==================== block 1
Block 1, signal wires by layer:
Only two layers are drawn.
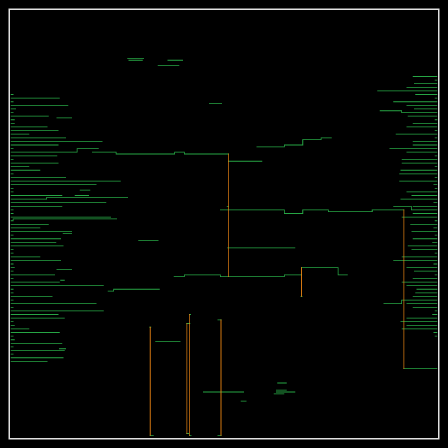

### src/rtl/mem_arb_pkg.sv
// Shared definitions for the instruction/data memory arbiter.
//   state_e  : arbiter FSM states
//   owner_e  : which requester owns the in-flight transaction
//   STREAK_W : width of the data-grant fairness counter
package mem_arb_pkg;

  localparam int STREAK_W = 4;

  typedef enum logic [1:0] {
    ST_IDLE  = 2'd0,
    ST_ISSUE = 2'd1,
    ST_WAIT  = 2'd2,
    ST_DONE  = 2'd3
  } state_e;

  typedef enum logic {
    OWN_IF = 1'b0,
    OWN_D  = 1'b1
  } owner_e;

  // Saturating increment of the fairness streak.
  function automatic logic [STREAK_W-1:0] streak_inc(input logic [STREAK_W-1:0] s,
                                                     input logic [STREAK_W-1:0] lim);
    return (s >= lim) ? lim : s + STREAK_W'(1);
  endfunction

endpackage

### src/rtl/mem_arb_select.sv
// Combinational winner pick between fetch and data requests.
//   if_req, d_req : pending requests
//   at_limit      : data streak has reached the fairness limit
//   gnt_vld       : some requester wins this cycle
//   gnt_owner     : OWN_D or OWN_IF
module mem_arb_select
  import mem_arb_pkg::*;
(
  input  logic if_req,
  input  logic d_req,
  input  logic at_limit,
  output logic gnt_vld,
  output logic gnt_owner
);

  always_comb begin
    gnt_vld   = if_req | d_req;
    gnt_owner = OWN_IF;
    // Data has priority unless fetch has been starved for a full streak.
    if (d_req && !(if_req && at_limit)) gnt_owner = OWN_D;
  end

endmodule

### src/rtl/mem_arbiter.sv
// Arbiter sharing one single-port memory between instruction fetch and
// data access. One transaction in flight at a time; the owner receives a
// one-cycle done pulse with its read data held in a registered output.
//   clk, reset               : clock, synchronous active-high reset
//   if_req/if_addr           : fetch request (held until if_done)
//   if_done/if_rdata         : fetch completion pulse and data
//   d_req/d_we/d_addr/...    : data request (held until d_done)
//   d_done/d_rdata           : data completion pulse and load data
//   m_req/m_we/m_addr/...    : memory request, fields latched at grant
//   m_gnt/m_rvalid/m_rdata   : memory accept and response
//   busy                     : FSM not idle
module mem_arbiter
  import mem_arb_pkg::*;
#(
  parameter int ADDR_W   = 32,
  parameter int DATA_W   = 32,
  parameter int FAIRNESS = 4
) (
  input  logic                clk,
  input  logic                reset,
  input  logic                if_req,
  input  logic [ADDR_W-1:0]   if_addr,
  output logic                if_done,
  output logic [DATA_W-1:0]   if_rdata,
  input  logic                d_req,
  input  logic                d_we,
  input  logic [ADDR_W-1:0]   d_addr,
  input  logic [DATA_W-1:0]   d_wdata,
  input  logic [DATA_W/8-1:0] d_wstrb,
  output logic                d_done,
  output logic [DATA_W-1:0]   d_rdata,
  output logic                m_req,
  output logic                m_we,
  output logic [ADDR_W-1:0]   m_addr,
  output logic [DATA_W-1:0]   m_wdata,
  output logic [DATA_W/8-1:0] m_wstrb,
  input  logic                m_gnt,
  input  logic                m_rvalid,
  input  logic [DATA_W-1:0]   m_rdata,
  output logic                busy
);

  localparam int STRB_W = DATA_W / 8;
  localparam logic [STREAK_W-1:0] FAIR_LIM = STREAK_W'(FAIRNESS);

  state_e              state_q,    state_d;
  logic                owner_q,    owner_d;
  logic [STREAK_W-1:0] streak_q,   streak_d;
  logic                m_req_q,    m_req_d;
  logic                m_we_q,     m_we_d;
  logic [ADDR_W-1:0]   m_addr_q,   m_addr_d;
  logic [DATA_W-1:0]   m_wdata_q,  m_wdata_d;
  logic [STRB_W-1:0]   m_wstrb_q,  m_wstrb_d;
  logic                if_done_q,  if_done_d;
  logic                d_done_q,   d_done_d;
  logic [DATA_W-1:0]   if_rdata_q, if_rdata_d;
  logic [DATA_W-1:0]   d_rdata_q,  d_rdata_d;
  logic                busy_q,     busy_d;

  logic gnt_vld, gnt_owner;

  mem_arb_select u_sel (
    .if_req    (if_req),
    .d_req     (d_req),
    .at_limit  (streak_q == FAIR_LIM),
    .gnt_vld   (gnt_vld),
    .gnt_owner (gnt_owner)
  );

  always_comb begin
    state_d    = state_q;
    owner_d    = owner_q;
    streak_d   = streak_q;
    m_req_d    = m_req_q;
    m_we_d     = m_we_q;
    m_addr_d   = m_addr_q;
    m_wdata_d  = m_wdata_q;
    m_wstrb_d  = m_wstrb_q;
    if_rdata_d = if_rdata_q;
    d_rdata_d  = d_rdata_q;
    if_done_d  = 1'b0;
    d_done_d   = 1'b0;

    unique case (state_q)
      ST_IDLE: begin
        // No pending fetch means no starvation history to keep.
        if (!if_req) streak_d = '0;
        if (gnt_vld) begin
          owner_d = gnt_owner;
          m_req_d = 1'b1;
          state_d = ST_ISSUE;
          if (gnt_owner == OWN_D) begin
            m_we_d    = d_we;
            m_addr_d  = d_addr;
            m_wdata_d = d_wdata;
            m_wstrb_d = d_wstrb;
            if (if_req) streak_d = streak_inc(streak_q, FAIR_LIM);
          end else begin
            m_we_d    = 1'b0;
            m_addr_d  = if_addr;
            m_wdata_d = '0;
            m_wstrb_d = '0;
            streak_d  = '0;
          end
        end
      end
      ST_ISSUE: begin
        if (m_gnt) begin
          // Address fields stay latched; only the request strobe drops.
          m_req_d = 1'b0;
          state_d = ST_WAIT;
          if (m_rvalid) begin
            state_d = ST_DONE;
            if (owner_q == OWN_D) d_rdata_d  = m_rdata;
            else                  if_rdata_d = m_rdata;
            d_done_d  = (owner_q == OWN_D);
            if_done_d = (owner_q == OWN_IF);
          end
        end
      end
      ST_WAIT: begin
        if (m_rvalid) begin
          state_d = ST_DONE;
          if (owner_q == OWN_D) d_rdata_d  = m_rdata;
          else                  if_rdata_d = m_rdata;
          d_done_d  = (owner_q == OWN_D);
          if_done_d = (owner_q == OWN_IF);
        end
      end
      ST_DONE: begin
        // Done pulse cycle: no arbitration, requesters may update req.
        state_d = ST_IDLE;
      end
      default: state_d = ST_IDLE;
    endcase

    busy_d = (state_d != ST_IDLE);
  end

  always_ff @(posedge clk) begin
    if (reset) begin
      state_q    <= ST_IDLE;
      owner_q    <= OWN_IF;
      streak_q   <= '0;
      m_req_q    <= 1'b0;
      m_we_q     <= 1'b0;
      m_addr_q   <= '0;
      m_wdata_q  <= '0;
      m_wstrb_q  <= '0;
      if_done_q  <= 1'b0;
      d_done_q   <= 1'b0;
      if_rdata_q <= '0;
      d_rdata_q  <= '0;
      busy_q     <= 1'b0;
    end else begin
      state_q    <= state_d;
      owner_q    <= owner_d;
      streak_q   <= streak_d;
      m_req_q    <= m_req_d;
      m_we_q     <= m_we_d;
      m_addr_q   <= m_addr_d;
      m_wdata_q  <= m_wdata_d;
      m_wstrb_q  <= m_wstrb_d;
      if_done_q  <= if_done_d;
      d_done_q   <= d_done_d;
      if_rdata_q <= if_rdata_d;
      d_rdata_q  <= d_rdata_d;
      busy_q     <= busy_d;
    end
  end

  assign m_req    = m_req_q;
  assign m_we     = m_we_q;
  assign m_addr   = m_addr_q;
  assign m_wdata  = m_wdata_q;
  assign m_wstrb  = m_wstrb_q;
  assign if_done  = if_done_q;
  assign d_done   = d_done_q;
  assign if_rdata = if_rdata_q;
  assign d_rdata  = d_rdata_q;
  assign busy     = busy_q;

endmodule

### config.mk
export PLATFORM = sky130hd
export DESIGN_NAME = mem_arbiter
export DESIGN_NICKNAME = d
export VERILOG_FILES = /design/src/rtl/mem_arb_pkg.sv /design/src/rtl/mem_arb_select.sv /design/src/rtl/mem_arbiter.sv
export SDC_FILE = /design/constraint.sdc
export NUM_CORES = 1
export LEC_CHECK = 0
export CAP_MARGIN = 40
export CORE_MARGIN = 10
export CORE_UTILIZATION = 30
export CTS_BUF_LIST = sky130_fd_sc_hd__clkbuf_4 sky130_fd_sc_hd__clkbuf_8 sky130_fd_sc_hd__clkbuf_16
export CTS_CLUSTER_DIAMETER = 120
export DETAILED_ROUTE_END_ITERATION = 12
export GPL_TIMING_DRIVEN = 0
export PLACE_DENSITY = 0.65
export SLEW_MARGIN = 20
export SYNTH_ARGS = -nofsm -noshare
export SYNTH_HDL_FRONTEND = slang
export SYNTH_SLANG_ARGS = --single-unit
### constraint.sdc
create_clock -name clk -period 5 [get_ports clk]
set_clock_uncertainty 0.2 [all_clocks]
set_input_delay 1 -clock clk [delete_from_list [all_inputs] [get_ports clk]]
set_output_delay 1 -clock clk [all_outputs]
set_load 0.02 [all_outputs]
==================== block 2
$ cat config.mk
export PLATFORM = sky130hd
export DESIGN_NAME = mio_bus_responder
export DESIGN_NICKNAME = d
export VERILOG_FILES = /design/src/rtl/mio_bus_responder_pkg.sv /design/src/rtl/mio_bus_responder_addr_decode.sv /design/src/rtl/mio_bus_responder.sv
export SDC_FILE = /design/constraint.sdc
export NUM_CORES = 1
export LEC_CHECK = 0
export ABC_AREA = 1
export CAP_MARGIN = 10
export CORE_MARGIN = 5
export CORE_UTILIZATION = 25
export CTS_CLUSTER_DIAMETER = 40
export DETAILED_ROUTE_END_ITERATION = 8
export PLACE_DENSITY = 0.52
export SKIP_CTS_REPAIR_TIMING = 1
export SYNTH_ARGS = -nofsm -noshare
export SYNTH_HDL_FRONTEND = slang
export SYNTH_SLANG_ARGS = --single-unit
$ cat constraint.sdc
create_clock -name clk -period 1.5 [get_ports clk]
set_input_delay 0.225 -clock clk [delete_from_list [all_inputs] [get_ports clk]]
set_output_delay 0.225 -clock clk [all_outputs]
set_load 0.1 [all_outputs]
$ cat src/rtl/mio_bus_responder_pkg.sv
// Shared constants for the MEM-stage bus: ALU opcodes, MIO address regions,
// responder FSM encoding and the default IO register addresses.
package mio_bus_responder_pkg;

   localparam logic [3:0] ALU_ADD = 4'd0;
   localparam logic [3:0] ALU_SUB = 4'd1;
   localparam logic [3:0] ALU_AND = 4'd2;
   localparam logic [3:0] ALU_OR  = 4'd3;
   localparam logic [3:0] ALU_XOR = 4'd4;
   localparam logic [3:0] ALU_SLT = 4'd5;

   typedef enum logic [1:0] {
      REG_RAM   = 2'd0,
      REG_GPIO  = 2'd1,
      REG_TIMER = 2'd2,
      REG_NONE  = 2'd3
   } region_t;

   localparam logic [1:0] ST_IDLE = 2'd0;
   localparam logic [1:0] ST_WAIT = 2'd1;
   localparam logic [1:0] ST_DONE = 2'd2;

   localparam logic [31:0] DEF_GPIO_BASE  = 32'hF000_0000;
   localparam logic [31:0] DEF_TIMER_BASE = 32'hF000_0004;
   localparam logic [31:0] WORD_MASK      = 32'hFFFF_FFFC;

endpackage

$ cat src/rtl/mio_bus_responder_addr_decode.sv
// Combinational MIO address decoder: maps a byte address to its region.
// Word accesses only, so the two low address bits never affect the result.
module mio_addr_decode
   import mio_bus_responder_pkg::*;
#(
   parameter int          RAM_AW     = 10,
   parameter logic [31:0] GPIO_BASE  = DEF_GPIO_BASE,
   parameter logic [31:0] TIMER_BASE = DEF_TIMER_BASE
)
(
   input  logic [31:0] addr,
   output region_t     region
);

   logic [31:0] wordAddr_s;

   assign wordAddr_s = addr & WORD_MASK;

   // RAM window takes priority over the IO words
   always_comb begin
      region = REG_NONE;
      if ((addr >> (RAM_AW + 2)) == 32'd0) begin
         region = REG_RAM;
      end else if (wordAddr_s == (GPIO_BASE & WORD_MASK)) begin
         region = REG_GPIO;
      end else if (wordAddr_s == (TIMER_BASE & WORD_MASK)) begin
         region = REG_TIMER;
      end else begin
         region = REG_NONE;
      end
   end

endmodule

$ cat src/rtl/mio_bus_responder.sv
// MIO bus responder: completes MEM-stage loads/stores to data RAM, GPIO and
// the free-running timer, pulsing MIO_ready once per accepted request.
module mio_bus_responder
   import mio_bus_responder_pkg::*;
#(
   parameter int          RAM_AW      = 10,
   parameter int          RAM_LATENCY = 2,
   parameter logic [31:0] GPIO_BASE   = DEF_GPIO_BASE,
   parameter logic [31:0] TIMER_BASE  = DEF_TIMER_BASE
)
(
   input  logic              clk,
   input  logic              rst,
   input  logic              mem_r,
   input  logic              mem_w,
   input  logic [31:0]       addr,
   input  logic [31:0]       cpu_wdata,
   output logic [31:0]       cpu_rdata,
   output logic              MIO_ready,
   output logic              ram_en,
   output logic              ram_we,
   output logic [RAM_AW-1:0] ram_addr,
   output logic [31:0]       ram_wdata,
   input  logic [31:0]       ram_rdata,
   input  logic [15:0]       sw,
   output logic [15:0]       led
);

   localparam logic [7:0] RAM_CNT_INIT = 8'(RAM_LATENCY - 1);

   logic [1:0]        state_r;
   logic [7:0]        cnt_r;
   logic [RAM_AW-1:0] ramAddr_r;
   logic [31:0]       latWdata_r;
   logic              latWrite_r;
   region_t           latRegion_r;
   region_t           region_s;
   logic              ramEn_r;
   logic              ramWe_r;
   logic              mioReady_r;
   logic [31:0]       cpuRdata_r;
   logic [15:0]       led_r;
   logic [31:0]       timer_r;
   logic [31:0]       timerNext_s;
   logic              complete_s;

   mio_addr_decode #(
      .RAM_AW     (RAM_AW),
      .GPIO_BASE  (GPIO_BASE),
      .TIMER_BASE (TIMER_BASE)
   ) uDecode (
      .addr   (addr),
      .region (region_s)
   );

   assign complete_s = (state_r == ST_WAIT) && (cnt_r == 8'd0);

   // Next timer value; a completing timer store overrides the increment
   always_comb begin
      timerNext_s = timer_r + 32'd1;
      if (complete_s && latWrite_r && (latRegion_r == REG_TIMER)) begin
         timerNext_s = latWdata_r;
      end else begin
         timerNext_s = timer_r + 32'd1;
      end
   end

   // Free-running timer register
   always_ff @(posedge clk) begin
      if (rst) begin
         timer_r <= 32'd0;
      end else begin
         timer_r <= timerNext_s;
      end
   end

   // Request FSM: accept in IDLE, count region latency in WAIT, turnaround in DONE
   always_ff @(posedge clk) begin
      if (rst) begin
         state_r     <= ST_IDLE;
         cnt_r       <= 8'd0;
         ramAddr_r   <= '0;
         latWdata_r  <= 32'd0;
         latWrite_r  <= 1'b0;
         latRegion_r <= REG_NONE;
         ramEn_r     <= 1'b0;
         ramWe_r     <= 1'b0;
         mioReady_r  <= 1'b0;
         cpuRdata_r  <= 32'd0;
         led_r       <= 16'd0;
      end else begin
         ramEn_r    <= 1'b0;
         ramWe_r    <= 1'b0;
         mioReady_r <= 1'b0;
         case (state_r)
            ST_IDLE: begin
               if (mem_r || mem_w) begin
                  ramAddr_r   <= addr[RAM_AW+1:2];
                  latWdata_r  <= cpu_wdata;
                  latWrite_r  <= mem_w;
                  latRegion_r <= region_s;
                  state_r     <= ST_WAIT;
                  if (region_s == REG_RAM) begin
                     ramEn_r <= 1'b1;
                     ramWe_r <= mem_w;
                     cnt_r   <= RAM_CNT_INIT;
                  end else begin
                     cnt_r <= 8'd0;
                  end
               end
            end
            ST_WAIT: begin
               if (cnt_r != 8'd0) begin
                  cnt_r <= cnt_r - 8'd1;
               end else begin
                  mioReady_r <= 1'b1;
                  state_r    <= ST_DONE;
                  if (latWrite_r) begin
                     cpuRdata_r <= 32'd0;
                     if (latRegion_r == REG_GPIO) begin
                        led_r <= latWdata_r[15:0];
                     end
                  end else begin
                     case (latRegion_r)
                        REG_RAM:   cpuRdata_r <= ram_rdata;
                        REG_GPIO:  cpuRdata_r <= {16'd0, sw};
                        REG_TIMER: cpuRdata_r <= timerNext_s;
                        default:   cpuRdata_r <= 32'd0;
                     endcase
                  end
               end
            end
            ST_DONE: begin
               state_r <= ST_IDLE;
            end
            default: begin
               state_r <= ST_IDLE;
            end
         endcase
      end
   end

   assign cpu_rdata = cpuRdata_r;
   assign MIO_ready = mioReady_r;
   assign ram_en    = ramEn_r;
   assign ram_we    = ramWe_r;
   assign ram_addr  = ramAddr_r;
   assign ram_wdata = latWdata_r;
   assign led       = led_r;

endmodule

==================== block 3
## src/rtl/gen_reg_file_pkg.sv

```systemverilog
// rtl/gen_reg_file_pkg.sv - shared constants for the general-register file
package gen_reg_file_pkg;

    localparam int WORD_LENGTH      = 32;
    localparam int GR0_IDX          = 0;
    localparam int DEFAULT_NUM_REGS = 8;
    localparam int DEFAULT_ADDR_W   = 3;

endpackage

```

## src/rtl/gen_reg_file_if.sv

```systemverilog
// rtl/gen_reg_file_if.sv - read/write-back/issue bus between pipeline and register file
//
// Signals:
//   rd_en, rd_addr_a, rd_addr_b          read request (pipeline -> file)
//   rd_data_a/b, rd_busy_a/b             registered operands (file -> pipeline)
//   wr_en, wr_addr, wr_data              write-back (pipeline -> file)
//   issue_en, issue_addr                 destination of issued instruction
//   pending                              live scoreboard vector (file -> pipeline)
// Modports: master = pipeline side, slave = register file side.
interface gen_reg_file_if
    import gen_reg_file_pkg::*;
#(
    parameter int NUM_REGS = DEFAULT_NUM_REGS,
    parameter int ADDR_W   = DEFAULT_ADDR_W
);

    logic                   rd_en;
    logic [ADDR_W-1:0]      rd_addr_a;
    logic [ADDR_W-1:0]      rd_addr_b;
    logic [WORD_LENGTH-1:0] rd_data_a;
    logic [WORD_LENGTH-1:0] rd_data_b;
    logic                   rd_busy_a;
    logic                   rd_busy_b;
    logic                   wr_en;
    logic [ADDR_W-1:0]      wr_addr;
    logic [WORD_LENGTH-1:0] wr_data;
    logic                   issue_en;
    logic [ADDR_W-1:0]      issue_addr;
    logic [NUM_REGS-1:0]    pending;

    modport master (
        output rd_en, rd_addr_a, rd_addr_b,
        input  rd_data_a, rd_data_b, rd_busy_a, rd_busy_b,
        output wr_en, wr_addr, wr_data,
        output issue_en, issue_addr,
        input  pending
    );

    modport slave (
        input  rd_en, rd_addr_a, rd_addr_b,
        output rd_data_a, rd_data_b, rd_busy_a, rd_busy_b,
        input  wr_en, wr_addr, wr_data,
        input  issue_en, issue_addr,
        output pending
    );

endinterface

```

## src/rtl/gen_reg_file_reg_scoreboard.sv

```systemverilog
// rtl/gen_reg_file_reg_scoreboard.sv - per-register pending scoreboard with two lookup ports
//
// Ports:
//   clk, rst_n             clock, asynchronous active-low reset
//   issue_en, issue_addr   set pending for the issued destination
//   wr_en, wr_addr         clear pending on write-back
//   lookup_a, lookup_b     busy lookup indices
//   pending                current scoreboard vector
//   busy_a, busy_b         current (pre-update) pending bit at each lookup index
module gen_reg_file_reg_scoreboard
    import gen_reg_file_pkg::*;
#(
    parameter int NUM_REGS = DEFAULT_NUM_REGS,
    parameter int ADDR_W   = DEFAULT_ADDR_W
) (
    input  logic                clk,
    input  logic                rst_n,
    input  logic                issue_en,
    input  logic [ADDR_W-1:0]   issue_addr,
    input  logic                wr_en,
    input  logic [ADDR_W-1:0]   wr_addr,
    input  logic [ADDR_W-1:0]   lookup_a,
    input  logic [ADDR_W-1:0]   lookup_b,
    output logic [NUM_REGS-1:0] pending,
    output logic                busy_a,
    output logic                busy_b
);

    // Issue has priority over write-back: a new producer for the same
    // register supersedes the one retiring this cycle.
    always_ff @(posedge clk or negedge rst_n) begin
        if (!rst_n) begin
            pending <= '0;
        end else begin
            for (int i = 0; i < NUM_REGS; i++) begin
                if (i == GR0_IDX)
                    pending[i] <= 1'b0;
                else if (issue_en && issue_addr == ADDR_W'(i))
                    pending[i] <= 1'b1;
                else if (wr_en && wr_addr == ADDR_W'(i))
                    pending[i] <= 1'b0;
            end
        end
    end

    assign busy_a = pending[lookup_a];
    assign busy_b = pending[lookup_b];

endmodule

```

## src/rtl/gen_reg_file.sv

```systemverilog
// rtl/gen_reg_file.sv - general-register file with pending scoreboard and two registered read ports
//
// Ports:
//   clk   system clock
//   rst   asynchronous active-low reset
//   bus   gen_reg_file_if.slave (read, write-back, issue, pending)
// Build option: REG_FILE_BYPASS_EN forwards a same-edge write to the read ports.
module gen_reg_file
    import gen_reg_file_pkg::*;
#(
    parameter int NUM_REGS = DEFAULT_NUM_REGS,
    parameter int ADDR_W   = DEFAULT_ADDR_W
) (
    input  logic           clk,
    input  logic           rst,
    gen_reg_file_if.slave  bus
);

    localparam logic [ADDR_W-1:0] GR0 = ADDR_W'(GR0_IDX);

    logic [WORD_LENGTH-1:0] regs [NUM_REGS];
    logic [WORD_LENGTH-1:0] data_a_q, data_b_q;
    logic [WORD_LENGTH-1:0] data_a_nxt, data_b_nxt;
    logic                   busy_a_q, busy_b_q;
    logic                   busy_a_nxt, busy_b_nxt;
    logic                   sb_busy_a, sb_busy_b;
    logic [NUM_REGS-1:0]    sb_pending;

    gen_reg_file_reg_scoreboard #(
        .NUM_REGS (NUM_REGS),
        .ADDR_W   (ADDR_W)
    ) u_scoreboard (
        .clk        (clk),
        .rst_n      (rst),
        .issue_en   (bus.issue_en),
        .issue_addr (bus.issue_addr),
        .wr_en      (bus.wr_en),
        .wr_addr    (bus.wr_addr),
        .lookup_a   (bus.rd_addr_a),
        .lookup_b   (bus.rd_addr_b),
        .pending    (sb_pending),
        .busy_a     (sb_busy_a),
        .busy_b     (sb_busy_b)
    );

    // GR0 storage is never written, so it stays at its reset value of zero.
    always_ff @(posedge clk or negedge rst) begin
        if (!rst) begin
            for (int i = 0; i < NUM_REGS; i++)
                regs[i] <= '0;
        end else if (bus.wr_en && bus.wr_addr != GR0) begin
            regs[bus.wr_addr] <= bus.wr_data;
        end
    end

    // Busy comes from the pre-update scoreboard, so a same-edge issue is
    // not yet visible and a same-edge write-back has not yet cleared it.
    always_comb begin
        data_a_nxt = (bus.rd_addr_a == GR0) ? '0 : regs[bus.rd_addr_a];
        data_b_nxt = (bus.rd_addr_b == GR0) ? '0 : regs[bus.rd_addr_b];
        busy_a_nxt = sb_busy_a;
        busy_b_nxt = sb_busy_b;
`ifdef REG_FILE_BYPASS_EN
        if (bus.wr_en && bus.wr_addr == bus.rd_addr_a && bus.rd_addr_a != GR0) begin
            data_a_nxt = bus.wr_data;
            busy_a_nxt = (bus.issue_en && bus.issue_addr == bus.rd_addr_a) ? sb_busy_a : 1'b0;
        end
        if (bus.wr_en && bus.wr_addr == bus.rd_addr_b && bus.rd_addr_b != GR0) begin
            data_b_nxt = bus.wr_data;
            busy_b_nxt = (bus.issue_en && bus.issue_addr == bus.rd_addr_b) ? sb_busy_b : 1'b0;
        end
`endif
    end

    always_ff @(posedge clk or negedge rst) begin
        if (!rst) begin
            data_a_q <= '0;
            data_b_q <= '0;
            busy_a_q <= 1'b0;
            busy_b_q <= 1'b0;
        end else if (bus.rd_en) begin
            data_a_q <= data_a_nxt;
            data_b_q <= data_b_nxt;
            busy_a_q <= busy_a_nxt;
            busy_b_q <= busy_b_nxt;
        end
    end

    assign bus.rd_data_a = data_a_q;
    assign bus.rd_data_b = data_b_q;
    assign bus.rd_busy_a = busy_a_q;
    assign bus.rd_busy_b = busy_b_q;
    assign bus.pending   = sb_pending;

endmodule
```

## src/flat_wrapper.sv

```systemverilog
// flat-port wrapper written by rule: the top's interface ports become plain ports
module gen_reg_file_flat import gen_reg_file_pkg::*;
#(
    parameter int NUM_REGS = DEFAULT_NUM_REGS,
    parameter int ADDR_W   = DEFAULT_ADDR_W
)
  (clk, rst, bus_rd_en, bus_rd_addr_a, bus_rd_addr_b, bus_rd_data_a, bus_rd_data_b, bus_rd_busy_a, bus_rd_busy_b, bus_wr_en, bus_wr_addr, bus_wr_data, bus_issue_en, bus_issue_addr, bus_pending);
  gen_reg_file_if #(.NUM_REGS(NUM_REGS), .ADDR_W(ADDR_W)) bus_i ();
  input  logic clk;
  input  logic rst;
  input wire logic [$bits(bus_i.rd_en)-1:0] bus_rd_en;
  input wire logic [$bits(bus_i.rd_addr_a)-1:0] bus_rd_addr_a;
  input wire logic [$bits(bus_i.rd_addr_b)-1:0] bus_rd_addr_b;
  output wire logic [$bits(bus_i.rd_data_a)-1:0] bus_rd_data_a;
  output wire logic [$bits(bus_i.rd_data_b)-1:0] bus_rd_data_b;
  output wire logic [$bits(bus_i.rd_busy_a)-1:0] bus_rd_busy_a;
  output wire logic [$bits(bus_i.rd_busy_b)-1:0] bus_rd_busy_b;
  input wire logic [$bits(bus_i.wr_en)-1:0] bus_wr_en;
  input wire logic [$bits(bus_i.wr_addr)-1:0] bus_wr_addr;
  input wire logic [$bits(bus_i.wr_data)-1:0] bus_wr_data;
  input wire logic [$bits(bus_i.issue_en)-1:0] bus_issue_en;
  input wire logic [$bits(bus_i.issue_addr)-1:0] bus_issue_addr;
  output wire logic [$bits(bus_i.pending)-1:0] bus_pending;
  assign bus_i.rd_en = bus_rd_en;
  assign bus_i.rd_addr_a = bus_rd_addr_a;
  assign bus_i.rd_addr_b = bus_rd_addr_b;
  assign bus_rd_data_a = bus_i.rd_data_a;
  assign bus_rd_data_b = bus_i.rd_data_b;
  assign bus_rd_busy_a = bus_i.rd_busy_a;
  assign bus_rd_busy_b = bus_i.rd_busy_b;
  assign bus_i.wr_en = bus_wr_en;
  assign bus_i.wr_addr = bus_wr_addr;
  assign bus_i.wr_data = bus_wr_data;
  assign bus_i.issue_en = bus_issue_en;
  assign bus_i.issue_addr = bus_issue_addr;
  assign bus_pending = bus_i.pending;
  gen_reg_file #(.NUM_REGS(NUM_REGS), .ADDR_W(ADDR_W)) u_core (.clk(clk), .rst(rst), .bus(bus_i));
endmodule
```

## config.mk

```make
export PLATFORM = sky130hd
export DESIGN_NAME = gen_reg_file_flat
export DESIGN_NICKNAME = d
export VERILOG_FILES = /design/src/rtl/gen_reg_file_pkg.sv /design/src/rtl/gen_reg_file_if.sv /design/src/rtl/gen_reg_file_reg_scoreboard.sv /design/src/rtl/gen_reg_file.sv /design/src/flat_wrapper.sv
export SDC_FILE = /design/constraint.sdc
export NUM_CORES = 1
export LEC_CHECK = 0
export CAP_MARGIN = 25
export CORE_ASPECT_RATIO = 1.25
export CORE_MARGIN = 2
export CORE_UTILIZATION = 34
export DETAILED_ROUTE_END_ITERATION = 8
export PLACE_DENSITY = 0.47
export SETUP_SLACK_MARGIN = 0.4
export SLEW_MARGIN = 25
export SYNTH_ARGS = -nofsm -noshare
export SYNTH_HDL_FRONTEND = slang
export SYNTH_SLANG_ARGS = --single-unit
```

## constraint.sdc

```tcl
create_clock -name clk -period 4.1 [get_ports clk]
set_input_delay 0.82 -clock clk [delete_from_list [all_inputs] [get_ports clk]]
set_output_delay 0.82 -clock clk [all_outputs]
set_load 0.01 [all_outputs]
```


==> screenshots <==
Congestion heat map.
image #1
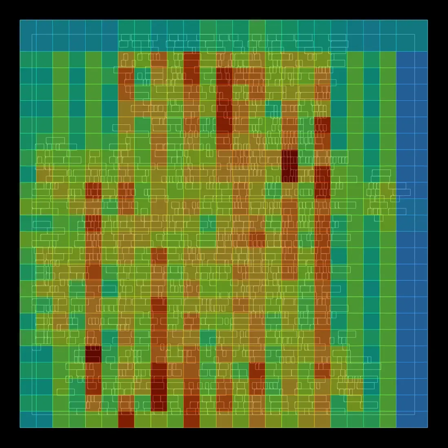
image #2
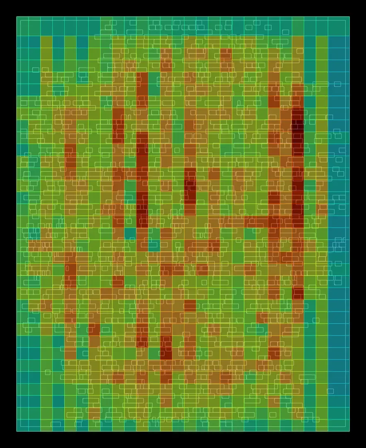
image #3
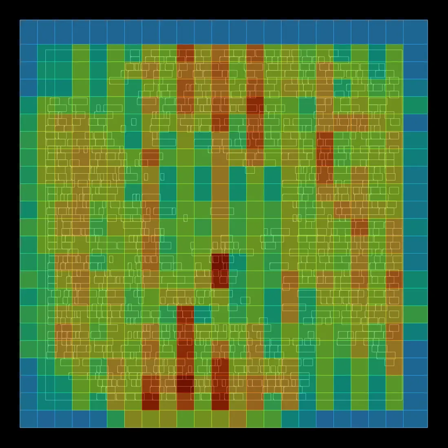
Of these, most wire per cell: image #2
Image #3 is block 1.
Image #1 is block 2.
Image #2 is block 3.

Block 1, cells colored by class:
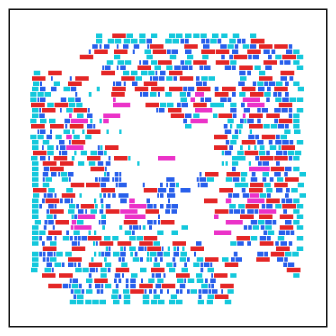
| color | class | cells |
|---|---|---|
| blue | combinational and other logic | 416 |
| magenta | clock drivers and dummy loads | 32 |
| red | flops | 144 |
| cyan | other buffers and delay cells | 334 |
Final Util: 49.3%
sequential share of cell area: 29.9%
count of standard-cell rows: 51
area of the core: 19,600 sq um
area of all placed cells without fillers: 9660 sq um

## Picture notes: 'signal wires by layer' of block 1
| color | layer | wire length |
|---|---|---|
| orange | metal 4 | 288 microns |
| green | metal 3 | 2,020 microns |

==> changes_impl.md, block 1 <==
## Implementation

- Power Combinational: about 1.1 mW
- Proportion of synthesized area in mux cells: 10.9%
- Type of element launching the critical path: flop
- Final setup vio count: 0
- Flip-flop and latch power: 1.37 mW
- Critical Path, Cell by Cell: clkdlybuf4s50_1
- Critical register-to-register path startpoint: state_q[1]
- Critical path start-end classification: reg -> out
- Total negative slack for setup checks: 0 ns
- Gpl congestion: between 0.7 and 0.8
- Highest signal layer in the routed design: met4
- Synthesized-area fraction occupied by ao, oa, aoi and oai cells: 14.7%
- Capturing point of the worst reg2reg path: m_addr[5]
- Post-synth area from yosys stat: 6000 sq um
- Met1 layer usage reported by global route: between 15 and 20%
- Final tally of hold violations: 0
- Post-synthesis cell type with the largest combined area: sky130_fd_sc_hd__dfxtp_1
- Headroom to the max-slew limit: 60.5%
- Fmax achieved: 381 MHz
- Result of the run: completed
- Placement-stage cell area: 9060 sq um
- IR Drop Worst-Case VDD: approximately 230 uV
- Setup bufs post-CTS: 0
- Syn_area_per_cell: 9.66 sq um
- Area fraction of the dominant cell type after synthesis: between 40% and 50%
- Hold WC Path Type: reg -> reg
- Number of buffers inserted for hold repair after clock tree synthesis: 0
- Tap Count: 265
- Minimum setup slack after placement: 2.05 ns
- Distinct cell type count after synthesis: 42
- Non-filler instance count after layout: 1,192
- Layer carrying the most global-route usage: met2
- First-pass detailed-route iteration total: 4
- Clock tree buffer count of the final layout: 19
- Initial drt markers: 258
- Fraction of met3 tracks used by global routing: under 10%
- Metal-1 WL: around 9600 microns
- H-tree Lvls: 4
- Root buffer cell: sky130_fd_sc_hd__clkbuf_16
Block 2, cells colored by class:
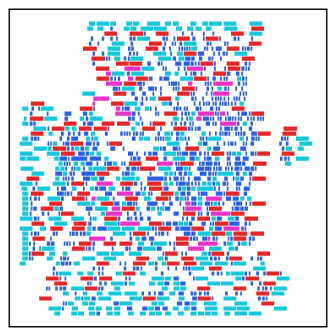
| color | class | cells |
|---|---|---|
| blue | combinational and other logic | 787 |
| cyan | other buffers and delay cells | 322 |
| magenta | clock drivers and dummy loads | 32 |
| red | flops | 138 |

==> changes_impl.md, block 2 <==
## Implementation

- Most instantiated flip-flop cell in the synthesis netlist: sky130_fd_sc_hd__dfxtp_1
- Final setup vio count: between 80 and 90
- Result of the run: finished with violations
- Internal power of the cells: 10.0 mW
- Shortest period the worst path allows: 1.71 ns
- Setup slack after layout: -0.214 ns
- Type of element launching the critical path: flop
- Filler Cells Inserted: around 2,500
- Multi-Input Combinational: 694
- Total met3 wirelength after detailed routing: approximately 950 microns
- Slew Viols, Final: 0
- Gate count of the mapped netlist: 967
- Violations in the final reports: negative setup slack
- Layer carrying the most global-route usage: met2
- Number of sequential cells: 138
- Fraction of the yosys area taken by sequential cells: 42.1%
- Proportion of synthesized area in mux cells: 0%
- Sequential share of cell area: 23.2%
- N_diodes: 2
- Dominant logic cell type in the layout: sky130_fd_sc_hd__nand2_1
- Via/cell ratio: 4.43
- Max Root-Sink Buffers: 2
Block 3, cells colored by class:
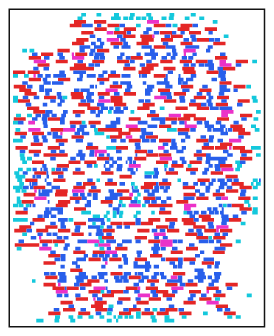
| color | class | cells |
|---|---|---|
| cyan | other buffers and delay cells | 167 |
| blue | combinational and other logic | 685 |
| magenta | clock drivers and dummy loads | 63 |
| red | flops | 297 |

Block 3, signal wires by layer:
Only two layers are drawn.
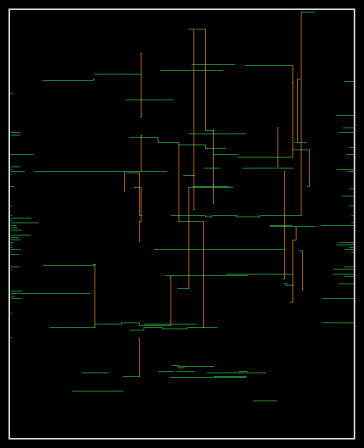
| color | layer | wire length |
|---|---|---|
| orange | metal 4 | 928 microns |
| green | metal 3 | 1,560 microns |

==> changes_impl.md, block 3 <==
## Implementation

- RSZ-0062 raised after global routing: no
- Final Net Count: 1,235
- N_diodes: 0
- IR Drop Worst-Case VDD: around 340 uV
- Number of flip-flops and latches in the synthesized netlist: around 300
- Multi-Input Combinational: roughly 680
- CP endpoint kind: flop
- Power Combinational: just over 2 mW
- Slew Viols, Final: 0
- Total clock network power: 3.07 mW
- Fraction of cell area in non-clock buffers: 8.91%
- Worst clock skew on the final layout: 0.0115 ns
- Shortest period the worst path allows: about 2.6 ns
- Area of the core: 43,800 sq um
- Area of the multi-input gates: 7070 sq um
- Result of the run: completed
- Clock tree from TritonCTS: done
- Top non-seq family: multiplexers
- Cell types occupying the most area after synthesis: sky130_fd_sc_hd__dfrtp_1 (50%), sky130_fd_sc_hd__mux2_2 (23%), sky130_fd_sc_hd__mux2i_1 (8.5%), sky130_fd_sc_hd__a221oi_1 (3.6%), sky130_fd_sc_hd__a221oi_2 (3.1%)
- Inverters: 4
- Total negative slack for setup checks: 0 ns
- Critical path start-end classification: in -> reg
- Metal-1 WL: 19,900 microns
- Leakage Power: between 7 and 8 nW
- Height of the chip: about 240 microns
- Number of gates resized after cts: 0
- Via count: 9,738
- Top cell category: registers
- Area fraction of the dominant cell type after synthesis: 49.6%
- WL per Instance: 24.7 microns
- ClkCell Share: 6.28%
- Fraction of met3 tracks used by global routing: approximately 2.5%

==================== block 4
--- src/rtl/cpu_pkg.sv ---
// Types and constants shared between the fetch stage and the opcode decoder.
package cpu_pkg;

    typedef enum logic [1:0] {
        FETCH  = 2'd0,
        WAIT   = 2'd1,
        DRAIN  = 2'd2,
        HALTED = 2'd3
    } fetch_state_t;

    localparam logic [15:0] NOP_WORD    = 16'h0800;
    localparam logic [4:0]  HALT_OPCODE = 5'b00000;

    localparam logic [4:0]  OP_NOP  = 5'b00001;
    localparam logic [4:0]  OP_ADD  = 5'b00010;
    localparam logic [4:0]  OP_SUB  = 5'b00011;
    localparam logic [4:0]  OP_LD   = 5'b00100;
    localparam logic [4:0]  OP_ST   = 5'b00101;
    localparam logic [4:0]  OP_BEQ  = 5'b00110;
    localparam logic [4:0]  OP_BNE  = 5'b00111;
    localparam logic [4:0]  OP_JAL  = 5'b01000;
    localparam logic [4:0]  OP_JALR = 5'b01001;

    function automatic logic [4:0] opcode_of(input logic [15:0] word);
        return word[15:11];
    endfunction

endpackage

--- src/rtl/fetch_stage_pc_next.sv ---
// Next-PC selection: redirect target, sequential advance, or hold.
module pc_next (
    input  logic [15:0] i_pc,
    input  logic        i_redirect,
    input  logic [15:0] i_redirect_pc,
    input  logic        i_advance,
    output logic [15:0] o_next_pc,
    output logic [15:0] o_pc_plus2,
    output logic        o_misaligned
);

    logic [15:0] w_pc_plus2;

    // Wraps modulo 2^16 by construction.
    assign w_pc_plus2   = i_pc + 16'd2;
    assign o_pc_plus2   = w_pc_plus2;
    assign o_misaligned = i_redirect && i_redirect_pc[0];

    always_comb begin
        o_next_pc = i_pc;
        if (i_redirect)
            o_next_pc = i_redirect_pc;
        else if (i_advance)
            o_next_pc = w_pc_plus2;
    end

endmodule

--- src/rtl/fetch_stage.sv ---
// Instruction fetch: owns the PC, talks to a variable-latency instruction
// memory and holds one fetched word in the instruction register for decode.
module fetch_stage
    import cpu_pkg::*;
#(
    parameter logic [15:0] RESET_PC = 16'h0000,
    parameter logic [15:0] NOP_WORD = cpu_pkg::NOP_WORD
) (
    input  logic        clk,
    input  logic        rst,
    input  logic        stall_in,
    input  logic        redirect,
    input  logic [15:0] redirect_pc,
    input  logic        halt_in,
    output logic [15:0] imem_addr,
    output logic        imem_rd,
    input  logic [15:0] imem_data,
    input  logic        imem_stall,
    input  logic        imem_done,
    output logic [15:0] instr,
    output logic [15:0] pc_plus2,
    output logic        instr_valid,
    output logic        fetch_err,
    output logic        halted
);

    fetch_state_t r_state;
    fetch_state_t w_next_state;
    logic         r_halt_pend;
    logic         w_next_halt_pend;

    logic [15:0]  r_pc;
    logic [15:0]  r_ir;
    logic [15:0]  r_pc_plus2;
    logic         r_valid;
    logic         r_err;

    logic         w_consume;
    logic         w_ir_free;
    logic         w_accept;
    logic         w_redir;
    logic         w_halt_req;
    logic         w_capture;
    logic         w_drain_needed;
    logic [15:0]  w_next_pc;
    logic [15:0]  w_pc_plus2;
    logic         w_misaligned;

    assign w_consume  = r_valid && !stall_in;
    assign w_ir_free  = !r_valid || w_consume;
    assign w_accept   = imem_rd && !imem_stall;
    assign w_redir    = redirect && (r_state != HALTED);
    assign w_halt_req = halt_in && w_consume && !redirect;

    // A request is still in flight if we are waiting on it, one was just
    // accepted without completing, or a squashed one has not yet returned.
    assign w_drain_needed = (r_state == WAIT)
                         || ((r_state == FETCH) && w_accept && !imem_done)
                         || ((r_state == DRAIN) && !imem_done);

    assign w_capture = !w_redir && !w_halt_req
                    && (((r_state == FETCH) && w_accept && imem_done)
                     || ((r_state == WAIT) && imem_done));

    pc_next u_pc_next (
        .i_pc          (r_pc),
        .i_redirect    (w_redir),
        .i_redirect_pc (redirect_pc),
        .i_advance     (w_capture),
        .o_next_pc     (w_next_pc),
        .o_pc_plus2    (w_pc_plus2),
        .o_misaligned  (w_misaligned)
    );

    always_ff @(posedge clk) begin
        if (rst) begin
            r_state     <= FETCH;
            r_halt_pend <= 1'b0;
        end else begin
            r_state     <= w_next_state;
            r_halt_pend <= w_next_halt_pend;
        end
    end

    always_comb begin
        w_next_state = r_state;
        if (w_redir) begin
            if (w_misaligned)
                w_next_state = HALTED;
            else if (w_drain_needed)
                w_next_state = DRAIN;
            else if (r_halt_pend)
                w_next_state = HALTED;
            else
                w_next_state = FETCH;
        end else if (w_halt_req) begin
            w_next_state = w_drain_needed ? DRAIN : HALTED;
        end else begin
            case (r_state)
                FETCH:   if (w_accept && !imem_done) w_next_state = WAIT;
                WAIT:    if (imem_done) w_next_state = FETCH;
                DRAIN:   if (imem_done) w_next_state = r_halt_pend ? HALTED : FETCH;
                default: w_next_state = HALTED;
            endcase
        end
        w_next_halt_pend = (w_next_state == DRAIN) && (r_halt_pend || w_halt_req);
    end

    always_comb begin
        imem_rd     = (r_state == FETCH) && w_ir_free && !rst;
        imem_addr   = r_pc;
        instr       = r_valid ? r_ir : NOP_WORD;
        pc_plus2    = r_pc_plus2;
        instr_valid = r_valid;
        fetch_err   = r_err;
        halted      = (r_state == HALTED);
    end

    always_ff @(posedge clk) begin
        if (rst) begin
            r_pc       <= RESET_PC;
            r_ir       <= NOP_WORD;
            r_valid    <= 1'b0;
            r_pc_plus2 <= RESET_PC + 16'd2;
            r_err      <= 1'b0;
        end else begin
            r_pc <= w_next_pc;
            if (w_redir) begin
                r_valid <= 1'b0;
                r_ir    <= NOP_WORD;
                if (w_misaligned)
                    r_err <= 1'b1;
            end else if (w_capture) begin
                r_ir       <= imem_data;
                r_valid    <= 1'b1;
                r_pc_plus2 <= w_pc_plus2;
            end else if (w_consume || (w_next_state == HALTED)) begin
                r_valid <= 1'b0;
            end
        end
    end

endmodule

--- config.mk ---
export PLATFORM = sky130hd
export DESIGN_NAME = fetch_stage
export DESIGN_NICKNAME = d
export VERILOG_FILES = /design/src/rtl/cpu_pkg.sv /design/src/rtl/fetch_stage_pc_next.sv /design/src/rtl/fetch_stage.sv
export SDC_FILE = /design/constraint.sdc
export NUM_CORES = 1
export LEC_CHECK = 0
export ABC_CLOCK_PERIOD_IN_PS = 3200
export CORE_MARGIN = 10
export CORE_UTILIZATION = 40
export DETAILED_ROUTE_END_ITERATION = 10
export GPL_TIMING_DRIVEN = 0
export PLACE_DENSITY = 0.77
export SYNTH_ARGS = -nofsm -noshare
export SYNTH_HDL_FRONTEND = slang
export SYNTH_SLANG_ARGS = --single-unit
--- constraint.sdc ---
create_clock -name clk -period 3.2 [get_ports clk]
set_input_delay 0.48 -clock clk [delete_from_list [all_inputs] [get_ports clk]]
set_output_delay 0.48 -clock clk [all_outputs]
set_load 0.05 [all_outputs]
==================== block 5
==> config.mk <==
export PLATFORM = sky130hd
export DESIGN_NAME = ram_arbiter_flat
export DESIGN_NICKNAME = d
export VERILOG_FILES = /design/src/rtl/ram_arbiter_if.sv /design/src/rtl/ram_arbiter.sv /design/src/flat_wrapper.sv
export SDC_FILE = /design/constraint.sdc
export NUM_CORES = 1
export LEC_CHECK = 0
export CORE_UTILIZATION = 36
export CTS_BUF_LIST = sky130_fd_sc_hd__clkbuf_16
export DETAILED_ROUTE_END_ITERATION = 16
export GPL_TIMING_DRIVEN = 0
export PLACE_DENSITY_LB_ADDON = 0.3
export RECOVER_POWER = 25
export SYNTH_ARGS = -nofsm -noshare
export SYNTH_HDL_FRONTEND = slang
export SYNTH_SLANG_ARGS = --single-unit
export TNS_END_PERCENT = 100
==> constraint.sdc <==
create_clock -name CLK -period 1.8 [get_ports CLK]
set_clock_uncertainty 0.05 [all_clocks]
set_input_delay 0.36 -clock CLK [delete_from_list [all_inputs] [get_ports CLK]]
set_output_delay 0.36 -clock CLK [all_outputs]
set_load 0.03 [all_outputs]
==> src/rtl/ram_arbiter_if.sv <==
// Request/response and RAM-port bundle between the datapath, the arbiter and the RAM.
// slave is the arbiter's view; master is the requester-plus-RAM side.
interface ram_arbiter_if #(
  parameter int ADDR_W = 32,
  parameter int DATA_W = 32
);
  logic              iREN;
  logic [ADDR_W-1:0] iaddr;
  logic              dREN;
  logic              dWEN;
  logic [ADDR_W-1:0] daddr;
  logic [DATA_W-1:0] dstore;
  logic              ihit;
  logic [DATA_W-1:0] iload;
  logic              dhit;
  logic [DATA_W-1:0] dload;
  logic              ramREN;
  logic              ramWEN;
  logic [ADDR_W-1:0] ramaddr;
  logic [DATA_W-1:0] ramstore;
  logic [DATA_W-1:0] ramload;
  logic              ram_ready;
  logic              err;

  modport slave (
    input  iREN, iaddr, dREN, dWEN, daddr, dstore, ramload, ram_ready,
    output ihit, iload, dhit, dload, ramREN, ramWEN, ramaddr, ramstore, err
  );

  modport master (
    output iREN, iaddr, dREN, dWEN, daddr, dstore, ramload, ram_ready,
    input  ihit, iload, dhit, dload, ramREN, ramWEN, ramaddr, ramstore, err
  );
endinterface

==> src/rtl/ram_arbiter.sv <==
// Serialises instruction and data requests onto one variable-latency RAM port,
// alternating under contention, with a per-access timeout and sticky error flag.
module ram_arbiter #(
  parameter int ADDR_W      = 32,
  parameter int DATA_W      = 32,
  parameter int TIMEOUT_CYC = 64
) (
  input  logic          CLK,
  input  logic          RST,
  ram_arbiter_if.slave  bus
);
  localparam int CNT_W = $clog2(TIMEOUT_CYC) + 1;
  localparam logic [CNT_W-1:0] CNT_LIM = CNT_W'(TIMEOUT_CYC - 1);

  localparam logic [1:0] S_IDLE   = 2'd0;
  localparam logic [1:0] S_ACCESS = 2'd1;
  localparam logic [1:0] S_RESP   = 2'd2;

  localparam logic G_INSTR = 1'b0;
  localparam logic G_DATA  = 1'b1;

  logic [1:0]        state_q, state_d;
  logic              gnt_q, gnt_d;
  logic              last_q, last_d;
  logic              wr_q, wr_d;
  logic [ADDR_W-1:0] addr_q, addr_d;
  logic [DATA_W-1:0] store_q, store_d;
  logic [CNT_W-1:0]  cnt_q, cnt_d;
  logic [DATA_W-1:0] iload_q, iload_d;
  logic [DATA_W-1:0] dload_q, dload_d;
  logic              err_q, err_d;

  logic want_i, want_d;
  assign want_i = bus.iREN;
  assign want_d = bus.dREN | bus.dWEN;

  always_comb begin
    state_d = state_q;
    gnt_d   = gnt_q;
    last_d  = last_q;
    wr_d    = wr_q;
    addr_d  = addr_q;
    store_d = store_q;
    cnt_d   = cnt_q;
    iload_d = iload_q;
    dload_d = dload_q;
    err_d   = err_q;
    case (state_q)
      S_IDLE: begin
        if (want_i || want_d) begin
          // Under contention the side that lost last time wins.
          gnt_d   = want_d && (!want_i || last_q == G_INSTR);
          last_d  = gnt_d;
          wr_d    = gnt_d & bus.dWEN;
          addr_d  = gnt_d ? bus.daddr : bus.iaddr;
          store_d = bus.dstore;
          cnt_d   = '0;
          state_d = S_ACCESS;
        end
      end
      S_ACCESS: begin
        if (bus.ram_ready) begin
          if (gnt_q == G_INSTR) iload_d = bus.ramload;
          else if (!wr_q)       dload_d = bus.ramload;
          state_d = S_RESP;
        end else if (cnt_q == CNT_LIM) begin
          err_d = 1'b1;
          if (gnt_q == G_INSTR) iload_d = '0;
          else                  dload_d = '0;
          state_d = S_RESP;
        end else begin
          cnt_d = cnt_q + 1'b1;
        end
      end
      S_RESP:  state_d = S_IDLE;
      default: state_d = S_IDLE;
    endcase
  end

  always_ff @(posedge CLK) begin
    if (RST) begin
      state_q <= S_IDLE;
      gnt_q   <= G_INSTR;
      last_q  <= G_INSTR;
      wr_q    <= 1'b0;
      addr_q  <= '0;
      store_q <= '0;
      cnt_q   <= '0;
      iload_q <= '0;
      dload_q <= '0;
      err_q   <= 1'b0;
    end else begin
      state_q <= state_d;
      gnt_q   <= gnt_d;
      last_q  <= last_d;
      wr_q    <= wr_d;
      addr_q  <= addr_d;
      store_q <= store_d;
      cnt_q   <= cnt_d;
      iload_q <= iload_d;
      dload_q <= dload_d;
      err_q   <= err_d;
    end
  end

  assign bus.ramREN   = (state_q == S_ACCESS) && !wr_q;
  assign bus.ramWEN   = (state_q == S_ACCESS) && wr_q;
  assign bus.ramaddr  = addr_q;
  assign bus.ramstore = store_q;
  assign bus.ihit     = (state_q == S_RESP) && (gnt_q == G_INSTR);
  assign bus.dhit     = (state_q == S_RESP) && (gnt_q == G_DATA);
  assign bus.iload    = iload_q;
  assign bus.dload    = dload_q;
  assign bus.err      = err_q;
endmodule

==> src/flat_wrapper.sv <==
// flat-port wrapper written by rule: the top's interface ports become plain ports
module ram_arbiter_flat 
#(
  parameter int ADDR_W      = 32,
  parameter int DATA_W      = 32,
  parameter int TIMEOUT_CYC = 64
)
  (CLK, RST, bus_iREN, bus_iaddr, bus_dREN, bus_dWEN, bus_daddr, bus_dstore, bus_ramload, bus_ram_ready, bus_ihit, bus_iload, bus_dhit, bus_dload, bus_ramREN, bus_ramWEN, bus_ramaddr, bus_ramstore, bus_err);
  ram_arbiter_if #(.ADDR_W(ADDR_W), .DATA_W(DATA_W)) bus_i ();
  input  logic CLK;
  input  logic RST;
  input wire logic [$bits(bus_i.iREN)-1:0] bus_iREN;
  input wire logic [$bits(bus_i.iaddr)-1:0] bus_iaddr;
  input wire logic [$bits(bus_i.dREN)-1:0] bus_dREN;
  input wire logic [$bits(bus_i.dWEN)-1:0] bus_dWEN;
  input wire logic [$bits(bus_i.daddr)-1:0] bus_daddr;
  input wire logic [$bits(bus_i.dstore)-1:0] bus_dstore;
  input wire logic [$bits(bus_i.ramload)-1:0] bus_ramload;
  input wire logic [$bits(bus_i.ram_ready)-1:0] bus_ram_ready;
  output wire logic [$bits(bus_i.ihit)-1:0] bus_ihit;
  output wire logic [$bits(bus_i.iload)-1:0] bus_iload;
  output wire logic [$bits(bus_i.dhit)-1:0] bus_dhit;
  output wire logic [$bits(bus_i.dload)-1:0] bus_dload;
  output wire logic [$bits(bus_i.ramREN)-1:0] bus_ramREN;
  output wire logic [$bits(bus_i.ramWEN)-1:0] bus_ramWEN;
  output wire logic [$bits(bus_i.ramaddr)-1:0] bus_ramaddr;
  output wire logic [$bits(bus_i.ramstore)-1:0] bus_ramstore;
  output wire logic [$bits(bus_i.err)-1:0] bus_err;
  assign bus_i.iREN = bus_iREN;
  assign bus_i.iaddr = bus_iaddr;
  assign bus_i.dREN = bus_dREN;
  assign bus_i.dWEN = bus_dWEN;
  assign bus_i.daddr = bus_daddr;
  assign bus_i.dstore = bus_dstore;
  assign bus_i.ramload = bus_ramload;
  assign bus_i.ram_ready = bus_ram_ready;
  assign bus_ihit = bus_i.ihit;
  assign bus_iload = bus_i.iload;
  assign bus_dhit = bus_i.dhit;
  assign bus_dload = bus_i.dload;
  assign bus_ramREN = bus_i.ramREN;
  assign bus_ramWEN = bus_i.ramWEN;
  assign bus_ramaddr = bus_i.ramaddr;
  assign bus_ramstore = bus_i.ramstore;
  assign bus_err = bus_i.err;
  ram_arbiter #(.ADDR_W(ADDR_W), .DATA_W(DATA_W), .TIMEOUT_CYC(TIMEOUT_CYC)) u_core (.CLK(CLK), .RST(RST), .bus(bus_i));
endmodule
==================== block 6
$ cat src/rtl/crc_calc.sv
// Bit-serial CRC datapath: accepts one memory word per crc_en strobe and folds it
// into the running CRC MSB first, one bit per clock. crc_rdy finalizes the result.
module crc_calc #(
  parameter int unsigned          DATA_WIDTH = 8,
  parameter int unsigned          CRC_WIDTH  = 16,
  parameter logic [CRC_WIDTH-1:0] POLY       = 16'h1021,
  parameter logic [CRC_WIDTH-1:0] INIT       = 16'hFFFF,
  parameter logic [CRC_WIDTH-1:0] XOR_OUT    = 16'h0000
) (
  input  logic                  clk50m,
  input  logic                  rst_n,
  input  logic                  crc_start,
  input  logic                  crc_en,
  input  logic [DATA_WIDTH-1:0] mem_data,
  input  logic                  crc_rdy,
  output logic                  crc_busy,
  output logic [CRC_WIDTH-1:0]  crc_out,
  output logic                  crc_valid,
  output logic                  crc_err
);

  localparam int unsigned   CntW    = (DATA_WIDTH > 1) ? $clog2(DATA_WIDTH) : 1;
  localparam logic [CntW-1:0] CntLast = CntW'(DATA_WIDTH - 1);

  typedef enum logic [1:0] {StIdle, StShift, StDone} state_e;

  state_e                state_q, state_d;
  logic [CRC_WIDTH-1:0]  crc_q, crc_d;
  logic [CRC_WIDTH-1:0]  out_q, out_d;
  logic [DATA_WIDTH-1:0] sh_q, sh_d;
  logic [CntW-1:0]       cnt_q, cnt_d;
  logic                  valid_q, valid_d;
  logic                  err_q, err_d;
  logic                  pend_q, pend_d;

  logic                  fb;
  logic [CRC_WIDTH-1:0]  crc_step;

  // One LFSR step using the current MSB of the latched word.
  always_comb begin
    fb       = crc_q[CRC_WIDTH-1] ^ sh_q[DATA_WIDTH-1];
    crc_step = {crc_q[CRC_WIDTH-2:0], 1'b0} ^ (fb ? POLY : '0);
  end

  // Next-state logic: crc_start overrides everything else in the cycle.
  always_comb begin
    state_d = state_q;
    crc_d   = crc_q;
    out_d   = out_q;
    sh_d    = sh_q;
    cnt_d   = cnt_q;
    valid_d = valid_q;
    err_d   = err_q;
    pend_d  = pend_q;

    if (crc_start) begin
      state_d = StIdle;
      crc_d   = INIT;
      out_d   = '0;
      valid_d = 1'b0;
      err_d   = 1'b0;
      pend_d  = 1'b0;
    end else begin
      unique case (state_q)
        StIdle: begin
          if (crc_en) begin
            sh_d    = mem_data;
            cnt_d   = CntLast;
            state_d = StShift;
            // rdy with en: byte goes first, finalize afterwards
            pend_d  = crc_rdy;
          end else if (crc_rdy) begin
            state_d = StDone;
            out_d   = crc_q ^ XOR_OUT;
            valid_d = 1'b1;
          end
        end
        StShift: begin
          crc_d = crc_step;
          sh_d  = sh_q << 1;
          if (crc_en) begin
            err_d = 1'b1;
          end
          if (crc_rdy) begin
            pend_d = 1'b1;
          end
          if (cnt_q == '0) begin
            if (pend_q || crc_rdy) begin
              state_d = StDone;
              out_d   = crc_step ^ XOR_OUT;
              valid_d = 1'b1;
              pend_d  = 1'b0;
            end else begin
              state_d = StIdle;
            end
          end else begin
            cnt_d = cnt_q - 1'b1;
          end
        end
        StDone: begin
          if (crc_en) begin
            err_d = 1'b1;
          end
        end
        default: state_d = StIdle;
      endcase
    end
  end

  // State registers, asynchronous reset only.
  always_ff @(posedge clk50m or negedge rst_n) begin
    if (!rst_n) begin
      state_q <= StIdle;
      crc_q   <= INIT;
      out_q   <= '0;
      sh_q    <= '0;
      cnt_q   <= '0;
      valid_q <= 1'b0;
      err_q   <= 1'b0;
      pend_q  <= 1'b0;
    end else begin
      state_q <= state_d;
      crc_q   <= crc_d;
      out_q   <= out_d;
      sh_q    <= sh_d;
      cnt_q   <= cnt_d;
      valid_q <= valid_d;
      err_q   <= err_d;
      pend_q  <= pend_d;
    end
  end

  // Outputs come straight from registers.
  always_comb begin
    crc_busy  = (state_q == StShift);
    crc_out   = out_q;
    crc_valid = valid_q;
    crc_err   = err_q;
  end

endmodule
$ cat config.mk
export PLATFORM = sky130hd
export DESIGN_NAME = crc_calc
export DESIGN_NICKNAME = d
export VERILOG_FILES = /design/src/rtl/crc_calc.sv
export SDC_FILE = /design/constraint.sdc
export NUM_CORES = 1
export LEC_CHECK = 0
export ABC_AREA = 0
export CORE_UTILIZATION = 55
export DETAILED_ROUTE_END_ITERATION = 10
export HOLD_SLACK_MARGIN = 0.12
export PLACE_DENSITY = 0.79
export SLEW_MARGIN = 10
export SYNTH_ARGS = -nofsm -noshare
export SYNTH_HDL_FRONTEND = slang
export SYNTH_SLANG_ARGS = --single-unit
export TNS_END_PERCENT = 50
$ cat constraint.sdc
create_clock -name clk50m -period 2 [get_ports clk50m]
set_clock_uncertainty 0.2 [all_clocks]
set_input_delay 0.5 -clock clk50m [delete_from_list [all_inputs] [get_ports clk50m]]
set_output_delay 0.5 -clock clk50m [all_outputs]
set_load 0.02 [all_outputs]
==================== block 7
## src/rtl/router_pkg.sv

```systemverilog
// Shared router types and helpers: port count, port status, allocator
// state encoding and a round-robin pick function.
package router_pkg;

   localparam int unsigned NUM_OF_PORTS = 5;
   localparam int unsigned PORT_IDX_W   = $clog2(NUM_OF_PORTS);

   typedef enum logic {
      PORT_FREE = 1'b0,
      PORT_BUSY = 1'b1
   } PORT_STATUS_t;

   typedef enum logic {
      ALLOC_IDLE   = 1'b0,
      ALLOC_ACTIVE = 1'b1
   } alloc_state_t;

   // First set bit of eligible at or after ptr, wrapping; 0 when none is set.
   function automatic logic [PORT_IDX_W-1:0] rr_pick(
      input logic [NUM_OF_PORTS-1:0] eligible,
      input logic [PORT_IDX_W-1:0]   ptr
   );
      logic [PORT_IDX_W-1:0] pick;
      logic                  found;
      int unsigned           j;
      pick  = '0;
      found = 1'b0;
      for (int unsigned k = 0; k < NUM_OF_PORTS; k++) begin
         j = (32'(ptr) + k) % NUM_OF_PORTS;
         if (!found && eligible[PORT_IDX_W'(j)]) begin
            found = 1'b1;
            pick  = PORT_IDX_W'(j);
         end
      end
      return pick;
   endfunction

endpackage

```

## src/rtl/rr_arbiter.sv

```systemverilog
// Combinational rotating-priority picker: first eligible requester at or
// after ptr, wrapping mod N. Outputs are all-zero when nothing is eligible.
module rr_arbiter #(
   parameter  int unsigned N     = 5,
   localparam int unsigned IDX_W = (N > 1) ? $clog2(N) : 1
) (
   input  logic [N-1:0]     eligible,
   input  logic [IDX_W-1:0] ptr,
   output logic [N-1:0]     onehot,
   output logic [IDX_W-1:0] index
);

   logic        found;
   int unsigned j;

   always_comb begin
      onehot = '0;
      index  = '0;
      found  = 1'b0;
      j      = 0;
      for (int unsigned k = 0; k < N; k++) begin
         j = (32'(ptr) + k) % N;
         if (!found && eligible[IDX_W'(j)]) begin
            found                = 1'b1;
            onehot[IDX_W'(j)]    = 1'b1;
            index                = IDX_W'(j);
         end
      end
   end

endmodule

```

## src/rtl/output_port_allocator.sv

```systemverilog
// Per-output-port switch allocator: round-robin arbitration over input
// units, wormhole lock from head to tail, credit-gated flit transfer.
module output_port_allocator #(
   parameter  int unsigned NUM_OF_PORTS = router_pkg::NUM_OF_PORTS,
   parameter  int unsigned CREDITS      = 4,
   localparam int unsigned CNT_W        = $clog2(CREDITS + 1),
   localparam int unsigned IDX_W        = $clog2(NUM_OF_PORTS)
) (
   input  logic                    clk,
   input  logic                    reset,
   input  logic [NUM_OF_PORTS-1:0] i_req,
   input  logic [NUM_OF_PORTS-1:0] i_valid,
   input  logic [NUM_OF_PORTS-1:0] i_head,
   input  logic [NUM_OF_PORTS-1:0] i_tail,
   input  logic                    i_credit_return,
   output logic [NUM_OF_PORTS-1:0] o_grant,
   output logic [IDX_W-1:0]        o_sel,
   output logic                    o_xfer,
   output logic                    o_busy,
   output logic [CNT_W-1:0]        o_credits,
   output logic                    o_credit_err
);

   import router_pkg::*;

   alloc_state_t            state, state_nxt;
   PORT_STATUS_t            port_status, port_status_nxt;
   logic [NUM_OF_PORTS-1:0] grant_nxt;
   logic [IDX_W-1:0]        sel_nxt;
   logic [IDX_W-1:0]        rr_ptr, rr_ptr_nxt;
   logic [CNT_W-1:0]        credits, credits_nxt;
   logic                    credit_err_nxt;

   logic [NUM_OF_PORTS-1:0] eligible;
   logic [NUM_OF_PORTS-1:0] win_onehot;
   logic [IDX_W-1:0]        win_idx;
   logic                    credit_ok;

   assign eligible  = i_req & i_valid & i_head;
   assign credit_ok = (credits != '0);
   assign o_xfer    = (state == ALLOC_ACTIVE) && i_valid[o_sel] && credit_ok;
   assign o_busy    = (port_status == PORT_BUSY);
   assign o_credits = credits;

   rr_arbiter #(
      .N (NUM_OF_PORTS)
   ) u_rr_arbiter (
      .eligible (eligible),
      .ptr      (rr_ptr),
      .onehot   (win_onehot),
      .index    (win_idx)
   );

   // Next-state: arbitration in IDLE, lock release on the owner's tail.
   always_comb begin
      state_nxt       = state;
      grant_nxt       = o_grant;
      sel_nxt         = o_sel;
      rr_ptr_nxt      = rr_ptr;
      credits_nxt     = credits;
      credit_err_nxt  = o_credit_err;

      case (state)
         ALLOC_IDLE: begin
            if ((eligible != '0) && credit_ok) begin
               state_nxt = ALLOC_ACTIVE;
               grant_nxt = win_onehot;
               sel_nxt   = win_idx;
            end
         end
         ALLOC_ACTIVE: begin
            if (o_xfer && i_tail[o_sel]) begin
               state_nxt  = ALLOC_IDLE;
               grant_nxt  = '0;
               rr_ptr_nxt = (o_sel == IDX_W'(NUM_OF_PORTS - 1)) ? '0 : o_sel + IDX_W'(1);
            end
         end
         default: begin
            state_nxt = ALLOC_IDLE;
            grant_nxt = '0;
         end
      endcase

      // A transfer and a return in the same cycle cancel out.
      if (o_xfer && !i_credit_return) begin
         credits_nxt = credits - CNT_W'(1);
      end else if (!o_xfer && i_credit_return) begin
         if (credits == CNT_W'(CREDITS)) begin
            credit_err_nxt = 1'b1;
         end else begin
            credits_nxt = credits + CNT_W'(1);
         end
      end

      port_status_nxt = (state_nxt == ALLOC_ACTIVE) ? PORT_BUSY : PORT_FREE;
   end

   always_ff @(posedge clk) begin
      if (reset) begin
         state        <= ALLOC_IDLE;
         port_status  <= PORT_FREE;
         o_grant      <= '0;
         o_sel        <= '0;
         rr_ptr       <= '0;
         credits      <= CNT_W'(CREDITS);
         o_credit_err <= 1'b0;
      end else begin
         state        <= state_nxt;
         port_status  <= port_status_nxt;
         o_grant      <= grant_nxt;
         o_sel        <= sel_nxt;
         rr_ptr       <= rr_ptr_nxt;
         credits      <= credits_nxt;
         o_credit_err <= credit_err_nxt;
      end
   end

endmodule

```

## config.mk

```make
export PLATFORM = sky130hd
export DESIGN_NAME = output_port_allocator
export DESIGN_NICKNAME = d
export VERILOG_FILES = /design/src/rtl/router_pkg.sv /design/src/rtl/rr_arbiter.sv /design/src/rtl/output_port_allocator.sv
export SDC_FILE = /design/constraint.sdc
export NUM_CORES = 1
export LEC_CHECK = 0
export ABC_CLOCK_PERIOD_IN_PS = 7000
export CAP_MARGIN = 20
export CORE_MARGIN = 2
export CORE_UTILIZATION = 44
export CTS_BUF_LIST = sky130_fd_sc_hd__clkbuf_16
export DETAILED_ROUTE_END_ITERATION = 7
export PLACE_DENSITY = 0.67
export SLEW_MARGIN = 25
export SYNTH_ARGS = -nofsm -noshare
export SYNTH_HDL_FRONTEND = slang
export SYNTH_SLANG_ARGS = --single-unit
```

## constraint.sdc

```tcl
create_clock -name clk -period 7 [get_ports clk]
set_input_delay 1.05 -clock clk [delete_from_list [all_inputs] [get_ports clk]]
set_output_delay 1.05 -clock clk [all_outputs]
set_load 0.01 [all_outputs]
```


==> gallery <==
Signal wires by layer.
Only two layers are drawn.
picture 1
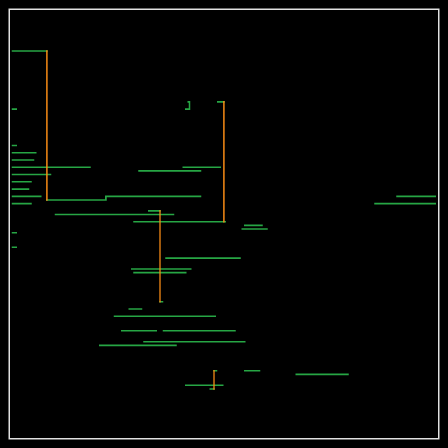
picture 2
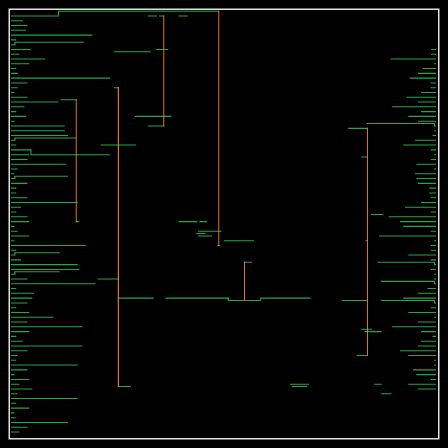
picture 3
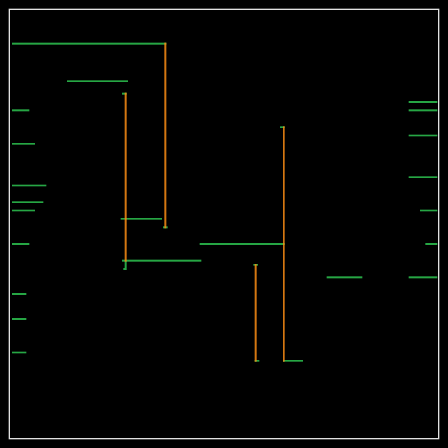
picture 4
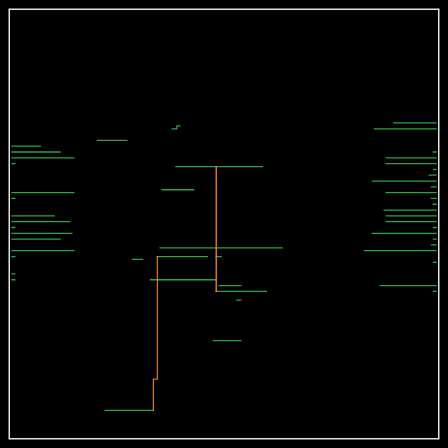
- most wire: picture 2
Picture 4 comes from block 4.
Picture 2 comes from block 5.
Picture 1 comes from block 7.
Picture 3 comes from block 6.

Key to picture 2:
| color | layer | wire length |
|---|---|---|
| orange | metal 4 | 293 microns |
| green | metal 3 | 1,240 microns |

Block 7, cells colored by class:
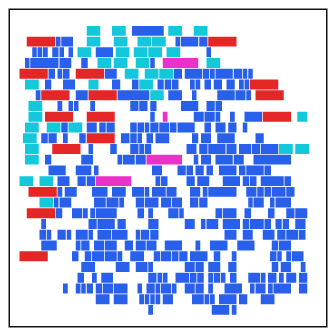
| color | class | cells |
|---|---|---|
| cyan | other buffers and delay cells | 38 |
| red | flops | 16 |
| blue | combinational and other logic | 319 |
| magenta | clock drivers and dummy loads | 4 |

==> changes_impl.md, block 7 <==
## Implementation

- Top cell category: multi-input combinational cells
- Comb pwr share: 53.5%
- Root buffer cell: sky130_fd_sc_hd__clkbuf_16
- Aggregate global routing overflow: 0
- Worst clock skew on the final layout: a little over 0.004 ns
- Most popular library cell in the synthesized design by count: sky130_fd_sc_hd__nor2_1
- Area added between synthesis and finish: 19.3%
- Count of standard-cell rows: 27
- Shortest period the worst path allows: 5.14 ns
- Setup slack after layout: 1.86 ns
- Cells on Worst Hold Path: 2
- Fraction of layout instances using a drive strength above 1: about 5.6%
- Simple-gate portion of the synthesized area: 26.5%
- Met1 layer usage reported by global route: 35.4%
- Tap Count: slightly above 70
- Sequential cell area: 320 sq um
- Max Cap Violations: 0
- Fraction of cell area in non-clock buffers: between 10% and 20%
- Hold path startpoint: o_grant[1]
- Result of the run: completed
- Most frequent cells in the layout: sky130_fd_sc_hd__nor2_1 (39), sky130_fd_sc_hd__clkdlybuf4s50_1 (36), sky130_fd_sc_hd__inv_1 (25)
Block 5, routed clock nets over the placement:
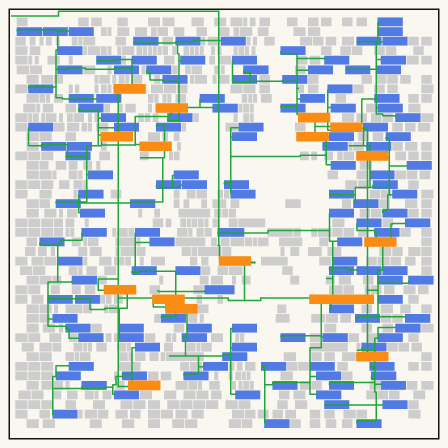
[orange] clock drivers | count: 17
[green] clock wires | length: 1,700 microns
[blue] flip-flops | count: 140
flops lie: spread over the die
routed clock nets: 18
total clock network power: 3.30 mW
clock group share of total power: 39.1%
clock latency on the worst-skew pair: 0.41 ns

==> changes_impl.md, block 5 <==
## Implementation

- Result of the run: completed
- Delay of the slowest cell on the worst path: 0.42 ns
- Post-route DRC violation count: 0
- Area of the multi-input gates: 2150 sq um
- Most popular library cell in the synthesized design by count: sky130_fd_sc_hd__dfxtp_1
- Hold WC Path Type: in -> reg
- Die outline width: 122 microns
- N_diodes: 0
- R2r worst-path depth: 6
- Worst endpoint required time: 2.05 ns
- Switching share of power: 28.3%
- Combined area of all synthesized cells: 5160 sq um
- Total stage count of the critical path: 6
- Total negative slack for setup checks: 0 ns
- Largest net degree at the start of global routing: 17
- Metal-1 WL: 6320 microns
- Max Cap Violations: 0
- Initial drt markers: 188
- Initial antenna violation count: 0
- Sequential share of cell area: ~33%
- CP Data Arrival Time: 1.97 ns
- I/O pin cnt: 267
- Setup slack after layout: 0.0760 ns
- Proportion of synthesized flip-flops having asynchronous set or reset: 0%
- Simple-gate portion of the synthesized area: 12.4%
- WL per Instance: 15.8 microns
- Slew Viols, Final: 0
- All-Layer GR Usage: 21.0%
- Critical path start-end classification: reg -> reg
- Via count: 4,895
- Minimum setup slack after placement: -0.613 ns
- Synth Net Count: 634
- Core Density at Floorplan: 37.0%
- Fraction of layout instances using a drive strength above 1: 11.3%
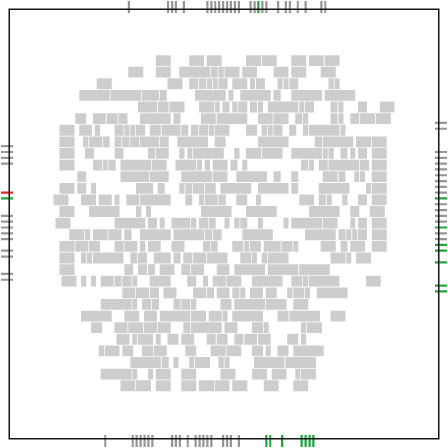
Block 4: ports around the boundary
Pins as bars across the die edge, other pins in gray.
| color | port | pins | direction | edge |
|---|---|---|---|---|
| red | halted | 1 | output | left |
| green | pc_plus2 | 16 | output | 7 bottom, 7 right, 1 top, 1 left |
all pins by edge: 27 bottom, 26 top, 23 right, 15 left

==> changes_impl.md, block 4 <==
## Implementation

- Result of the run: completed
- Clock tree from TritonCTS: done
- Met1 layer usage reported by global route: 18.0%
- Fraction of cell area in non-clock buffers: 28.3%
- Most instantiated flip-flop cell in the synthesis netlist: sky130_fd_sc_hd__dfxtp_1
- Startpoint of the most critical setup path: rst
- Critical path start-end classification: in -> out
- Core Density at Floorplan: 40.8%
- Proportion of synthesized flip-flops having asynchronous set or reset: 0%
- Number of gates resized after cts: 0
- Worst clock skew on the final layout: 0.00670 ns
- CP Data Arrival Time: approximately 2.4 ns
- Fraction of layout instances using a drive strength above 1: roughly 8.6%
- CP endpoint kind: primary output
- R2r worst-path depth: 6
- Type of element launching the critical path: input port
- Total negative slack for setup checks: 0 ns
- Die outline width: 100 microns
- Final Net Count: 447
- Height of the chip: between 100 and 150 microns
- Clk sinks: ~53
- Inverters: 1
- IR Drop Worst-Case VDD: 170 uV
- Distinct cell type count after synthesis: 44
- Number of CTS-inserted buffers: 5
- Max Root-Sink Buffers: 2
- Root buffer cell: sky130_fd_sc_hd__clkbuf_8
- Capturing point of the worst reg2reg path: imem_addr[13]
- Sum of routed wire length over all layers: 7420 microns
- Slack of the worst reg-to-reg path: 1.32 ns
- Headroom to the max-slew limit: 62.1%
- Metal-1 WL: approximately 3300 microns
- Hold path startpoint: r_ir[5]
- Area of all placed cells without fillers: 3670 sq um
- I/O pin cnt: 91
- Proportion of synthesized area in mux cells: 0%
- Most numerous cell types in the synthesized netlist: sky130_fd_sc_hd__dfxtp_1 (53), sky130_fd_sc_hd__nand2_1 (46), sky130_fd_sc_hd__nor2_1 (36)
- Filler Cells Inserted: around 600
- Cell types occupying the most area after synthesis: sky130_fd_sc_hd__dfxtp_1 (41%), sky130_fd_sc_hd__a211oi_1 (6.7%), sky130_fd_sc_hd__nand2_1 (6.7%), sky130_fd_sc_hd__nor2_1 (5.2%), sky130_fd_sc_hd__a21oi_1 (4.5%)
- Chip area: 10,000 sq um
- Area of the multi-input gates: 1370 sq um
- Total clock network power: between 300 and 400 uW
- Slew Viols, Final: 0
- Non-filler instance count after layout: 485
- Area fraction of the dominant cell type after synthesis: 41.2%
- Sequential share of cell area: about 29%
- H-tree Lvls: 2
- Delay of the slowest cell on the worst path: approximately 0.82 ns
- Global Route met2 Usage: 24.4%
- Multi-Input Combinational: 231
- Sequential cell area: 1060 sq um
- YS warnings: 0
- Leakage Power: about 1.3 nW
- Standard cell with the maximum stage delay on the critical path: sky130_fd_sc_hd__clkdlybuf4s50_1
- N_diodes: 0
- Switching share of power: between 30% and 40%
- Layer carrying the most global-route usage: met2
- Worst setup path endpoint: imem_rd
Block 6, congestion heat map:
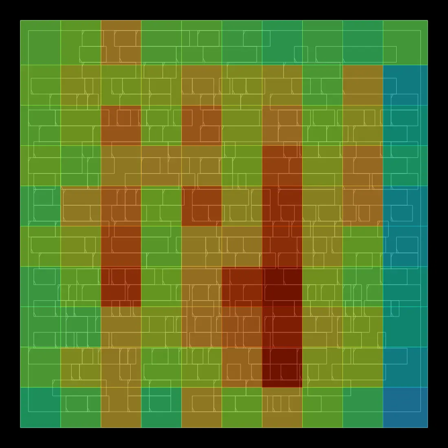
Final Util: 71.6%
WL per Instance: 15.9 microns
Global Route met2 Usage: 34.4%
layer carrying the most global-route usage: met2
met1 layer usage reported by global route: 29.7%

==> changes_impl.md, block 6 <==
## Implementation

- Result of the run: completed
- YS warnings: 0
- Most popular library cell in the synthesized design by count: sky130_fd_sc_hd__dfrtp_1
- Routed length on met2: 2390 microns
- Top pwr grp: combinational logic
- Internal power of the cells: just under 3 mW
- Number of buffers inserted for hold repair after clock tree synthesis: 1
- Critical register-to-register path startpoint: state_q[1]
- Fraction of met3 tracks used by global routing: 3.05%
- Clock tree from TritonCTS: done
- Combined area of all synthesized cells: 2520 sq um
- Most instantiated flip-flop cell in the synthesis netlist: sky130_fd_sc_hd__dfrtp_1
- Clk sinks: 48
- Hold WC Path Type: reg -> reg
- CP endpoint kind: primary output
- Number of flip-flops and latches in the synthesized netlist: about 48
- Area of the multi-input gates: 1200 sq um
- Root buffer cell: sky130_fd_sc_hd__clkbuf_8
- Cell types occupying the most area after synthesis: sky130_fd_sc_hd__dfrtp_1 (32%), sky130_fd_sc_hd__dfstp_2 (17%), sky130_fd_sc_hd__mux2i_1 (9.5%), sky130_fd_sc_hd__a211oi_2 (5.9%), sky130_fd_sc_hd__a21oi_1 (5.4%)
- Number of gates resized after cts: 4
- Placement-stage cell area: between 2000 and 3000 sq um
- Delay of the slowest cell on the worst path: approximately 0.60 ns
- Multi-input gate share of total cell area: about two fifths
- Total clock network power: 585 uW
- Chip area: 4860 sq um
- Post-route antenna net violation count: 0
- Sum of routed wire length over all layers: 5020 microns
- Initial drt markers: 137
- Non-clock buffer total of the final layout: about 50
- Number of buffer and inverter instances along the worst setup path: 1
- Largest net degree at the start of global routing: 49
- Sequential share of cell area: 38.9%
- Cells on Worst Hold Path: 1
- H-tree Lvls: 2
- Max Root-Sink Buffers: 2
- Area of all placed cells without fillers: between 3000 and 4000 sq um
- Number of sequential cells: 48
- ClkCell Share: under 10%
- Gate count of the mapped netlist: 220
- Synthesized-area fraction occupied by ao, oa, aoi and oai cells: 20.4%
- Area added between synthesis and finish: 24.3%
- Headroom to the max-slew limit: 75.8%
- Startpoint of the most critical setup path: crc_out[9]
- Tap Count: between 50 and 60

==================== block 8
Block 8, signal wires by layer:
Only two layers are drawn.
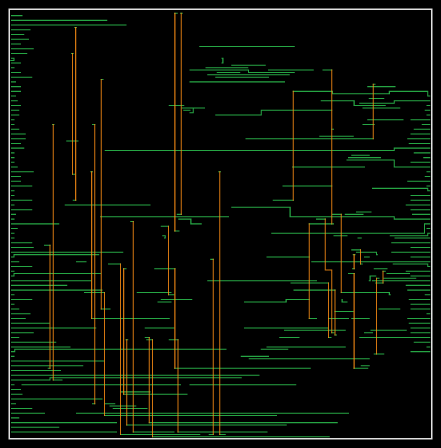

File: config.mk
export PLATFORM = sky130hd
export DESIGN_NAME = dmem_arbiter
export DESIGN_NICKNAME = d
export VERILOG_FILES = /design/src/rtl/dmem_arbiter_pkg.sv /design/src/rtl/dmem_port_resp.sv /design/src/rtl/dmem_arbiter.sv
export SDC_FILE = /design/constraint.sdc
export NUM_CORES = 1
export LEC_CHECK = 0
export ABC_AREA = 1
export CAP_MARGIN = 20
export CORE_AREA = 2 2 119 121
export DETAILED_ROUTE_END_ITERATION = 8
export DIE_AREA = 0 0 121 123
export PLACE_DENSITY = 0.86
export SYNTH_ARGS = -nofsm -noshare
export SYNTH_HDL_FRONTEND = slang
export SYNTH_SLANG_ARGS = --single-unit
File: constraint.sdc
create_clock -name clk -period 1.1 [get_ports clk]
set_input_delay 0.165 -clock clk [delete_from_list [all_inputs] [get_ports clk]]
set_output_delay 0.165 -clock clk [all_outputs]
set_load 0.02 [all_outputs]
File: src/rtl/dmem_arbiter_pkg.sv
// Shared types and defaults for the data-memory arbiter: priority state encoding,
// default sizing, and the out-of-range address test used by the arbiter.
package dmem_arbiter_pkg;

  typedef enum logic {
    PriA = 1'b0,
    PriB = 1'b1
  } pri_e;

  localparam int unsigned MaxWaitDefault    = 3;
  localparam int unsigned DepthWordsDefault = 128;

  // Word index is addr[31:2]; byte offset bits never affect the range test.
  function automatic logic addr_oor(input logic [31:0] addr, input int unsigned depth_words);
    return {2'b00, addr[31:2]} >= depth_words;
  endfunction

endpackage

File: src/rtl/dmem_port_resp.sv
// Per-port response registers: one-cycle rvalid/err pulses and read data that holds
// between reads.
module dmem_port_resp (
  input  logic        clk_i,
  input  logic        rst_ni,
  input  logic        gnt_i,
  input  logic        we_i,
  input  logic        oor_i,
  input  logic [31:0] mem_rd_i,
  output logic [31:0] rdata_o,
  output logic        rvalid_o,
  output logic        err_o
);

  logic [31:0] rdata_q, rdata_d;
  logic        rvalid_q, rvalid_d;
  logic        err_q, err_d;

  always_comb begin
    rvalid_d = gnt_i & ~we_i;
    err_d    = gnt_i & oor_i;
    rdata_d  = rdata_q;
    // Out-of-range reads still return a response, but with zero data.
    if (rvalid_d) begin
      rdata_d = oor_i ? 32'h0 : mem_rd_i;
    end
  end

  always_ff @(posedge clk_i or negedge rst_ni) begin
    if (!rst_ni) begin
      rdata_q  <= 32'h0;
      rvalid_q <= 1'b0;
      err_q    <= 1'b0;
    end else begin
      rdata_q  <= rdata_d;
      rvalid_q <= rvalid_d;
      err_q    <= err_d;
    end
  end

  assign rdata_o  = rdata_q;
  assign rvalid_o = rvalid_q;
  assign err_o    = err_q;

endmodule

File: src/rtl/dmem_arbiter.sv
// Two-port arbiter in front of a single-ported data memory: pipeline port A normally
// wins, debug/DMA port B gets priority after losing MAX_WAIT contested cycles.
module dmem_arbiter
  import dmem_arbiter_pkg::*;
#(
  parameter int unsigned MAX_WAIT    = MaxWaitDefault,
  parameter int unsigned DEPTH_WORDS = DepthWordsDefault
) (
  input  logic        clk,
  input  logic        rst_n,

  input  logic        a_req,
  input  logic        a_we,
  input  logic [31:0] a_addr,
  input  logic [31:0] a_wdata,
  output logic        a_gnt,
  output logic        a_rvalid,
  output logic        a_err,
  output logic [31:0] a_rdata,

  input  logic        b_req,
  input  logic        b_we,
  input  logic [31:0] b_addr,
  input  logic [31:0] b_wdata,
  output logic        b_gnt,
  output logic        b_rvalid,
  output logic        b_err,
  output logic [31:0] b_rdata,

  output logic [31:0] mem_add,
  output logic [31:0] mem_wd,
  output logic        mem_mw,
  output logic        mem_mre,
  input  logic [31:0] mem_rd
);

  localparam int unsigned CntW = (MAX_WAIT < 4) ? 2 : $clog2(MAX_WAIT + 1);
  localparam logic [CntW-1:0] CntMax = CntW'(MAX_WAIT);

  pri_e            pri_q, pri_d;
  logic [CntW-1:0] wait_cnt_q, wait_cnt_d;

  logic a_sel, b_sel;
  logic a_oor, b_oor;

  assign a_oor = addr_oor(a_addr, DEPTH_WORDS);
  assign b_oor = addr_oor(b_addr, DEPTH_WORDS);

  // Grants are gated by rst_n so nothing reaches memory while reset is held.
  always_comb begin
    a_sel = 1'b0;
    b_sel = 1'b0;
    if (rst_n) begin
      if (pri_q == PriA) begin
        if (a_req) begin
          a_sel = 1'b1;
        end else if (b_req) begin
          b_sel = 1'b1;
        end
      end else begin
        if (b_req) begin
          b_sel = 1'b1;
        end else if (a_req) begin
          a_sel = 1'b1;
        end
      end
    end
  end

  assign a_gnt = a_sel;
  assign b_gnt = b_sel;

  always_comb begin
    mem_add = 32'h0;
    mem_wd  = 32'h0;
    mem_mw  = 1'b0;
    mem_mre = 1'b0;
    if (a_sel) begin
      mem_add = a_addr;
      mem_wd  = a_wdata;
      mem_mre = ~a_we;
      mem_mw  = a_we & ~a_oor;
    end else if (b_sel) begin
      mem_add = b_addr;
      mem_wd  = b_wdata;
      mem_mre = ~b_we;
      mem_mw  = b_we & ~b_oor;
    end
  end

  always_comb begin
    wait_cnt_d = wait_cnt_q;
    if (b_sel) begin
      wait_cnt_d = '0;
    end else if (b_req && (wait_cnt_q != CntMax)) begin
      wait_cnt_d = wait_cnt_q + CntW'(1);
    end
  end

  // B keeps priority until it is actually served, so PriB is left only on a B grant.
  always_comb begin
    pri_d = pri_q;
    unique case (pri_q)
      PriA: begin
        if (b_req && !b_sel && (wait_cnt_d == CntMax)) begin
          pri_d = PriB;
        end
      end
      PriB: begin
        if (b_sel) begin
          pri_d = PriA;
        end
      end
      default: pri_d = PriA;
    endcase
  end

  always_ff @(posedge clk or negedge rst_n) begin
    if (!rst_n) begin
      pri_q      <= PriA;
      wait_cnt_q <= '0;
    end else begin
      pri_q      <= pri_d;
      wait_cnt_q <= wait_cnt_d;
    end
  end

  dmem_port_resp u_resp_a (
    .clk_i    (clk),
    .rst_ni   (rst_n),
    .gnt_i    (a_sel),
    .we_i     (a_we),
    .oor_i    (a_oor),
    .mem_rd_i (mem_rd),
    .rdata_o  (a_rdata),
    .rvalid_o (a_rvalid),
    .err_o    (a_err)
  );

  dmem_port_resp u_resp_b (
    .clk_i    (clk),
    .rst_ni   (rst_n),
    .gnt_i    (b_sel),
    .we_i     (b_we),
    .oor_i    (b_oor),
    .mem_rd_i (mem_rd),
    .rdata_o  (b_rdata),
    .rvalid_o (b_rvalid),
    .err_o    (b_err)
  );

endmodule

==================== block 9
==> config.mk <==
export PLATFORM = sky130hd
export DESIGN_NAME = uart_rx
export DESIGN_NICKNAME = d
export VERILOG_FILES = /design/src/rtl/uart_pkg.sv /design/src/rtl/uart_rx_sync.sv /design/src/rtl/uart_rx.sv
export SDC_FILE = /design/constraint.sdc
export NUM_CORES = 1
export LEC_CHECK = 0
export CELL_PAD_IN_SITES_DETAIL_PLACEMENT = 0
export CELL_PAD_IN_SITES_GLOBAL_PLACEMENT = 2
export CORE_UTILIZATION = 34
export CTS_BUF_LIST = sky130_fd_sc_hd__clkbuf_8 sky130_fd_sc_hd__clkbuf_16
export DETAILED_ROUTE_END_ITERATION = 8
export PLACE_DENSITY = 0.85
export SLEW_MARGIN = 10
export SYNTH_ARGS = -nofsm -noshare
export SYNTH_HDL_FRONTEND = slang
export SYNTH_SLANG_ARGS = --single-unit
==> constraint.sdc <==
create_clock -name clk -period 2.2 [get_ports clk]
set_input_delay 0.22 -clock clk [delete_from_list [all_inputs] [get_ports clk]]
set_output_delay 0.22 -clock clk [all_outputs]
set_load 0.02 [all_outputs]
==> src/rtl/uart_pkg.sv <==
// Shared UART definitions: FSM state encoding and oversampling constants.
// The transmitter imports the same package.
package uart_pkg;

  typedef enum logic [2:0] {
    StIdle,
    StStart,
    StData,
    StParity,
    StStop
  } uart_state_e;

  localparam int unsigned OVERSAMPLE = 16;
  localparam int unsigned MID_SAMPLE = 7;

endpackage

==> src/rtl/uart_rx_sync.sv <==
// Two-flop synchroniser for the asynchronous rx pad.
// Both stages reset to 1 so that reset does not look like a start bit.
module uart_rx_sync (
  input  logic clk,
  input  logic rst,
  input  logic rx,
  output logic rx_s
);

  logic meta_q;
  logic sync_q;

  always_ff @(posedge clk) begin
    if (rst) begin
      meta_q <= 1'b1;
      sync_q <= 1'b1;
    end else begin
      meta_q <= rx;
      sync_q <= meta_q;
    end
  end

  assign rx_s = sync_q;

endmodule

==> src/rtl/uart_rx.sv <==
// 16x-oversampling UART receiver with a valid/ready holding register.
// Frames are start, DBIT data bits LSB first, optional parity, stop.
module uart_rx
  import uart_pkg::*;
#(
  parameter int unsigned DBIT       = 8,
  parameter int unsigned SB_TICK    = 16,
  parameter int unsigned PARITY_EN  = 0,
  parameter int unsigned PARITY_ODD = 0
) (
  input  logic            clk,
  input  logic            rst,
  input  logic            s_tick,
  input  logic            rx,
  output logic [DBIT-1:0] dout,
  output logic            dout_valid,
  input  logic            dout_ready,
  output logic            frame_err,
  output logic            parity_err,
  output logic            overrun,
  output logic            busy
);

  localparam int unsigned SW = $clog2(SB_TICK);

  logic rx_s;

  uart_rx_sync u_sync (
    .clk  (clk),
    .rst  (rst),
    .rx   (rx),
    .rx_s (rx_s)
  );

  uart_state_e     state_q, state_d;
  logic [3:0]      s_cnt_q, s_cnt_d;
  logic [3:0]      n_q, n_d;
  logic [SW-1:0]   stop_cnt_q, stop_cnt_d;
  logic [DBIT-1:0] shreg_q, shreg_d;
  logic            par_bad_q, par_bad_d;
  logic [DBIT-1:0] dout_q, dout_d;
  logic            dout_valid_q, dout_valid_d;
  logic            frame_err_q, frame_err_d;
  logic            parity_err_q, parity_err_d;
  logic            overrun_q, overrun_d;
  logic            commit;
  logic            handshake;

  always_ff @(posedge clk) begin
    if (rst) begin
      state_q      <= StIdle;
      s_cnt_q      <= '0;
      n_q          <= '0;
      stop_cnt_q   <= '0;
      shreg_q      <= '0;
      par_bad_q    <= 1'b0;
      dout_q       <= '0;
      dout_valid_q <= 1'b0;
      frame_err_q  <= 1'b0;
      parity_err_q <= 1'b0;
      overrun_q    <= 1'b0;
    end else begin
      state_q      <= state_d;
      s_cnt_q      <= s_cnt_d;
      n_q          <= n_d;
      stop_cnt_q   <= stop_cnt_d;
      shreg_q      <= shreg_d;
      par_bad_q    <= par_bad_d;
      dout_q       <= dout_d;
      dout_valid_q <= dout_valid_d;
      frame_err_q  <= frame_err_d;
      parity_err_q <= parity_err_d;
      overrun_q    <= overrun_d;
    end
  end

  always_comb begin
    state_d      = state_q;
    s_cnt_d      = s_cnt_q;
    n_d          = n_q;
    stop_cnt_d   = stop_cnt_q;
    shreg_d      = shreg_q;
    par_bad_d    = par_bad_q;
    dout_d       = dout_q;
    dout_valid_d = dout_valid_q;
    frame_err_d  = frame_err_q;
    parity_err_d = parity_err_q;
    overrun_d    = 1'b0;
    commit       = 1'b0;

    unique case (state_q)
      StIdle: begin
        if (!rx_s) begin
          state_d = StStart;
          s_cnt_d = '0;
        end
      end
      StStart: begin
        if (s_tick) begin
          if (s_cnt_q == 4'(MID_SAMPLE)) begin
            // A high line at mid start bit is a glitch: drop back silently
            if (!rx_s) begin
              state_d   = StData;
              s_cnt_d   = '0;
              n_d       = '0;
              par_bad_d = 1'b0;
            end else begin
              state_d = StIdle;
            end
          end else begin
            s_cnt_d = s_cnt_q + 4'd1;
          end
        end
      end
      StData: begin
        if (s_tick) begin
          if (s_cnt_q == 4'(OVERSAMPLE - 1)) begin
            shreg_d = {rx_s, shreg_q[DBIT-1:1]};
            s_cnt_d = '0;
            if (n_q == 4'(DBIT - 1)) begin
              state_d    = (PARITY_EN != 0) ? StParity : StStop;
              stop_cnt_d = '0;
            end else begin
              n_d = n_q + 4'd1;
            end
          end else begin
            s_cnt_d = s_cnt_q + 4'd1;
          end
        end
      end
      StParity: begin
        if (s_tick) begin
          if (s_cnt_q == 4'(OVERSAMPLE - 1)) begin
            par_bad_d  = rx_s ^ (^shreg_q) ^ 1'(PARITY_ODD);
            s_cnt_d    = '0;
            stop_cnt_d = '0;
            state_d    = StStop;
          end else begin
            s_cnt_d = s_cnt_q + 4'd1;
          end
        end
      end
      StStop: begin
        // Leave at the stop sample point so a following start bit is not missed
        if (s_tick) begin
          if (stop_cnt_q == SW'(SB_TICK - 1)) begin
            commit  = 1'b1;
            state_d = StIdle;
          end else begin
            stop_cnt_d = stop_cnt_q + SW'(1);
          end
        end
      end
      default: state_d = StIdle;
    endcase

    handshake = dout_valid_q && dout_ready;
    if (commit) begin
      if (!dout_valid_q || handshake) begin
        dout_d       = shreg_q;
        frame_err_d  = !rx_s;
        parity_err_d = par_bad_q;
        dout_valid_d = 1'b1;
      end else begin
        overrun_d = 1'b1;
      end
    end else if (handshake) begin
      dout_valid_d = 1'b0;
    end
  end

  assign dout       = dout_q;
  assign dout_valid = dout_valid_q;
  assign frame_err  = frame_err_q;
  assign parity_err = parity_err_q;
  assign overrun    = overrun_q;
  assign busy       = (state_q != StIdle);

endmodule


## Gallery

Ports around the boundary.
Pins as bars across the die edge, other pins in gray.
Plate I
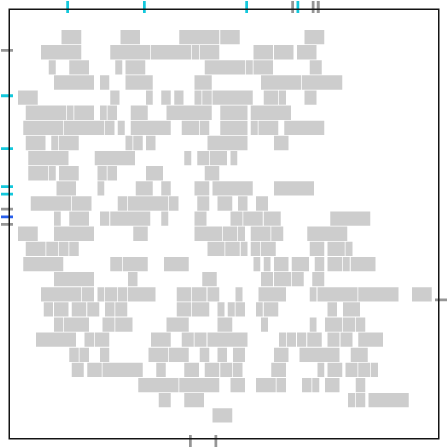
Plate II
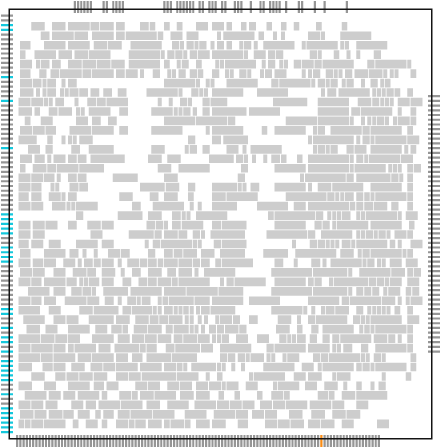
- Plate II = block 8
- Plate I = block 9

Key to Plate I:
| color | port | pins | direction | edge |
|---|---|---|---|---|
| cyan | dout | 8 | output | 4 left, 4 top |
| blue | dout_valid | 1 | output | left |

Block 9, routed clock nets over the placement:
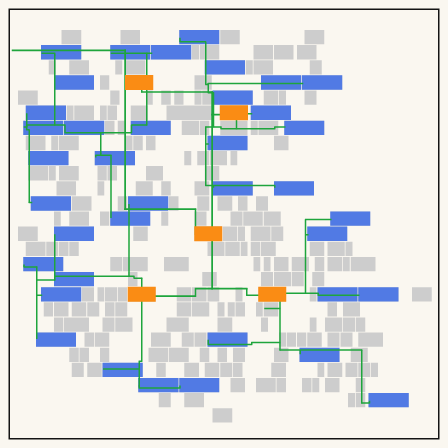
[green] clock wires | length: 504 microns
[blue] flip-flops | count: 38
[orange] clock drivers | count: 5
routed clock nets: 6

Block 9, congestion heat map:
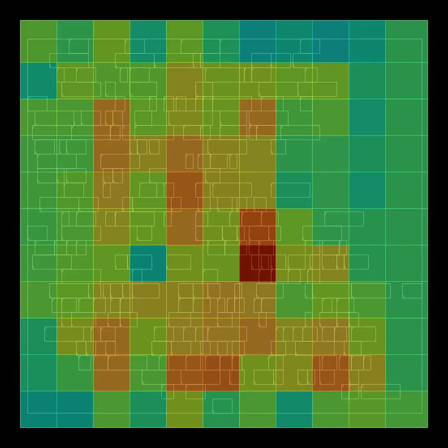
Final Util: 42.9%
WL per Instance: 13.7 microns

==> changes_impl.md, block 9 <==
## Implementation

- Fmax achieved: 513 MHz
- Clock group share of total power: between 30% and 40%
- Die outline width: around 77 microns
- Gate count of the mapped netlist: 220
- Clk sinks: 38
- Fraction of layout instances using a drive strength above 1: 10.8%
- Post-route DRC violation count: 0
- Via count: 1,645
- Wire length of the first global-routing pass: 7590 microns
- Met1 layer usage reported by global route: 22.1%
- Proportion of synthesized area in mux cells: 4.72%
- Shortest period the worst path allows: 1.95 ns
- Non-filler instance count after layout: 310
- Switching share of power: 25.9%
- Number of buffers inserted for hold repair after clock tree synthesis: 0
- Endpoint of the worst hold path: u_sync.rx_s
- Headroom to the max-slew limit: about two thirds
- Non-clock buffer total of the final layout: 26
- Final tally of hold violations: 0
- Clock tree buffer count of the final layout: 6
- Number of enable flip-flop cells: 0
- Layer carrying the most global-route usage: met2
- Result of the run: completed
- Hold WC Path Type: reg -> reg
- Final setup vio count: 0
- Inverters: 3
- Gpl congestion: 0.820
- Number of flip-flops and latches in the synthesized netlist: 38
- Sum of routed wire length over all layers: between 4000 and 5000 microns
- Multi-Input Combinational: 165
- Crit-path max FO: 15
- Slack of the worst reg-to-reg path: 0.33 ns
- Number of gates resized after cts: 0
- Area fraction of the dominant cell type after synthesis: 39.8%
- Initial antenna violation count: 0
Block 8, congestion heat map:
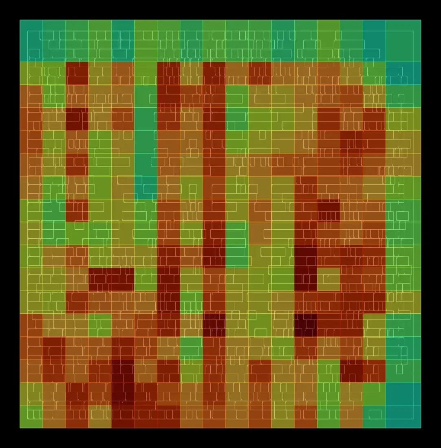
layer carrying the most global-route usage: met2
fraction of met3 tracks used by global routing: 12.5%
Global Route met2 Usage: 59.3%
All-Layer GR Usage: 35.2%
Final Util: 71.6%

Notes on 'signal wires by layer' of block 8 above:
| color | layer | wire length |
|---|---|---|
| green | metal 3 | 2,820 microns |
| orange | metal 4 | 1,220 microns |
sum of routed wire length over all layers: 26,900 microns
via count: 6,079
WL per Instance: 23.6 microns

==> changes_impl.md, block 8 <==
## Implementation

- Number of buffer and inverter instances along the worst setup path: 4
- Number of gates resized after cts: around 680
- Violations in the final reports: negative hold slack, negative setup slack
- Most instantiated flip-flop cell in the synthesis netlist: sky130_fd_sc_hd__dfrtp_1
- Core Density at Floorplan: between 30% and 40%
- IR Drop Worst-Case VDD: 692 uV
- Minimum hold slack: -0.0407 ns
- Chip area: 14,900 sq um
- Final tally of hold violations: 36
- Result of the run: finished with violations
- Final setup vio count: 139
- Worst clock skew on the final layout: 0.00429 ns
- Startpoint of the most critical setup path: pri_q
- Headroom to the max-slew limit: 67.3%
- Setup slack after layout: -0.767 ns
- Synthesized-area fraction occupied by ao, oa, aoi and oai cells: 13.3%
- Standard cell with the maximum stage delay on the critical path: sky130_fd_sc_hd__dfrtp_1
- Clock tree buffer count of the final layout: 12

==================== block 10
Block 10, congestion heat map:
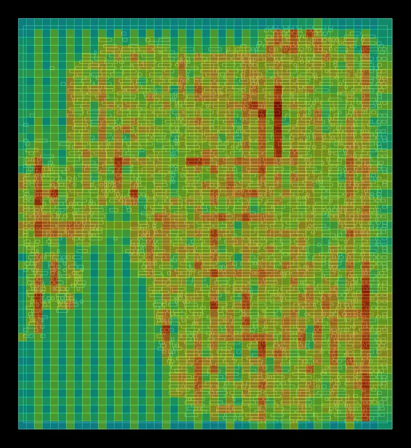

### config.mk
export PLATFORM = sky130hd
export DESIGN_NAME = conv_window_buf
export DESIGN_NICKNAME = d
export VERILOG_FILES = /design/src/rtl/conv_window_buf_pkg.sv /design/src/rtl/conv_line_fifo.sv /design/src/rtl/conv_window_buf.sv
export SDC_FILE = /design/constraint.sdc
export NUM_CORES = 1
export LEC_CHECK = 0
export CELL_PAD_IN_SITES_DETAIL_PLACEMENT = 1
export CELL_PAD_IN_SITES_GLOBAL_PLACEMENT = 1
export CORE_ASPECT_RATIO = 1.1
export CORE_MARGIN = 4
export CORE_UTILIZATION = 33
export CTS_CLUSTER_DIAMETER = 200
export DETAILED_ROUTE_END_ITERATION = 8
export PLACE_DENSITY = 0.54
export SYNTH_ARGS = -nofsm -noshare
export SYNTH_HDL_FRONTEND = slang
export SYNTH_SLANG_ARGS = --single-unit
### constraint.sdc
create_clock -name clk -period 16.1 [get_ports clk]
set_input_delay 1.61 -clock clk [delete_from_list [all_inputs] [get_ports clk]]
set_output_delay 1.61 -clock clk [all_outputs]
set_load 0.01 [all_outputs]
### src/rtl/conv_window_buf_pkg.sv
// Shared definitions for the conv window buffer slice.
// Default sample width, ceil-log2 and window element indexing.
package conv_window_buf_pkg;

   localparam int DEF_DATA_BITS = 12;

   function automatic int clog2(input int v);
      int r;
      r = 0;
      for (int i = 0; i < 31; i++) begin
         if ((1 << i) < v) r = i + 1;
      end
      return r;
   endfunction

   function automatic int elem_idx(input int r, input int c, input int k);
      return r * k + c;
   endfunction

endpackage

### src/rtl/conv_line_fifo.sv
// Fixed-length delay line for one image row.
// Output is the sample written DEPTH accepted beats ago.
module conv_line_fifo
   import conv_window_buf_pkg::*;
#(
   parameter int DEPTH = 12,
   parameter int W     = 12
) (
   input  logic         clk,
   input  logic         rst_n,
   input  logic         en,
   input  logic [W-1:0] din,
   output logic [W-1:0] dout
);

   localparam int AW = clog2(DEPTH);
   localparam logic [AW-1:0] LAST = AW'(DEPTH - 1);

   logic [W-1:0]  mem [DEPTH];
   logic [AW-1:0] ptr;

   // Circular pointer, one slot per accepted beat
   always_ff @(posedge clk) begin
      if (!rst_n) begin
         ptr <= '0;
      end else if (en) begin
         ptr <= (ptr == LAST) ? '0 : ptr + AW'(1);
      end
   end

   // Storage is deliberately left unreset
   always_ff @(posedge clk) begin
      if (en) mem[ptr] <= din;
   end

   assign dout = mem[ptr];

endmodule

### src/rtl/conv_window_buf.sv
// KxK sliding window generator over a raster pixel stream.
// K-1 cascaded line buffers feed a KxK shift-register window.
module conv_window_buf
   import conv_window_buf_pkg::*;
#(
   parameter int WIDTH     = 12,
   parameter int HEIGHT    = 12,
   parameter int DATA_BITS = DEF_DATA_BITS,
   parameter int K         = 5,
   parameter int CH        = 1,
   parameter int STRIDE    = 1
) (
   input  logic                          clk,
   input  logic                          rst_n,
   input  logic                          valid_in,
   input  logic [CH*DATA_BITS-1:0]       data_in,
   output logic [K*K*CH*DATA_BITS-1:0]   window_out,
   output logic                          valid_out,
   output logic [clog2(HEIGHT)-1:0]      out_row,
   output logic [clog2(WIDTH)-1:0]       out_col,
   output logic                          frame_done
);

   localparam int RW = clog2(HEIGHT);
   localparam int CW = clog2(WIDTH);
   localparam int PW = CH * DATA_BITS;
   localparam int OC_MAX = (WIDTH - K) / STRIDE;
   localparam int OR_MAX = (HEIGHT - K) / STRIDE;
   localparam logic PH_LAST = (STRIDE == 2);

   logic [CW-1:0] col, c_oc;
   logic [RW-1:0] row, r_oc;
   logic          c_ph, r_ph;
   logic          col_last, row_last, col_in, row_in;
   logic          hit, last_pos;
   logic [PW-1:0] lb_out  [K-1];
   logic [PW-1:0] new_col [K];
   logic [PW-1:0] win     [K][K];

   for (genvar i = 0; i < K - 1; i++) begin : g_lb
      if (i == K - 2) begin : g_head
         conv_line_fifo #(.DEPTH(WIDTH), .W(PW)) u_lb (
            .clk  (clk),
            .rst_n(rst_n),
            .en   (valid_in),
            .din  (data_in),
            .dout (lb_out[i])
         );
      end else begin : g_tail
         conv_line_fifo #(.DEPTH(WIDTH), .W(PW)) u_lb (
            .clk  (clk),
            .rst_n(rst_n),
            .en   (valid_in),
            .din  (lb_out[i+1]),
            .dout (lb_out[i])
         );
      end
   end

   assign col_last = (col == CW'(WIDTH - 1));
   assign row_last = (row == RW'(HEIGHT - 1));
   assign col_in   = (col >= CW'(K - 1));
   assign row_in   = (row >= RW'(K - 1));
   assign hit      = valid_in && col_in && row_in && !c_ph && !r_ph;
   assign last_pos = (c_oc == CW'(OC_MAX)) && (r_oc == RW'(OR_MAX));

   // Incoming column: oldest row at the top, live pixel at the bottom
   always_comb begin
      for (int r = 0; r < K - 1; r++) new_col[r] = lb_out[r];
      new_col[K-1] = data_in;
   end

   // Raster position plus stride-phase and output-index counters
   always_ff @(posedge clk) begin
      if (!rst_n) begin
         col  <= '0;
         row  <= '0;
         c_ph <= 1'b0;
         r_ph <= 1'b0;
         c_oc <= '0;
         r_oc <= '0;
      end else if (valid_in) begin
         if (col_last) begin
            col  <= '0;
            c_ph <= 1'b0;
            c_oc <= '0;
            if (row_last) begin
               row  <= '0;
               r_ph <= 1'b0;
               r_oc <= '0;
            end else begin
               row <= row + RW'(1);
               if (row_in) begin
                  if (r_ph == PH_LAST) begin
                     r_ph <= 1'b0;
                     r_oc <= r_oc + RW'(1);
                  end else begin
                     r_ph <= 1'b1;
                  end
               end
            end
         end else begin
            col <= col + CW'(1);
            if (col_in) begin
               if (c_ph == PH_LAST) begin
                  c_ph <= 1'b0;
                  c_oc <= c_oc + CW'(1);
               end else begin
                  c_ph <= 1'b1;
               end
            end
         end
      end
   end

   // Window pulse, frame end and output position
   always_ff @(posedge clk) begin
      if (!rst_n) begin
         valid_out  <= 1'b0;
         frame_done <= 1'b0;
         out_row    <= '0;
         out_col    <= '0;
      end else begin
         valid_out  <= hit;
         frame_done <= hit && last_pos;
         if (hit) begin
            out_row <= r_oc;
            out_col <= c_oc;
         end
      end
   end

   // Shift window columns left and load the new column on the right
   always_ff @(posedge clk) begin
      if (!rst_n) begin
         for (int r = 0; r < K; r++) begin
            for (int c = 0; c < K; c++) win[r][c] <= '0;
         end
      end else if (valid_in) begin
         for (int r = 0; r < K; r++) begin
            for (int c = 0; c < K - 1; c++) win[r][c] <= win[r][c+1];
            win[r][K-1] <= new_col[r];
         end
      end
   end

   // Flatten window registers into the output bus
   always_comb begin
      window_out = '0;
      for (int r = 0; r < K; r++) begin
         for (int c = 0; c < K; c++) begin
            window_out[elem_idx(r, c, K)*PW +: PW] = win[r][c];
         end
      end
   end

endmodule
==================== block 11
[config.mk]
export PLATFORM = sky130hd
export DESIGN_NAME = riscv_regfile
export DESIGN_NICKNAME = d
export VERILOG_FILES = /design/src/rtl/riscv_regfile_pkg.sv /design/src/rtl/riscv_regfile_rdport.sv /design/src/rtl/riscv_regfile.sv
export SDC_FILE = /design/constraint.sdc
export NUM_CORES = 2
export LEC_CHECK = 0
export CAP_MARGIN = 40
export CORE_ASPECT_RATIO = 0.6
export CORE_MARGIN = 4
export CORE_UTILIZATION = 50
export DETAILED_ROUTE_END_ITERATION = 8
export PLACE_DENSITY = 0.66
export SYNTH_ARGS = -nofsm -noshare
export SYNTH_HDL_FRONTEND = slang
export SYNTH_SLANG_ARGS = --single-unit
[constraint.sdc]
create_clock -name i_clk -period 2.9 [get_ports i_clk]
set_input_delay 0.87 -clock i_clk [delete_from_list [all_inputs] [get_ports i_clk]]
set_output_delay 0.87 -clock i_clk [all_outputs]
set_load 0.05 [all_outputs]
[src/rtl/riscv_regfile_pkg.sv]
// Shared configuration for the RV32I integer register file.
// Define RISCV_RF_BYPASS_EN to enable same-cycle write-through forwarding on the read ports.
`ifndef XLEN
`define XLEN 32
`endif

package riscv_regfile_pkg;
    localparam int XLEN         = `XLEN;
    localparam int REG_NUM      = 32;
    localparam int REG_ADDR_BIT = $clog2(REG_NUM);
endpackage

[src/rtl/riscv_regfile_rdport.sv]
// One combinational register-file read port: x0 reads zero, with optional write-through
// forwarding when RISCV_RF_BYPASS_EN is defined.
module riscv_regfile_rdport
    import riscv_regfile_pkg::*;
(
    input  logic [REG_ADDR_BIT-1:0] i_rs_addr,
    input  logic [XLEN-1:0]         i_rf [REG_NUM],
`ifdef RISCV_RF_BYPASS_EN
    input  logic                    i_rstn,
    input  logic                    i_rd_we,
    input  logic [REG_ADDR_BIT-1:0] i_rd_addr,
    input  logic [XLEN-1:0]         i_rd_data,
`endif
    output logic [XLEN-1:0]         o_rs_data
);

    always_comb begin
        o_rs_data = '0;
        if (i_rs_addr != '0) begin
            o_rs_data = i_rf[i_rs_addr];
`ifdef RISCV_RF_BYPASS_EN
            // Forwarding is held off during reset so a reset edge never exposes the dropped write.
            if (i_rstn && i_rd_we && (i_rs_addr == i_rd_addr)) begin
                o_rs_data = i_rd_data;
            end
`endif
        end
    end

endmodule

[src/rtl/riscv_regfile.sv]
// 32 x XLEN integer register file: two async read ports, one sync write port, x0 hardwired zero.
// Define RISCV_RF_BYPASS_EN to forward the write data to matching read ports in the same cycle.
module riscv_regfile
    import riscv_regfile_pkg::*;
(
    input  logic                    i_clk,
    input  logic                    i_rstn,
    input  logic [REG_ADDR_BIT-1:0] i_rf_rs1_addr,
    input  logic [REG_ADDR_BIT-1:0] i_rf_rs2_addr,
    output logic [XLEN-1:0]         o_rf_rs1_data,
    output logic [XLEN-1:0]         o_rf_rs2_data,
    input  logic                    i_rf_rd_we,
    input  logic [REG_ADDR_BIT-1:0] i_rf_rd_addr,
    input  logic [XLEN-1:0]         i_rf_rd_data
);

    logic [XLEN-1:0] regs_q [1:REG_NUM-1];
    logic [XLEN-1:0] regs_d [1:REG_NUM-1];
    logic [XLEN-1:0] rf_view [REG_NUM];

    always_comb begin
        regs_d = regs_q;
        if (i_rf_rd_we && (i_rf_rd_addr != '0)) begin
            regs_d[i_rf_rd_addr] = i_rf_rd_data;
        end
    end

    // Reset wins over a coincident write; the write is simply lost.
    always_ff @(posedge i_clk) begin
        if (!i_rstn) begin
            for (int i = 1; i < REG_NUM; i++) begin
                regs_q[i] <= '0;
            end
        end else begin
            regs_q <= regs_d;
        end
    end

    always_comb begin
        rf_view[0] = '0;
        for (int i = 1; i < REG_NUM; i++) begin
            rf_view[i] = regs_q[i];
        end
    end

    riscv_regfile_rdport u_rdport_rs1 (
        .i_rs_addr (i_rf_rs1_addr),
        .i_rf      (rf_view),
`ifdef RISCV_RF_BYPASS_EN
        .i_rstn    (i_rstn),
        .i_rd_we   (i_rf_rd_we),
        .i_rd_addr (i_rf_rd_addr),
        .i_rd_data (i_rf_rd_data),
`endif
        .o_rs_data (o_rf_rs1_data)
    );

    riscv_regfile_rdport u_rdport_rs2 (
        .i_rs_addr (i_rf_rs2_addr),
        .i_rf      (rf_view),
`ifdef RISCV_RF_BYPASS_EN
        .i_rstn    (i_rstn),
        .i_rd_we   (i_rf_rd_we),
        .i_rd_addr (i_rf_rd_addr),
        .i_rd_data (i_rf_rd_data),
`endif
        .o_rs_data (o_rf_rs2_data)
    );

endmodule

Block 10, ports around the boundary:
Pins as bars across the die edge, other pins in gray.
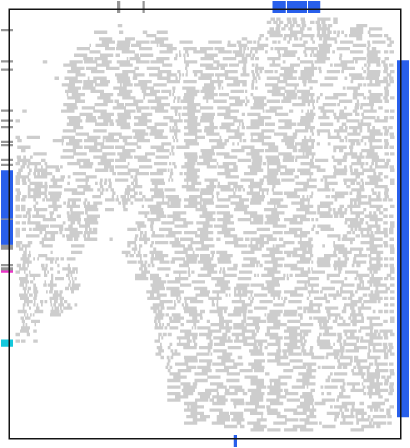
| color | port | pins | direction | edge |
|---|---|---|---|---|
| blue | window_out | 300 | output | 217 right, 44 left, 37 top, 2 bottom |
| magenta | frame_done | 1 | output | left |
| cyan | out_col | 4 | output | left |
all pins by edge: 217 right, 66 left, 40 top, 2 bottom
height of the chip: 354 microns
die outline width: 323 microns
Buffers on Ports: 324

Notes on 'congestion heat map' of block 10 above:
All-Layer GR Usage: 15.5%
met1 layer usage reported by global route: 21.1%
Final Util: 40.7%
WL per Instance: 24.0 microns

==> changes_impl.md, block 10 <==
## Implementation

- Tap Count: around 1,400
- Hold WC Path Type: reg -> reg
- Total negative slack for setup checks: 0 ns
- Result of the run: completed
- Fmax achieved: 219 MHz
- Count of standard-cell rows: 126
- Distinct cell type count after synthesis: 48
- Worst setup path endpoint: win[0][12]
- Gate count of the mapped netlist: 1,929
- Crit-path max FO: about 160
- Sum of routed wire length over all layers: 89,800 microns
- CP Data Arrival Time: 4.86 ns
- Area of all placed cells without fillers: 43,900 sq um
- Total clock network power: around 2.3 mW
- Power density cells: 127 nW/um^2
- YS warnings: 0
- Inverters: 14
- RSZ-0062 raised after global routing: no
- N_diodes: 1
- Capturing point of the worst reg2reg path: g_lb[1].g_tail.u_lb.mem[11][9]
Block 11, routed clock nets over the placement:
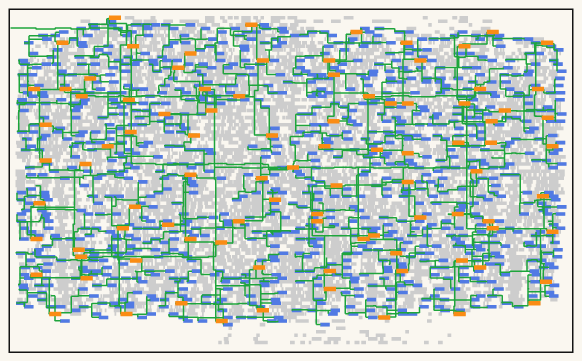
[green] clock wires | length: 13,200 microns
[blue] flip-flops | count: 992
[orange] clock drivers | count: 93
routed clock nets: 94
flops lie: spread over the die
clock latency on the worst-skew pair: 0.71 ns
clock group share of total power: 40.7%
worst clock skew on the final layout: 0 ns
total clock network power: 13.1 mW

Block 11, congestion heat map:
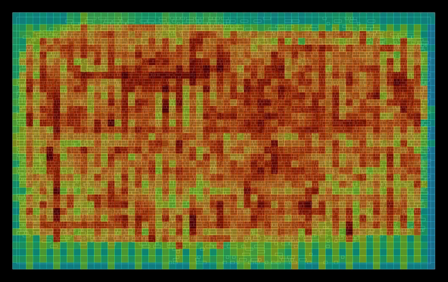
Final Util: 66.1%
All-Layer GR Usage: 38.2%
met1 layer usage reported by global route: 52.1%
fraction of met3 tracks used by global routing: 11.2%

==> changes_impl.md, block 11 <==
## Implementation

- Fmax achieved: ~280 MHz
- Clk sinks: 992
- Standard cell with the maximum stage delay on the critical path: sky130_fd_sc_hd__mux4_2
- P_sw: between 8 and 9 mW
- Power Combinational: about 5.2 mW
- Area added between synthesis and finish: 31.1%
- Final setup vio count: 64
- Proportion of synthesized area in mux cells: 20.2%
- Flip-flop and latch power: around 14 mW
- I/O pin cnt: 114
- Violations in the final reports: negative setup slack
- Setup slack after layout: -0.641 ns
- Gate count of the mapped netlist: 6,015
- Most instantiated flip-flop cell in the synthesis netlist: sky130_fd_sc_hd__dfxtp_1
- Synth Net Count: between 6,000 and 7,000
- First-pass detailed-route iteration total: 8
- Result of the run: finished with violations
- Crit-path max FO: 6
- Non-clock buffer total of the final layout: 775
- Syn_area_per_cell: about 8.8 sq um
- Count of standard-cell rows: about 92
- Clock tree buffer count of the final layout: 139
- Tap Count: between 1,000 and 1,500
- Highest signal layer in the routed design: met5

==================== block 12
Block 12, ports around the boundary:
Pins as bars across the die edge, other pins in gray.
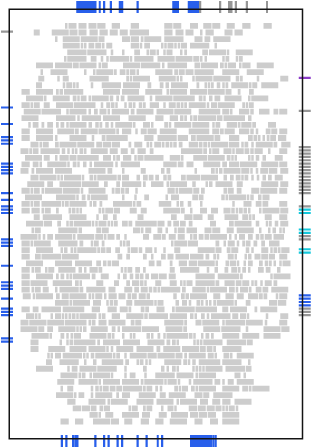
File: config.mk
export PLATFORM = sky130hd
export DESIGN_NAME = valid_move_engine
export DESIGN_NICKNAME = d
export VERILOG_FILES = /design/src/rtl/valid_move_engine.sv
export SDC_FILE = /design/constraint.sdc
export NUM_CORES = 1
export LEC_CHECK = 0
export CORE_ASPECT_RATIO = 1.5
export CORE_MARGIN = 4
export CORE_UTILIZATION = 56
export DETAILED_ROUTE_END_ITERATION = 10
export PLACE_DENSITY = 0.79
export SLEW_MARGIN = 15
export SYNTH_ARGS = -nofsm -noshare
export SYNTH_HDL_FRONTEND = slang
export SYNTH_SLANG_ARGS = --single-unit
File: constraint.sdc
create_clock -name clk -period 5.3 [get_ports clk]
set_input_delay 1.325 -clock clk [delete_from_list [all_inputs] [get_ports clk]]
set_output_delay 1.325 -clock clk [all_outputs]
set_load 0.02 [all_outputs]
File: src/rtl/valid_move_engine.sv
// rtl/valid_move_engine.sv - shared multi-channel valid-move engine over one map read port (optional VMD_WRAP_EN: tunnel wrap)
module valid_move_engine #(
    parameter int MAP_W       = 80,
    parameter int MAP_H       = 45,
    parameter int NUM_CH      = 5,
    parameter int MEM_LATENCY = 2,
    localparam int XW = $clog2(MAP_W),
    localparam int YW = $clog2(MAP_H),
    localparam int CW = (NUM_CH > 1) ? $clog2(NUM_CH) : 1
) (
    input  logic             clk,
    input  logic             rst,
    input  logic             req_valid,
    output logic             req_ready,
    input  logic [CW-1:0]    req_chan,
    input  logic [XW-1:0]    req_idx_x,
    input  logic [YW-1:0]    req_idx_y,
    output logic             mem_rd_en,
    output logic [YW-1:0]    mem_addr,
    input  logic [MAP_W-1:0] mem_rdata,
    output logic             rsp_valid,
    input  logic             rsp_ready,
    output logic [CW-1:0]    rsp_chan,
    output logic [3:0]       rsp_moves,
    output logic             rsp_err
);

`ifdef VMD_WRAP_EN
    localparam bit WRAP = 1'b1;
`else
    localparam bit WRAP = 1'b0;
`endif

    localparam logic [XW:0]  X_MAX   = (XW+1)'(MAP_W - 1);
    localparam logic [YW:0]  Y_MAX   = (YW+1)'(MAP_H - 1);
    localparam logic [YW-1:0] Y_LAST = YW'(MAP_H - 1);
    localparam logic [XW-1:0] X_LAST = XW'(MAP_W - 1);
    // capture points counted from the first read strobe
    localparam logic [2:0]   CAP_A   = 3'(MEM_LATENCY);
    localparam logic [2:0]   CAP_S   = 3'(MEM_LATENCY + 1);
    localparam logic [2:0]   CAP_B   = 3'(MEM_LATENCY + 2);

    typedef enum logic [1:0] {IDLE, ISSUE, DRAIN, RESP} state_t;

    state_t           state, state_n;
    logic [2:0]       cnt;
    logic [CW-1:0]    chan_q;
    logic [XW-1:0]    x_q;
    logic [YW-1:0]    y_q;
    logic [MAP_W-1:0] above_q, same_q, below_w;
    logic             accept, req_oor;
    logic [XW:0]      xp1, xm1;
    logic             r_in, l_in, mv_r, mv_l, mv_u, mv_d;
    logic [XW-1:0]    ridx, lidx;
    logic [3:0]       moves_n;

    // row above y: wraps to the last row or clamps to y at the top edge
    function automatic logic [YW-1:0] row_above(input logic [YW-1:0] y);
        logic [YW:0] ym1;
        ym1 = {1'b0, y} - 1'b1;
        if (ym1[YW]) return WRAP ? Y_LAST : y;
        return ym1[YW-1:0];
    endfunction

    // row below y: wraps to row 0 or clamps to y at the bottom edge
    function automatic logic [YW-1:0] row_below(input logic [YW-1:0] y);
        logic [YW:0] yp1;
        yp1 = {1'b0, y} + 1'b1;
        if (yp1 > Y_MAX) return WRAP ? '0 : y;
        return yp1[YW-1:0];
    endfunction

    assign accept  = (state == IDLE) && req_valid && req_ready;
    assign req_oor = ({1'b0, req_idx_x} > X_MAX) || ({1'b0, req_idx_y} > Y_MAX);

    // move mask from the captured rows; the below row is taken straight off the bus on its capture cycle
    always_comb begin
        xp1     = {1'b0, x_q} + 1'b1;
        xm1     = {1'b0, x_q} - 1'b1;
        r_in    = (xp1 <= X_MAX);
        l_in    = ~xm1[XW];
        ridx    = r_in ? xp1[XW-1:0] : '0;
        lidx    = l_in ? xm1[XW-1:0] : X_LAST;
        below_w = (!WRAP && ({1'b0, y_q} == Y_MAX)) ? '0 : mem_rdata;
        mv_r    = (r_in | WRAP) & same_q[ridx];
        mv_l    = (l_in | WRAP) & same_q[lidx];
        mv_u    = above_q[x_q];
        mv_d    = below_w[x_q];
        moves_n = {mv_l, mv_d, mv_u, mv_r};
    end

    // next-state logic
    always_comb begin
        state_n = state;
        case (state)
            IDLE:    if (req_valid && req_ready) state_n = req_oor ? RESP : ISSUE;
            ISSUE:   if (cnt == 3'd2) state_n = DRAIN;
            DRAIN:   if (cnt == CAP_B) state_n = RESP;
            RESP:    if (rsp_ready) state_n = IDLE;
            default: state_n = IDLE;
        endcase
    end

    // state register
    always_ff @(posedge clk) begin
        if (rst) state <= IDLE;
        else     state <= state_n;
    end

    // datapath: request latch, read sequencing, row captures and registered response
    always_ff @(posedge clk) begin
        if (rst) begin
            cnt       <= '0;
            chan_q    <= '0;
            x_q       <= '0;
            y_q       <= '0;
            above_q   <= '0;
            same_q    <= '0;
            req_ready <= 1'b0;
            mem_rd_en <= 1'b0;
            mem_addr  <= '0;
            rsp_valid <= 1'b0;
            rsp_chan  <= '0;
            rsp_moves <= '0;
            rsp_err   <= 1'b0;
        end else begin
            req_ready <= (state_n == IDLE);
            mem_rd_en <= (state_n == ISSUE);
            rsp_valid <= (state_n == RESP);
            mem_addr  <= '0;
            if (accept) begin
                chan_q <= req_chan;
                x_q    <= req_idx_x;
                y_q    <= req_idx_y;
                cnt    <= '0;
                if (!req_oor) mem_addr <= row_above(req_idx_y);
            end else if (state == ISSUE || state == DRAIN) begin
                cnt <= cnt + 3'd1;
            end
            if (state == ISSUE) begin
                if (cnt == 3'd0)      mem_addr <= y_q;
                else if (cnt == 3'd1) mem_addr <= row_below(y_q);
            end
            if (state == ISSUE || state == DRAIN) begin
                if (cnt == CAP_A) above_q <= (!WRAP && y_q == '0) ? '0 : mem_rdata;
                if (cnt == CAP_S) same_q  <= mem_rdata;
            end
            if (accept && req_oor) begin
                rsp_chan  <= req_chan;
                rsp_moves <= 4'b0000;
                rsp_err   <= 1'b1;
            end else if (state == DRAIN && cnt == CAP_B) begin
                rsp_chan  <= chan_q;
                rsp_moves <= moves_n;
                rsp_err   <= 1'b0;
            end
        end
    end

endmodule

==> changes_impl.md <==
## Implementation

- Result of the run: completed
- Post-route DRC violation count: 0
- CP Data Arrival Time: 4.13 ns
- Internal power of the cells: 2.34 mW
- Max Cap Violations: 0
- Minimum setup slack after placement: 1.50 ns
- Delay of the slowest cell on the worst path: 0.76 ns
- Most instantiated flip-flop cell in the synthesis netlist: sky130_fd_sc_hd__dfxtp_1
- Worst endpoint required time: 5.62 ns
- Power share of the sequential group: between 40% and 50%
- Wire length of the first global-routing pass: a little under 50,000 microns
- Metal-1 WL: 11,400 microns
- Global Route met2 Usage: 49.8%
- First-pass detailed-route iteration total: 5
- Simple-gate portion of the synthesized area: 18.0%
## Picture notes: 'ports around the boundary' of block 12
| color | port | pins | direction | edge |
|---|---|---|---|---|
| cyan | req_idx_y | 6 | input | right |
| purple | mem_rd_en | 1 | output | right |
| blue | mem_rdata | 80 | input | 27 left, 26 bottom, 23 top, 4 right |



## Gallery

Cells colored by class.
shot_01.png
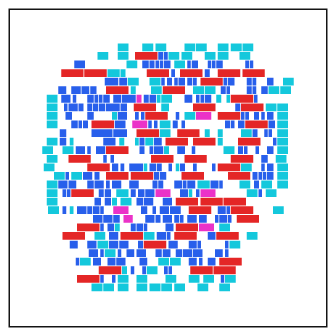
shot_02.png
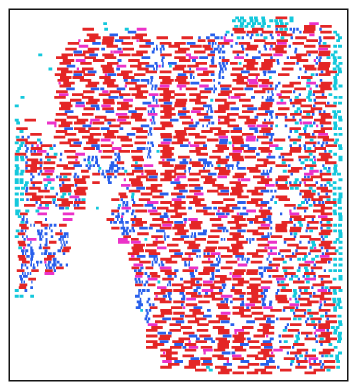
shot_03.png
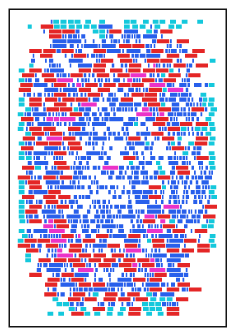
shot_04.png
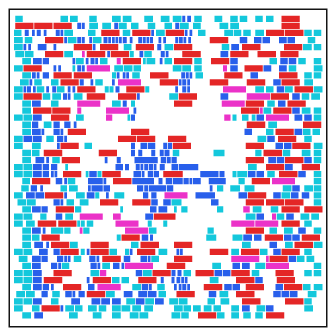
shot_05.png
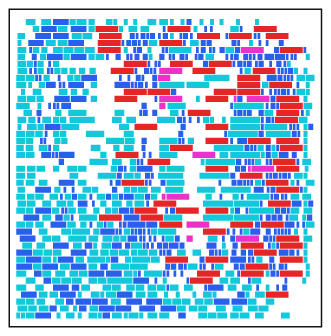
shot_06.png
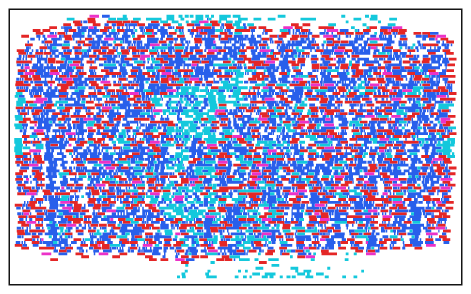
Of these, fewest cells: shot_01.png
Of these, most cells: shot_06.png
block 5: shot_04.png
block 12: shot_03.png
block 10: shot_02.png
block 4: shot_01.png
block 8: shot_05.png
block 11: shot_06.png

Key to shot_01.png:
| color | class | cells |
|---|---|---|
| magenta | clock drivers and dummy loads | 8 |
| blue | combinational and other logic | 232 |
| red | flops | 53 |
| cyan | other buffers and delay cells | 115 |


==> gallery <==
Congestion heat map.
panel A
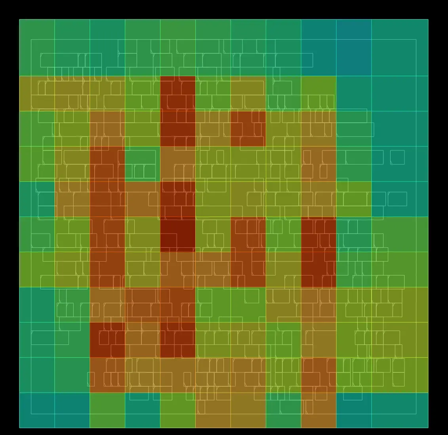
panel B
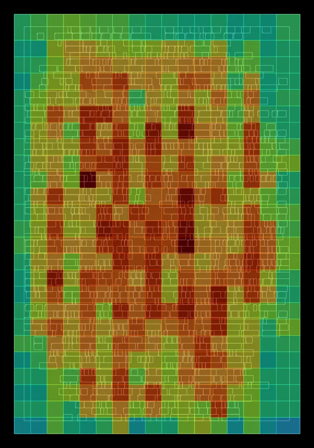
panel C
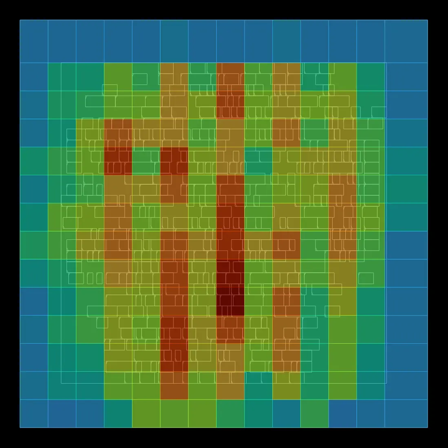
panel D
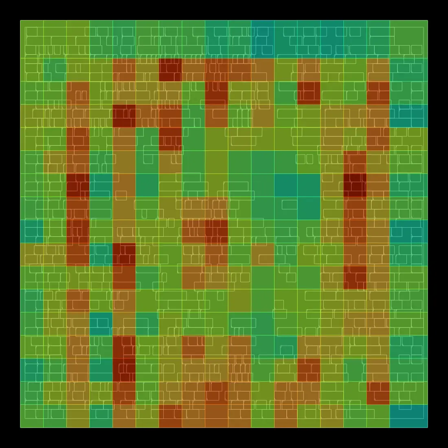
block 4 -> panel C
block 12 -> panel B
block 5 -> panel D
block 7 -> panel A

Power figures rest on the tool's default switching activity, not on a simulated workload.
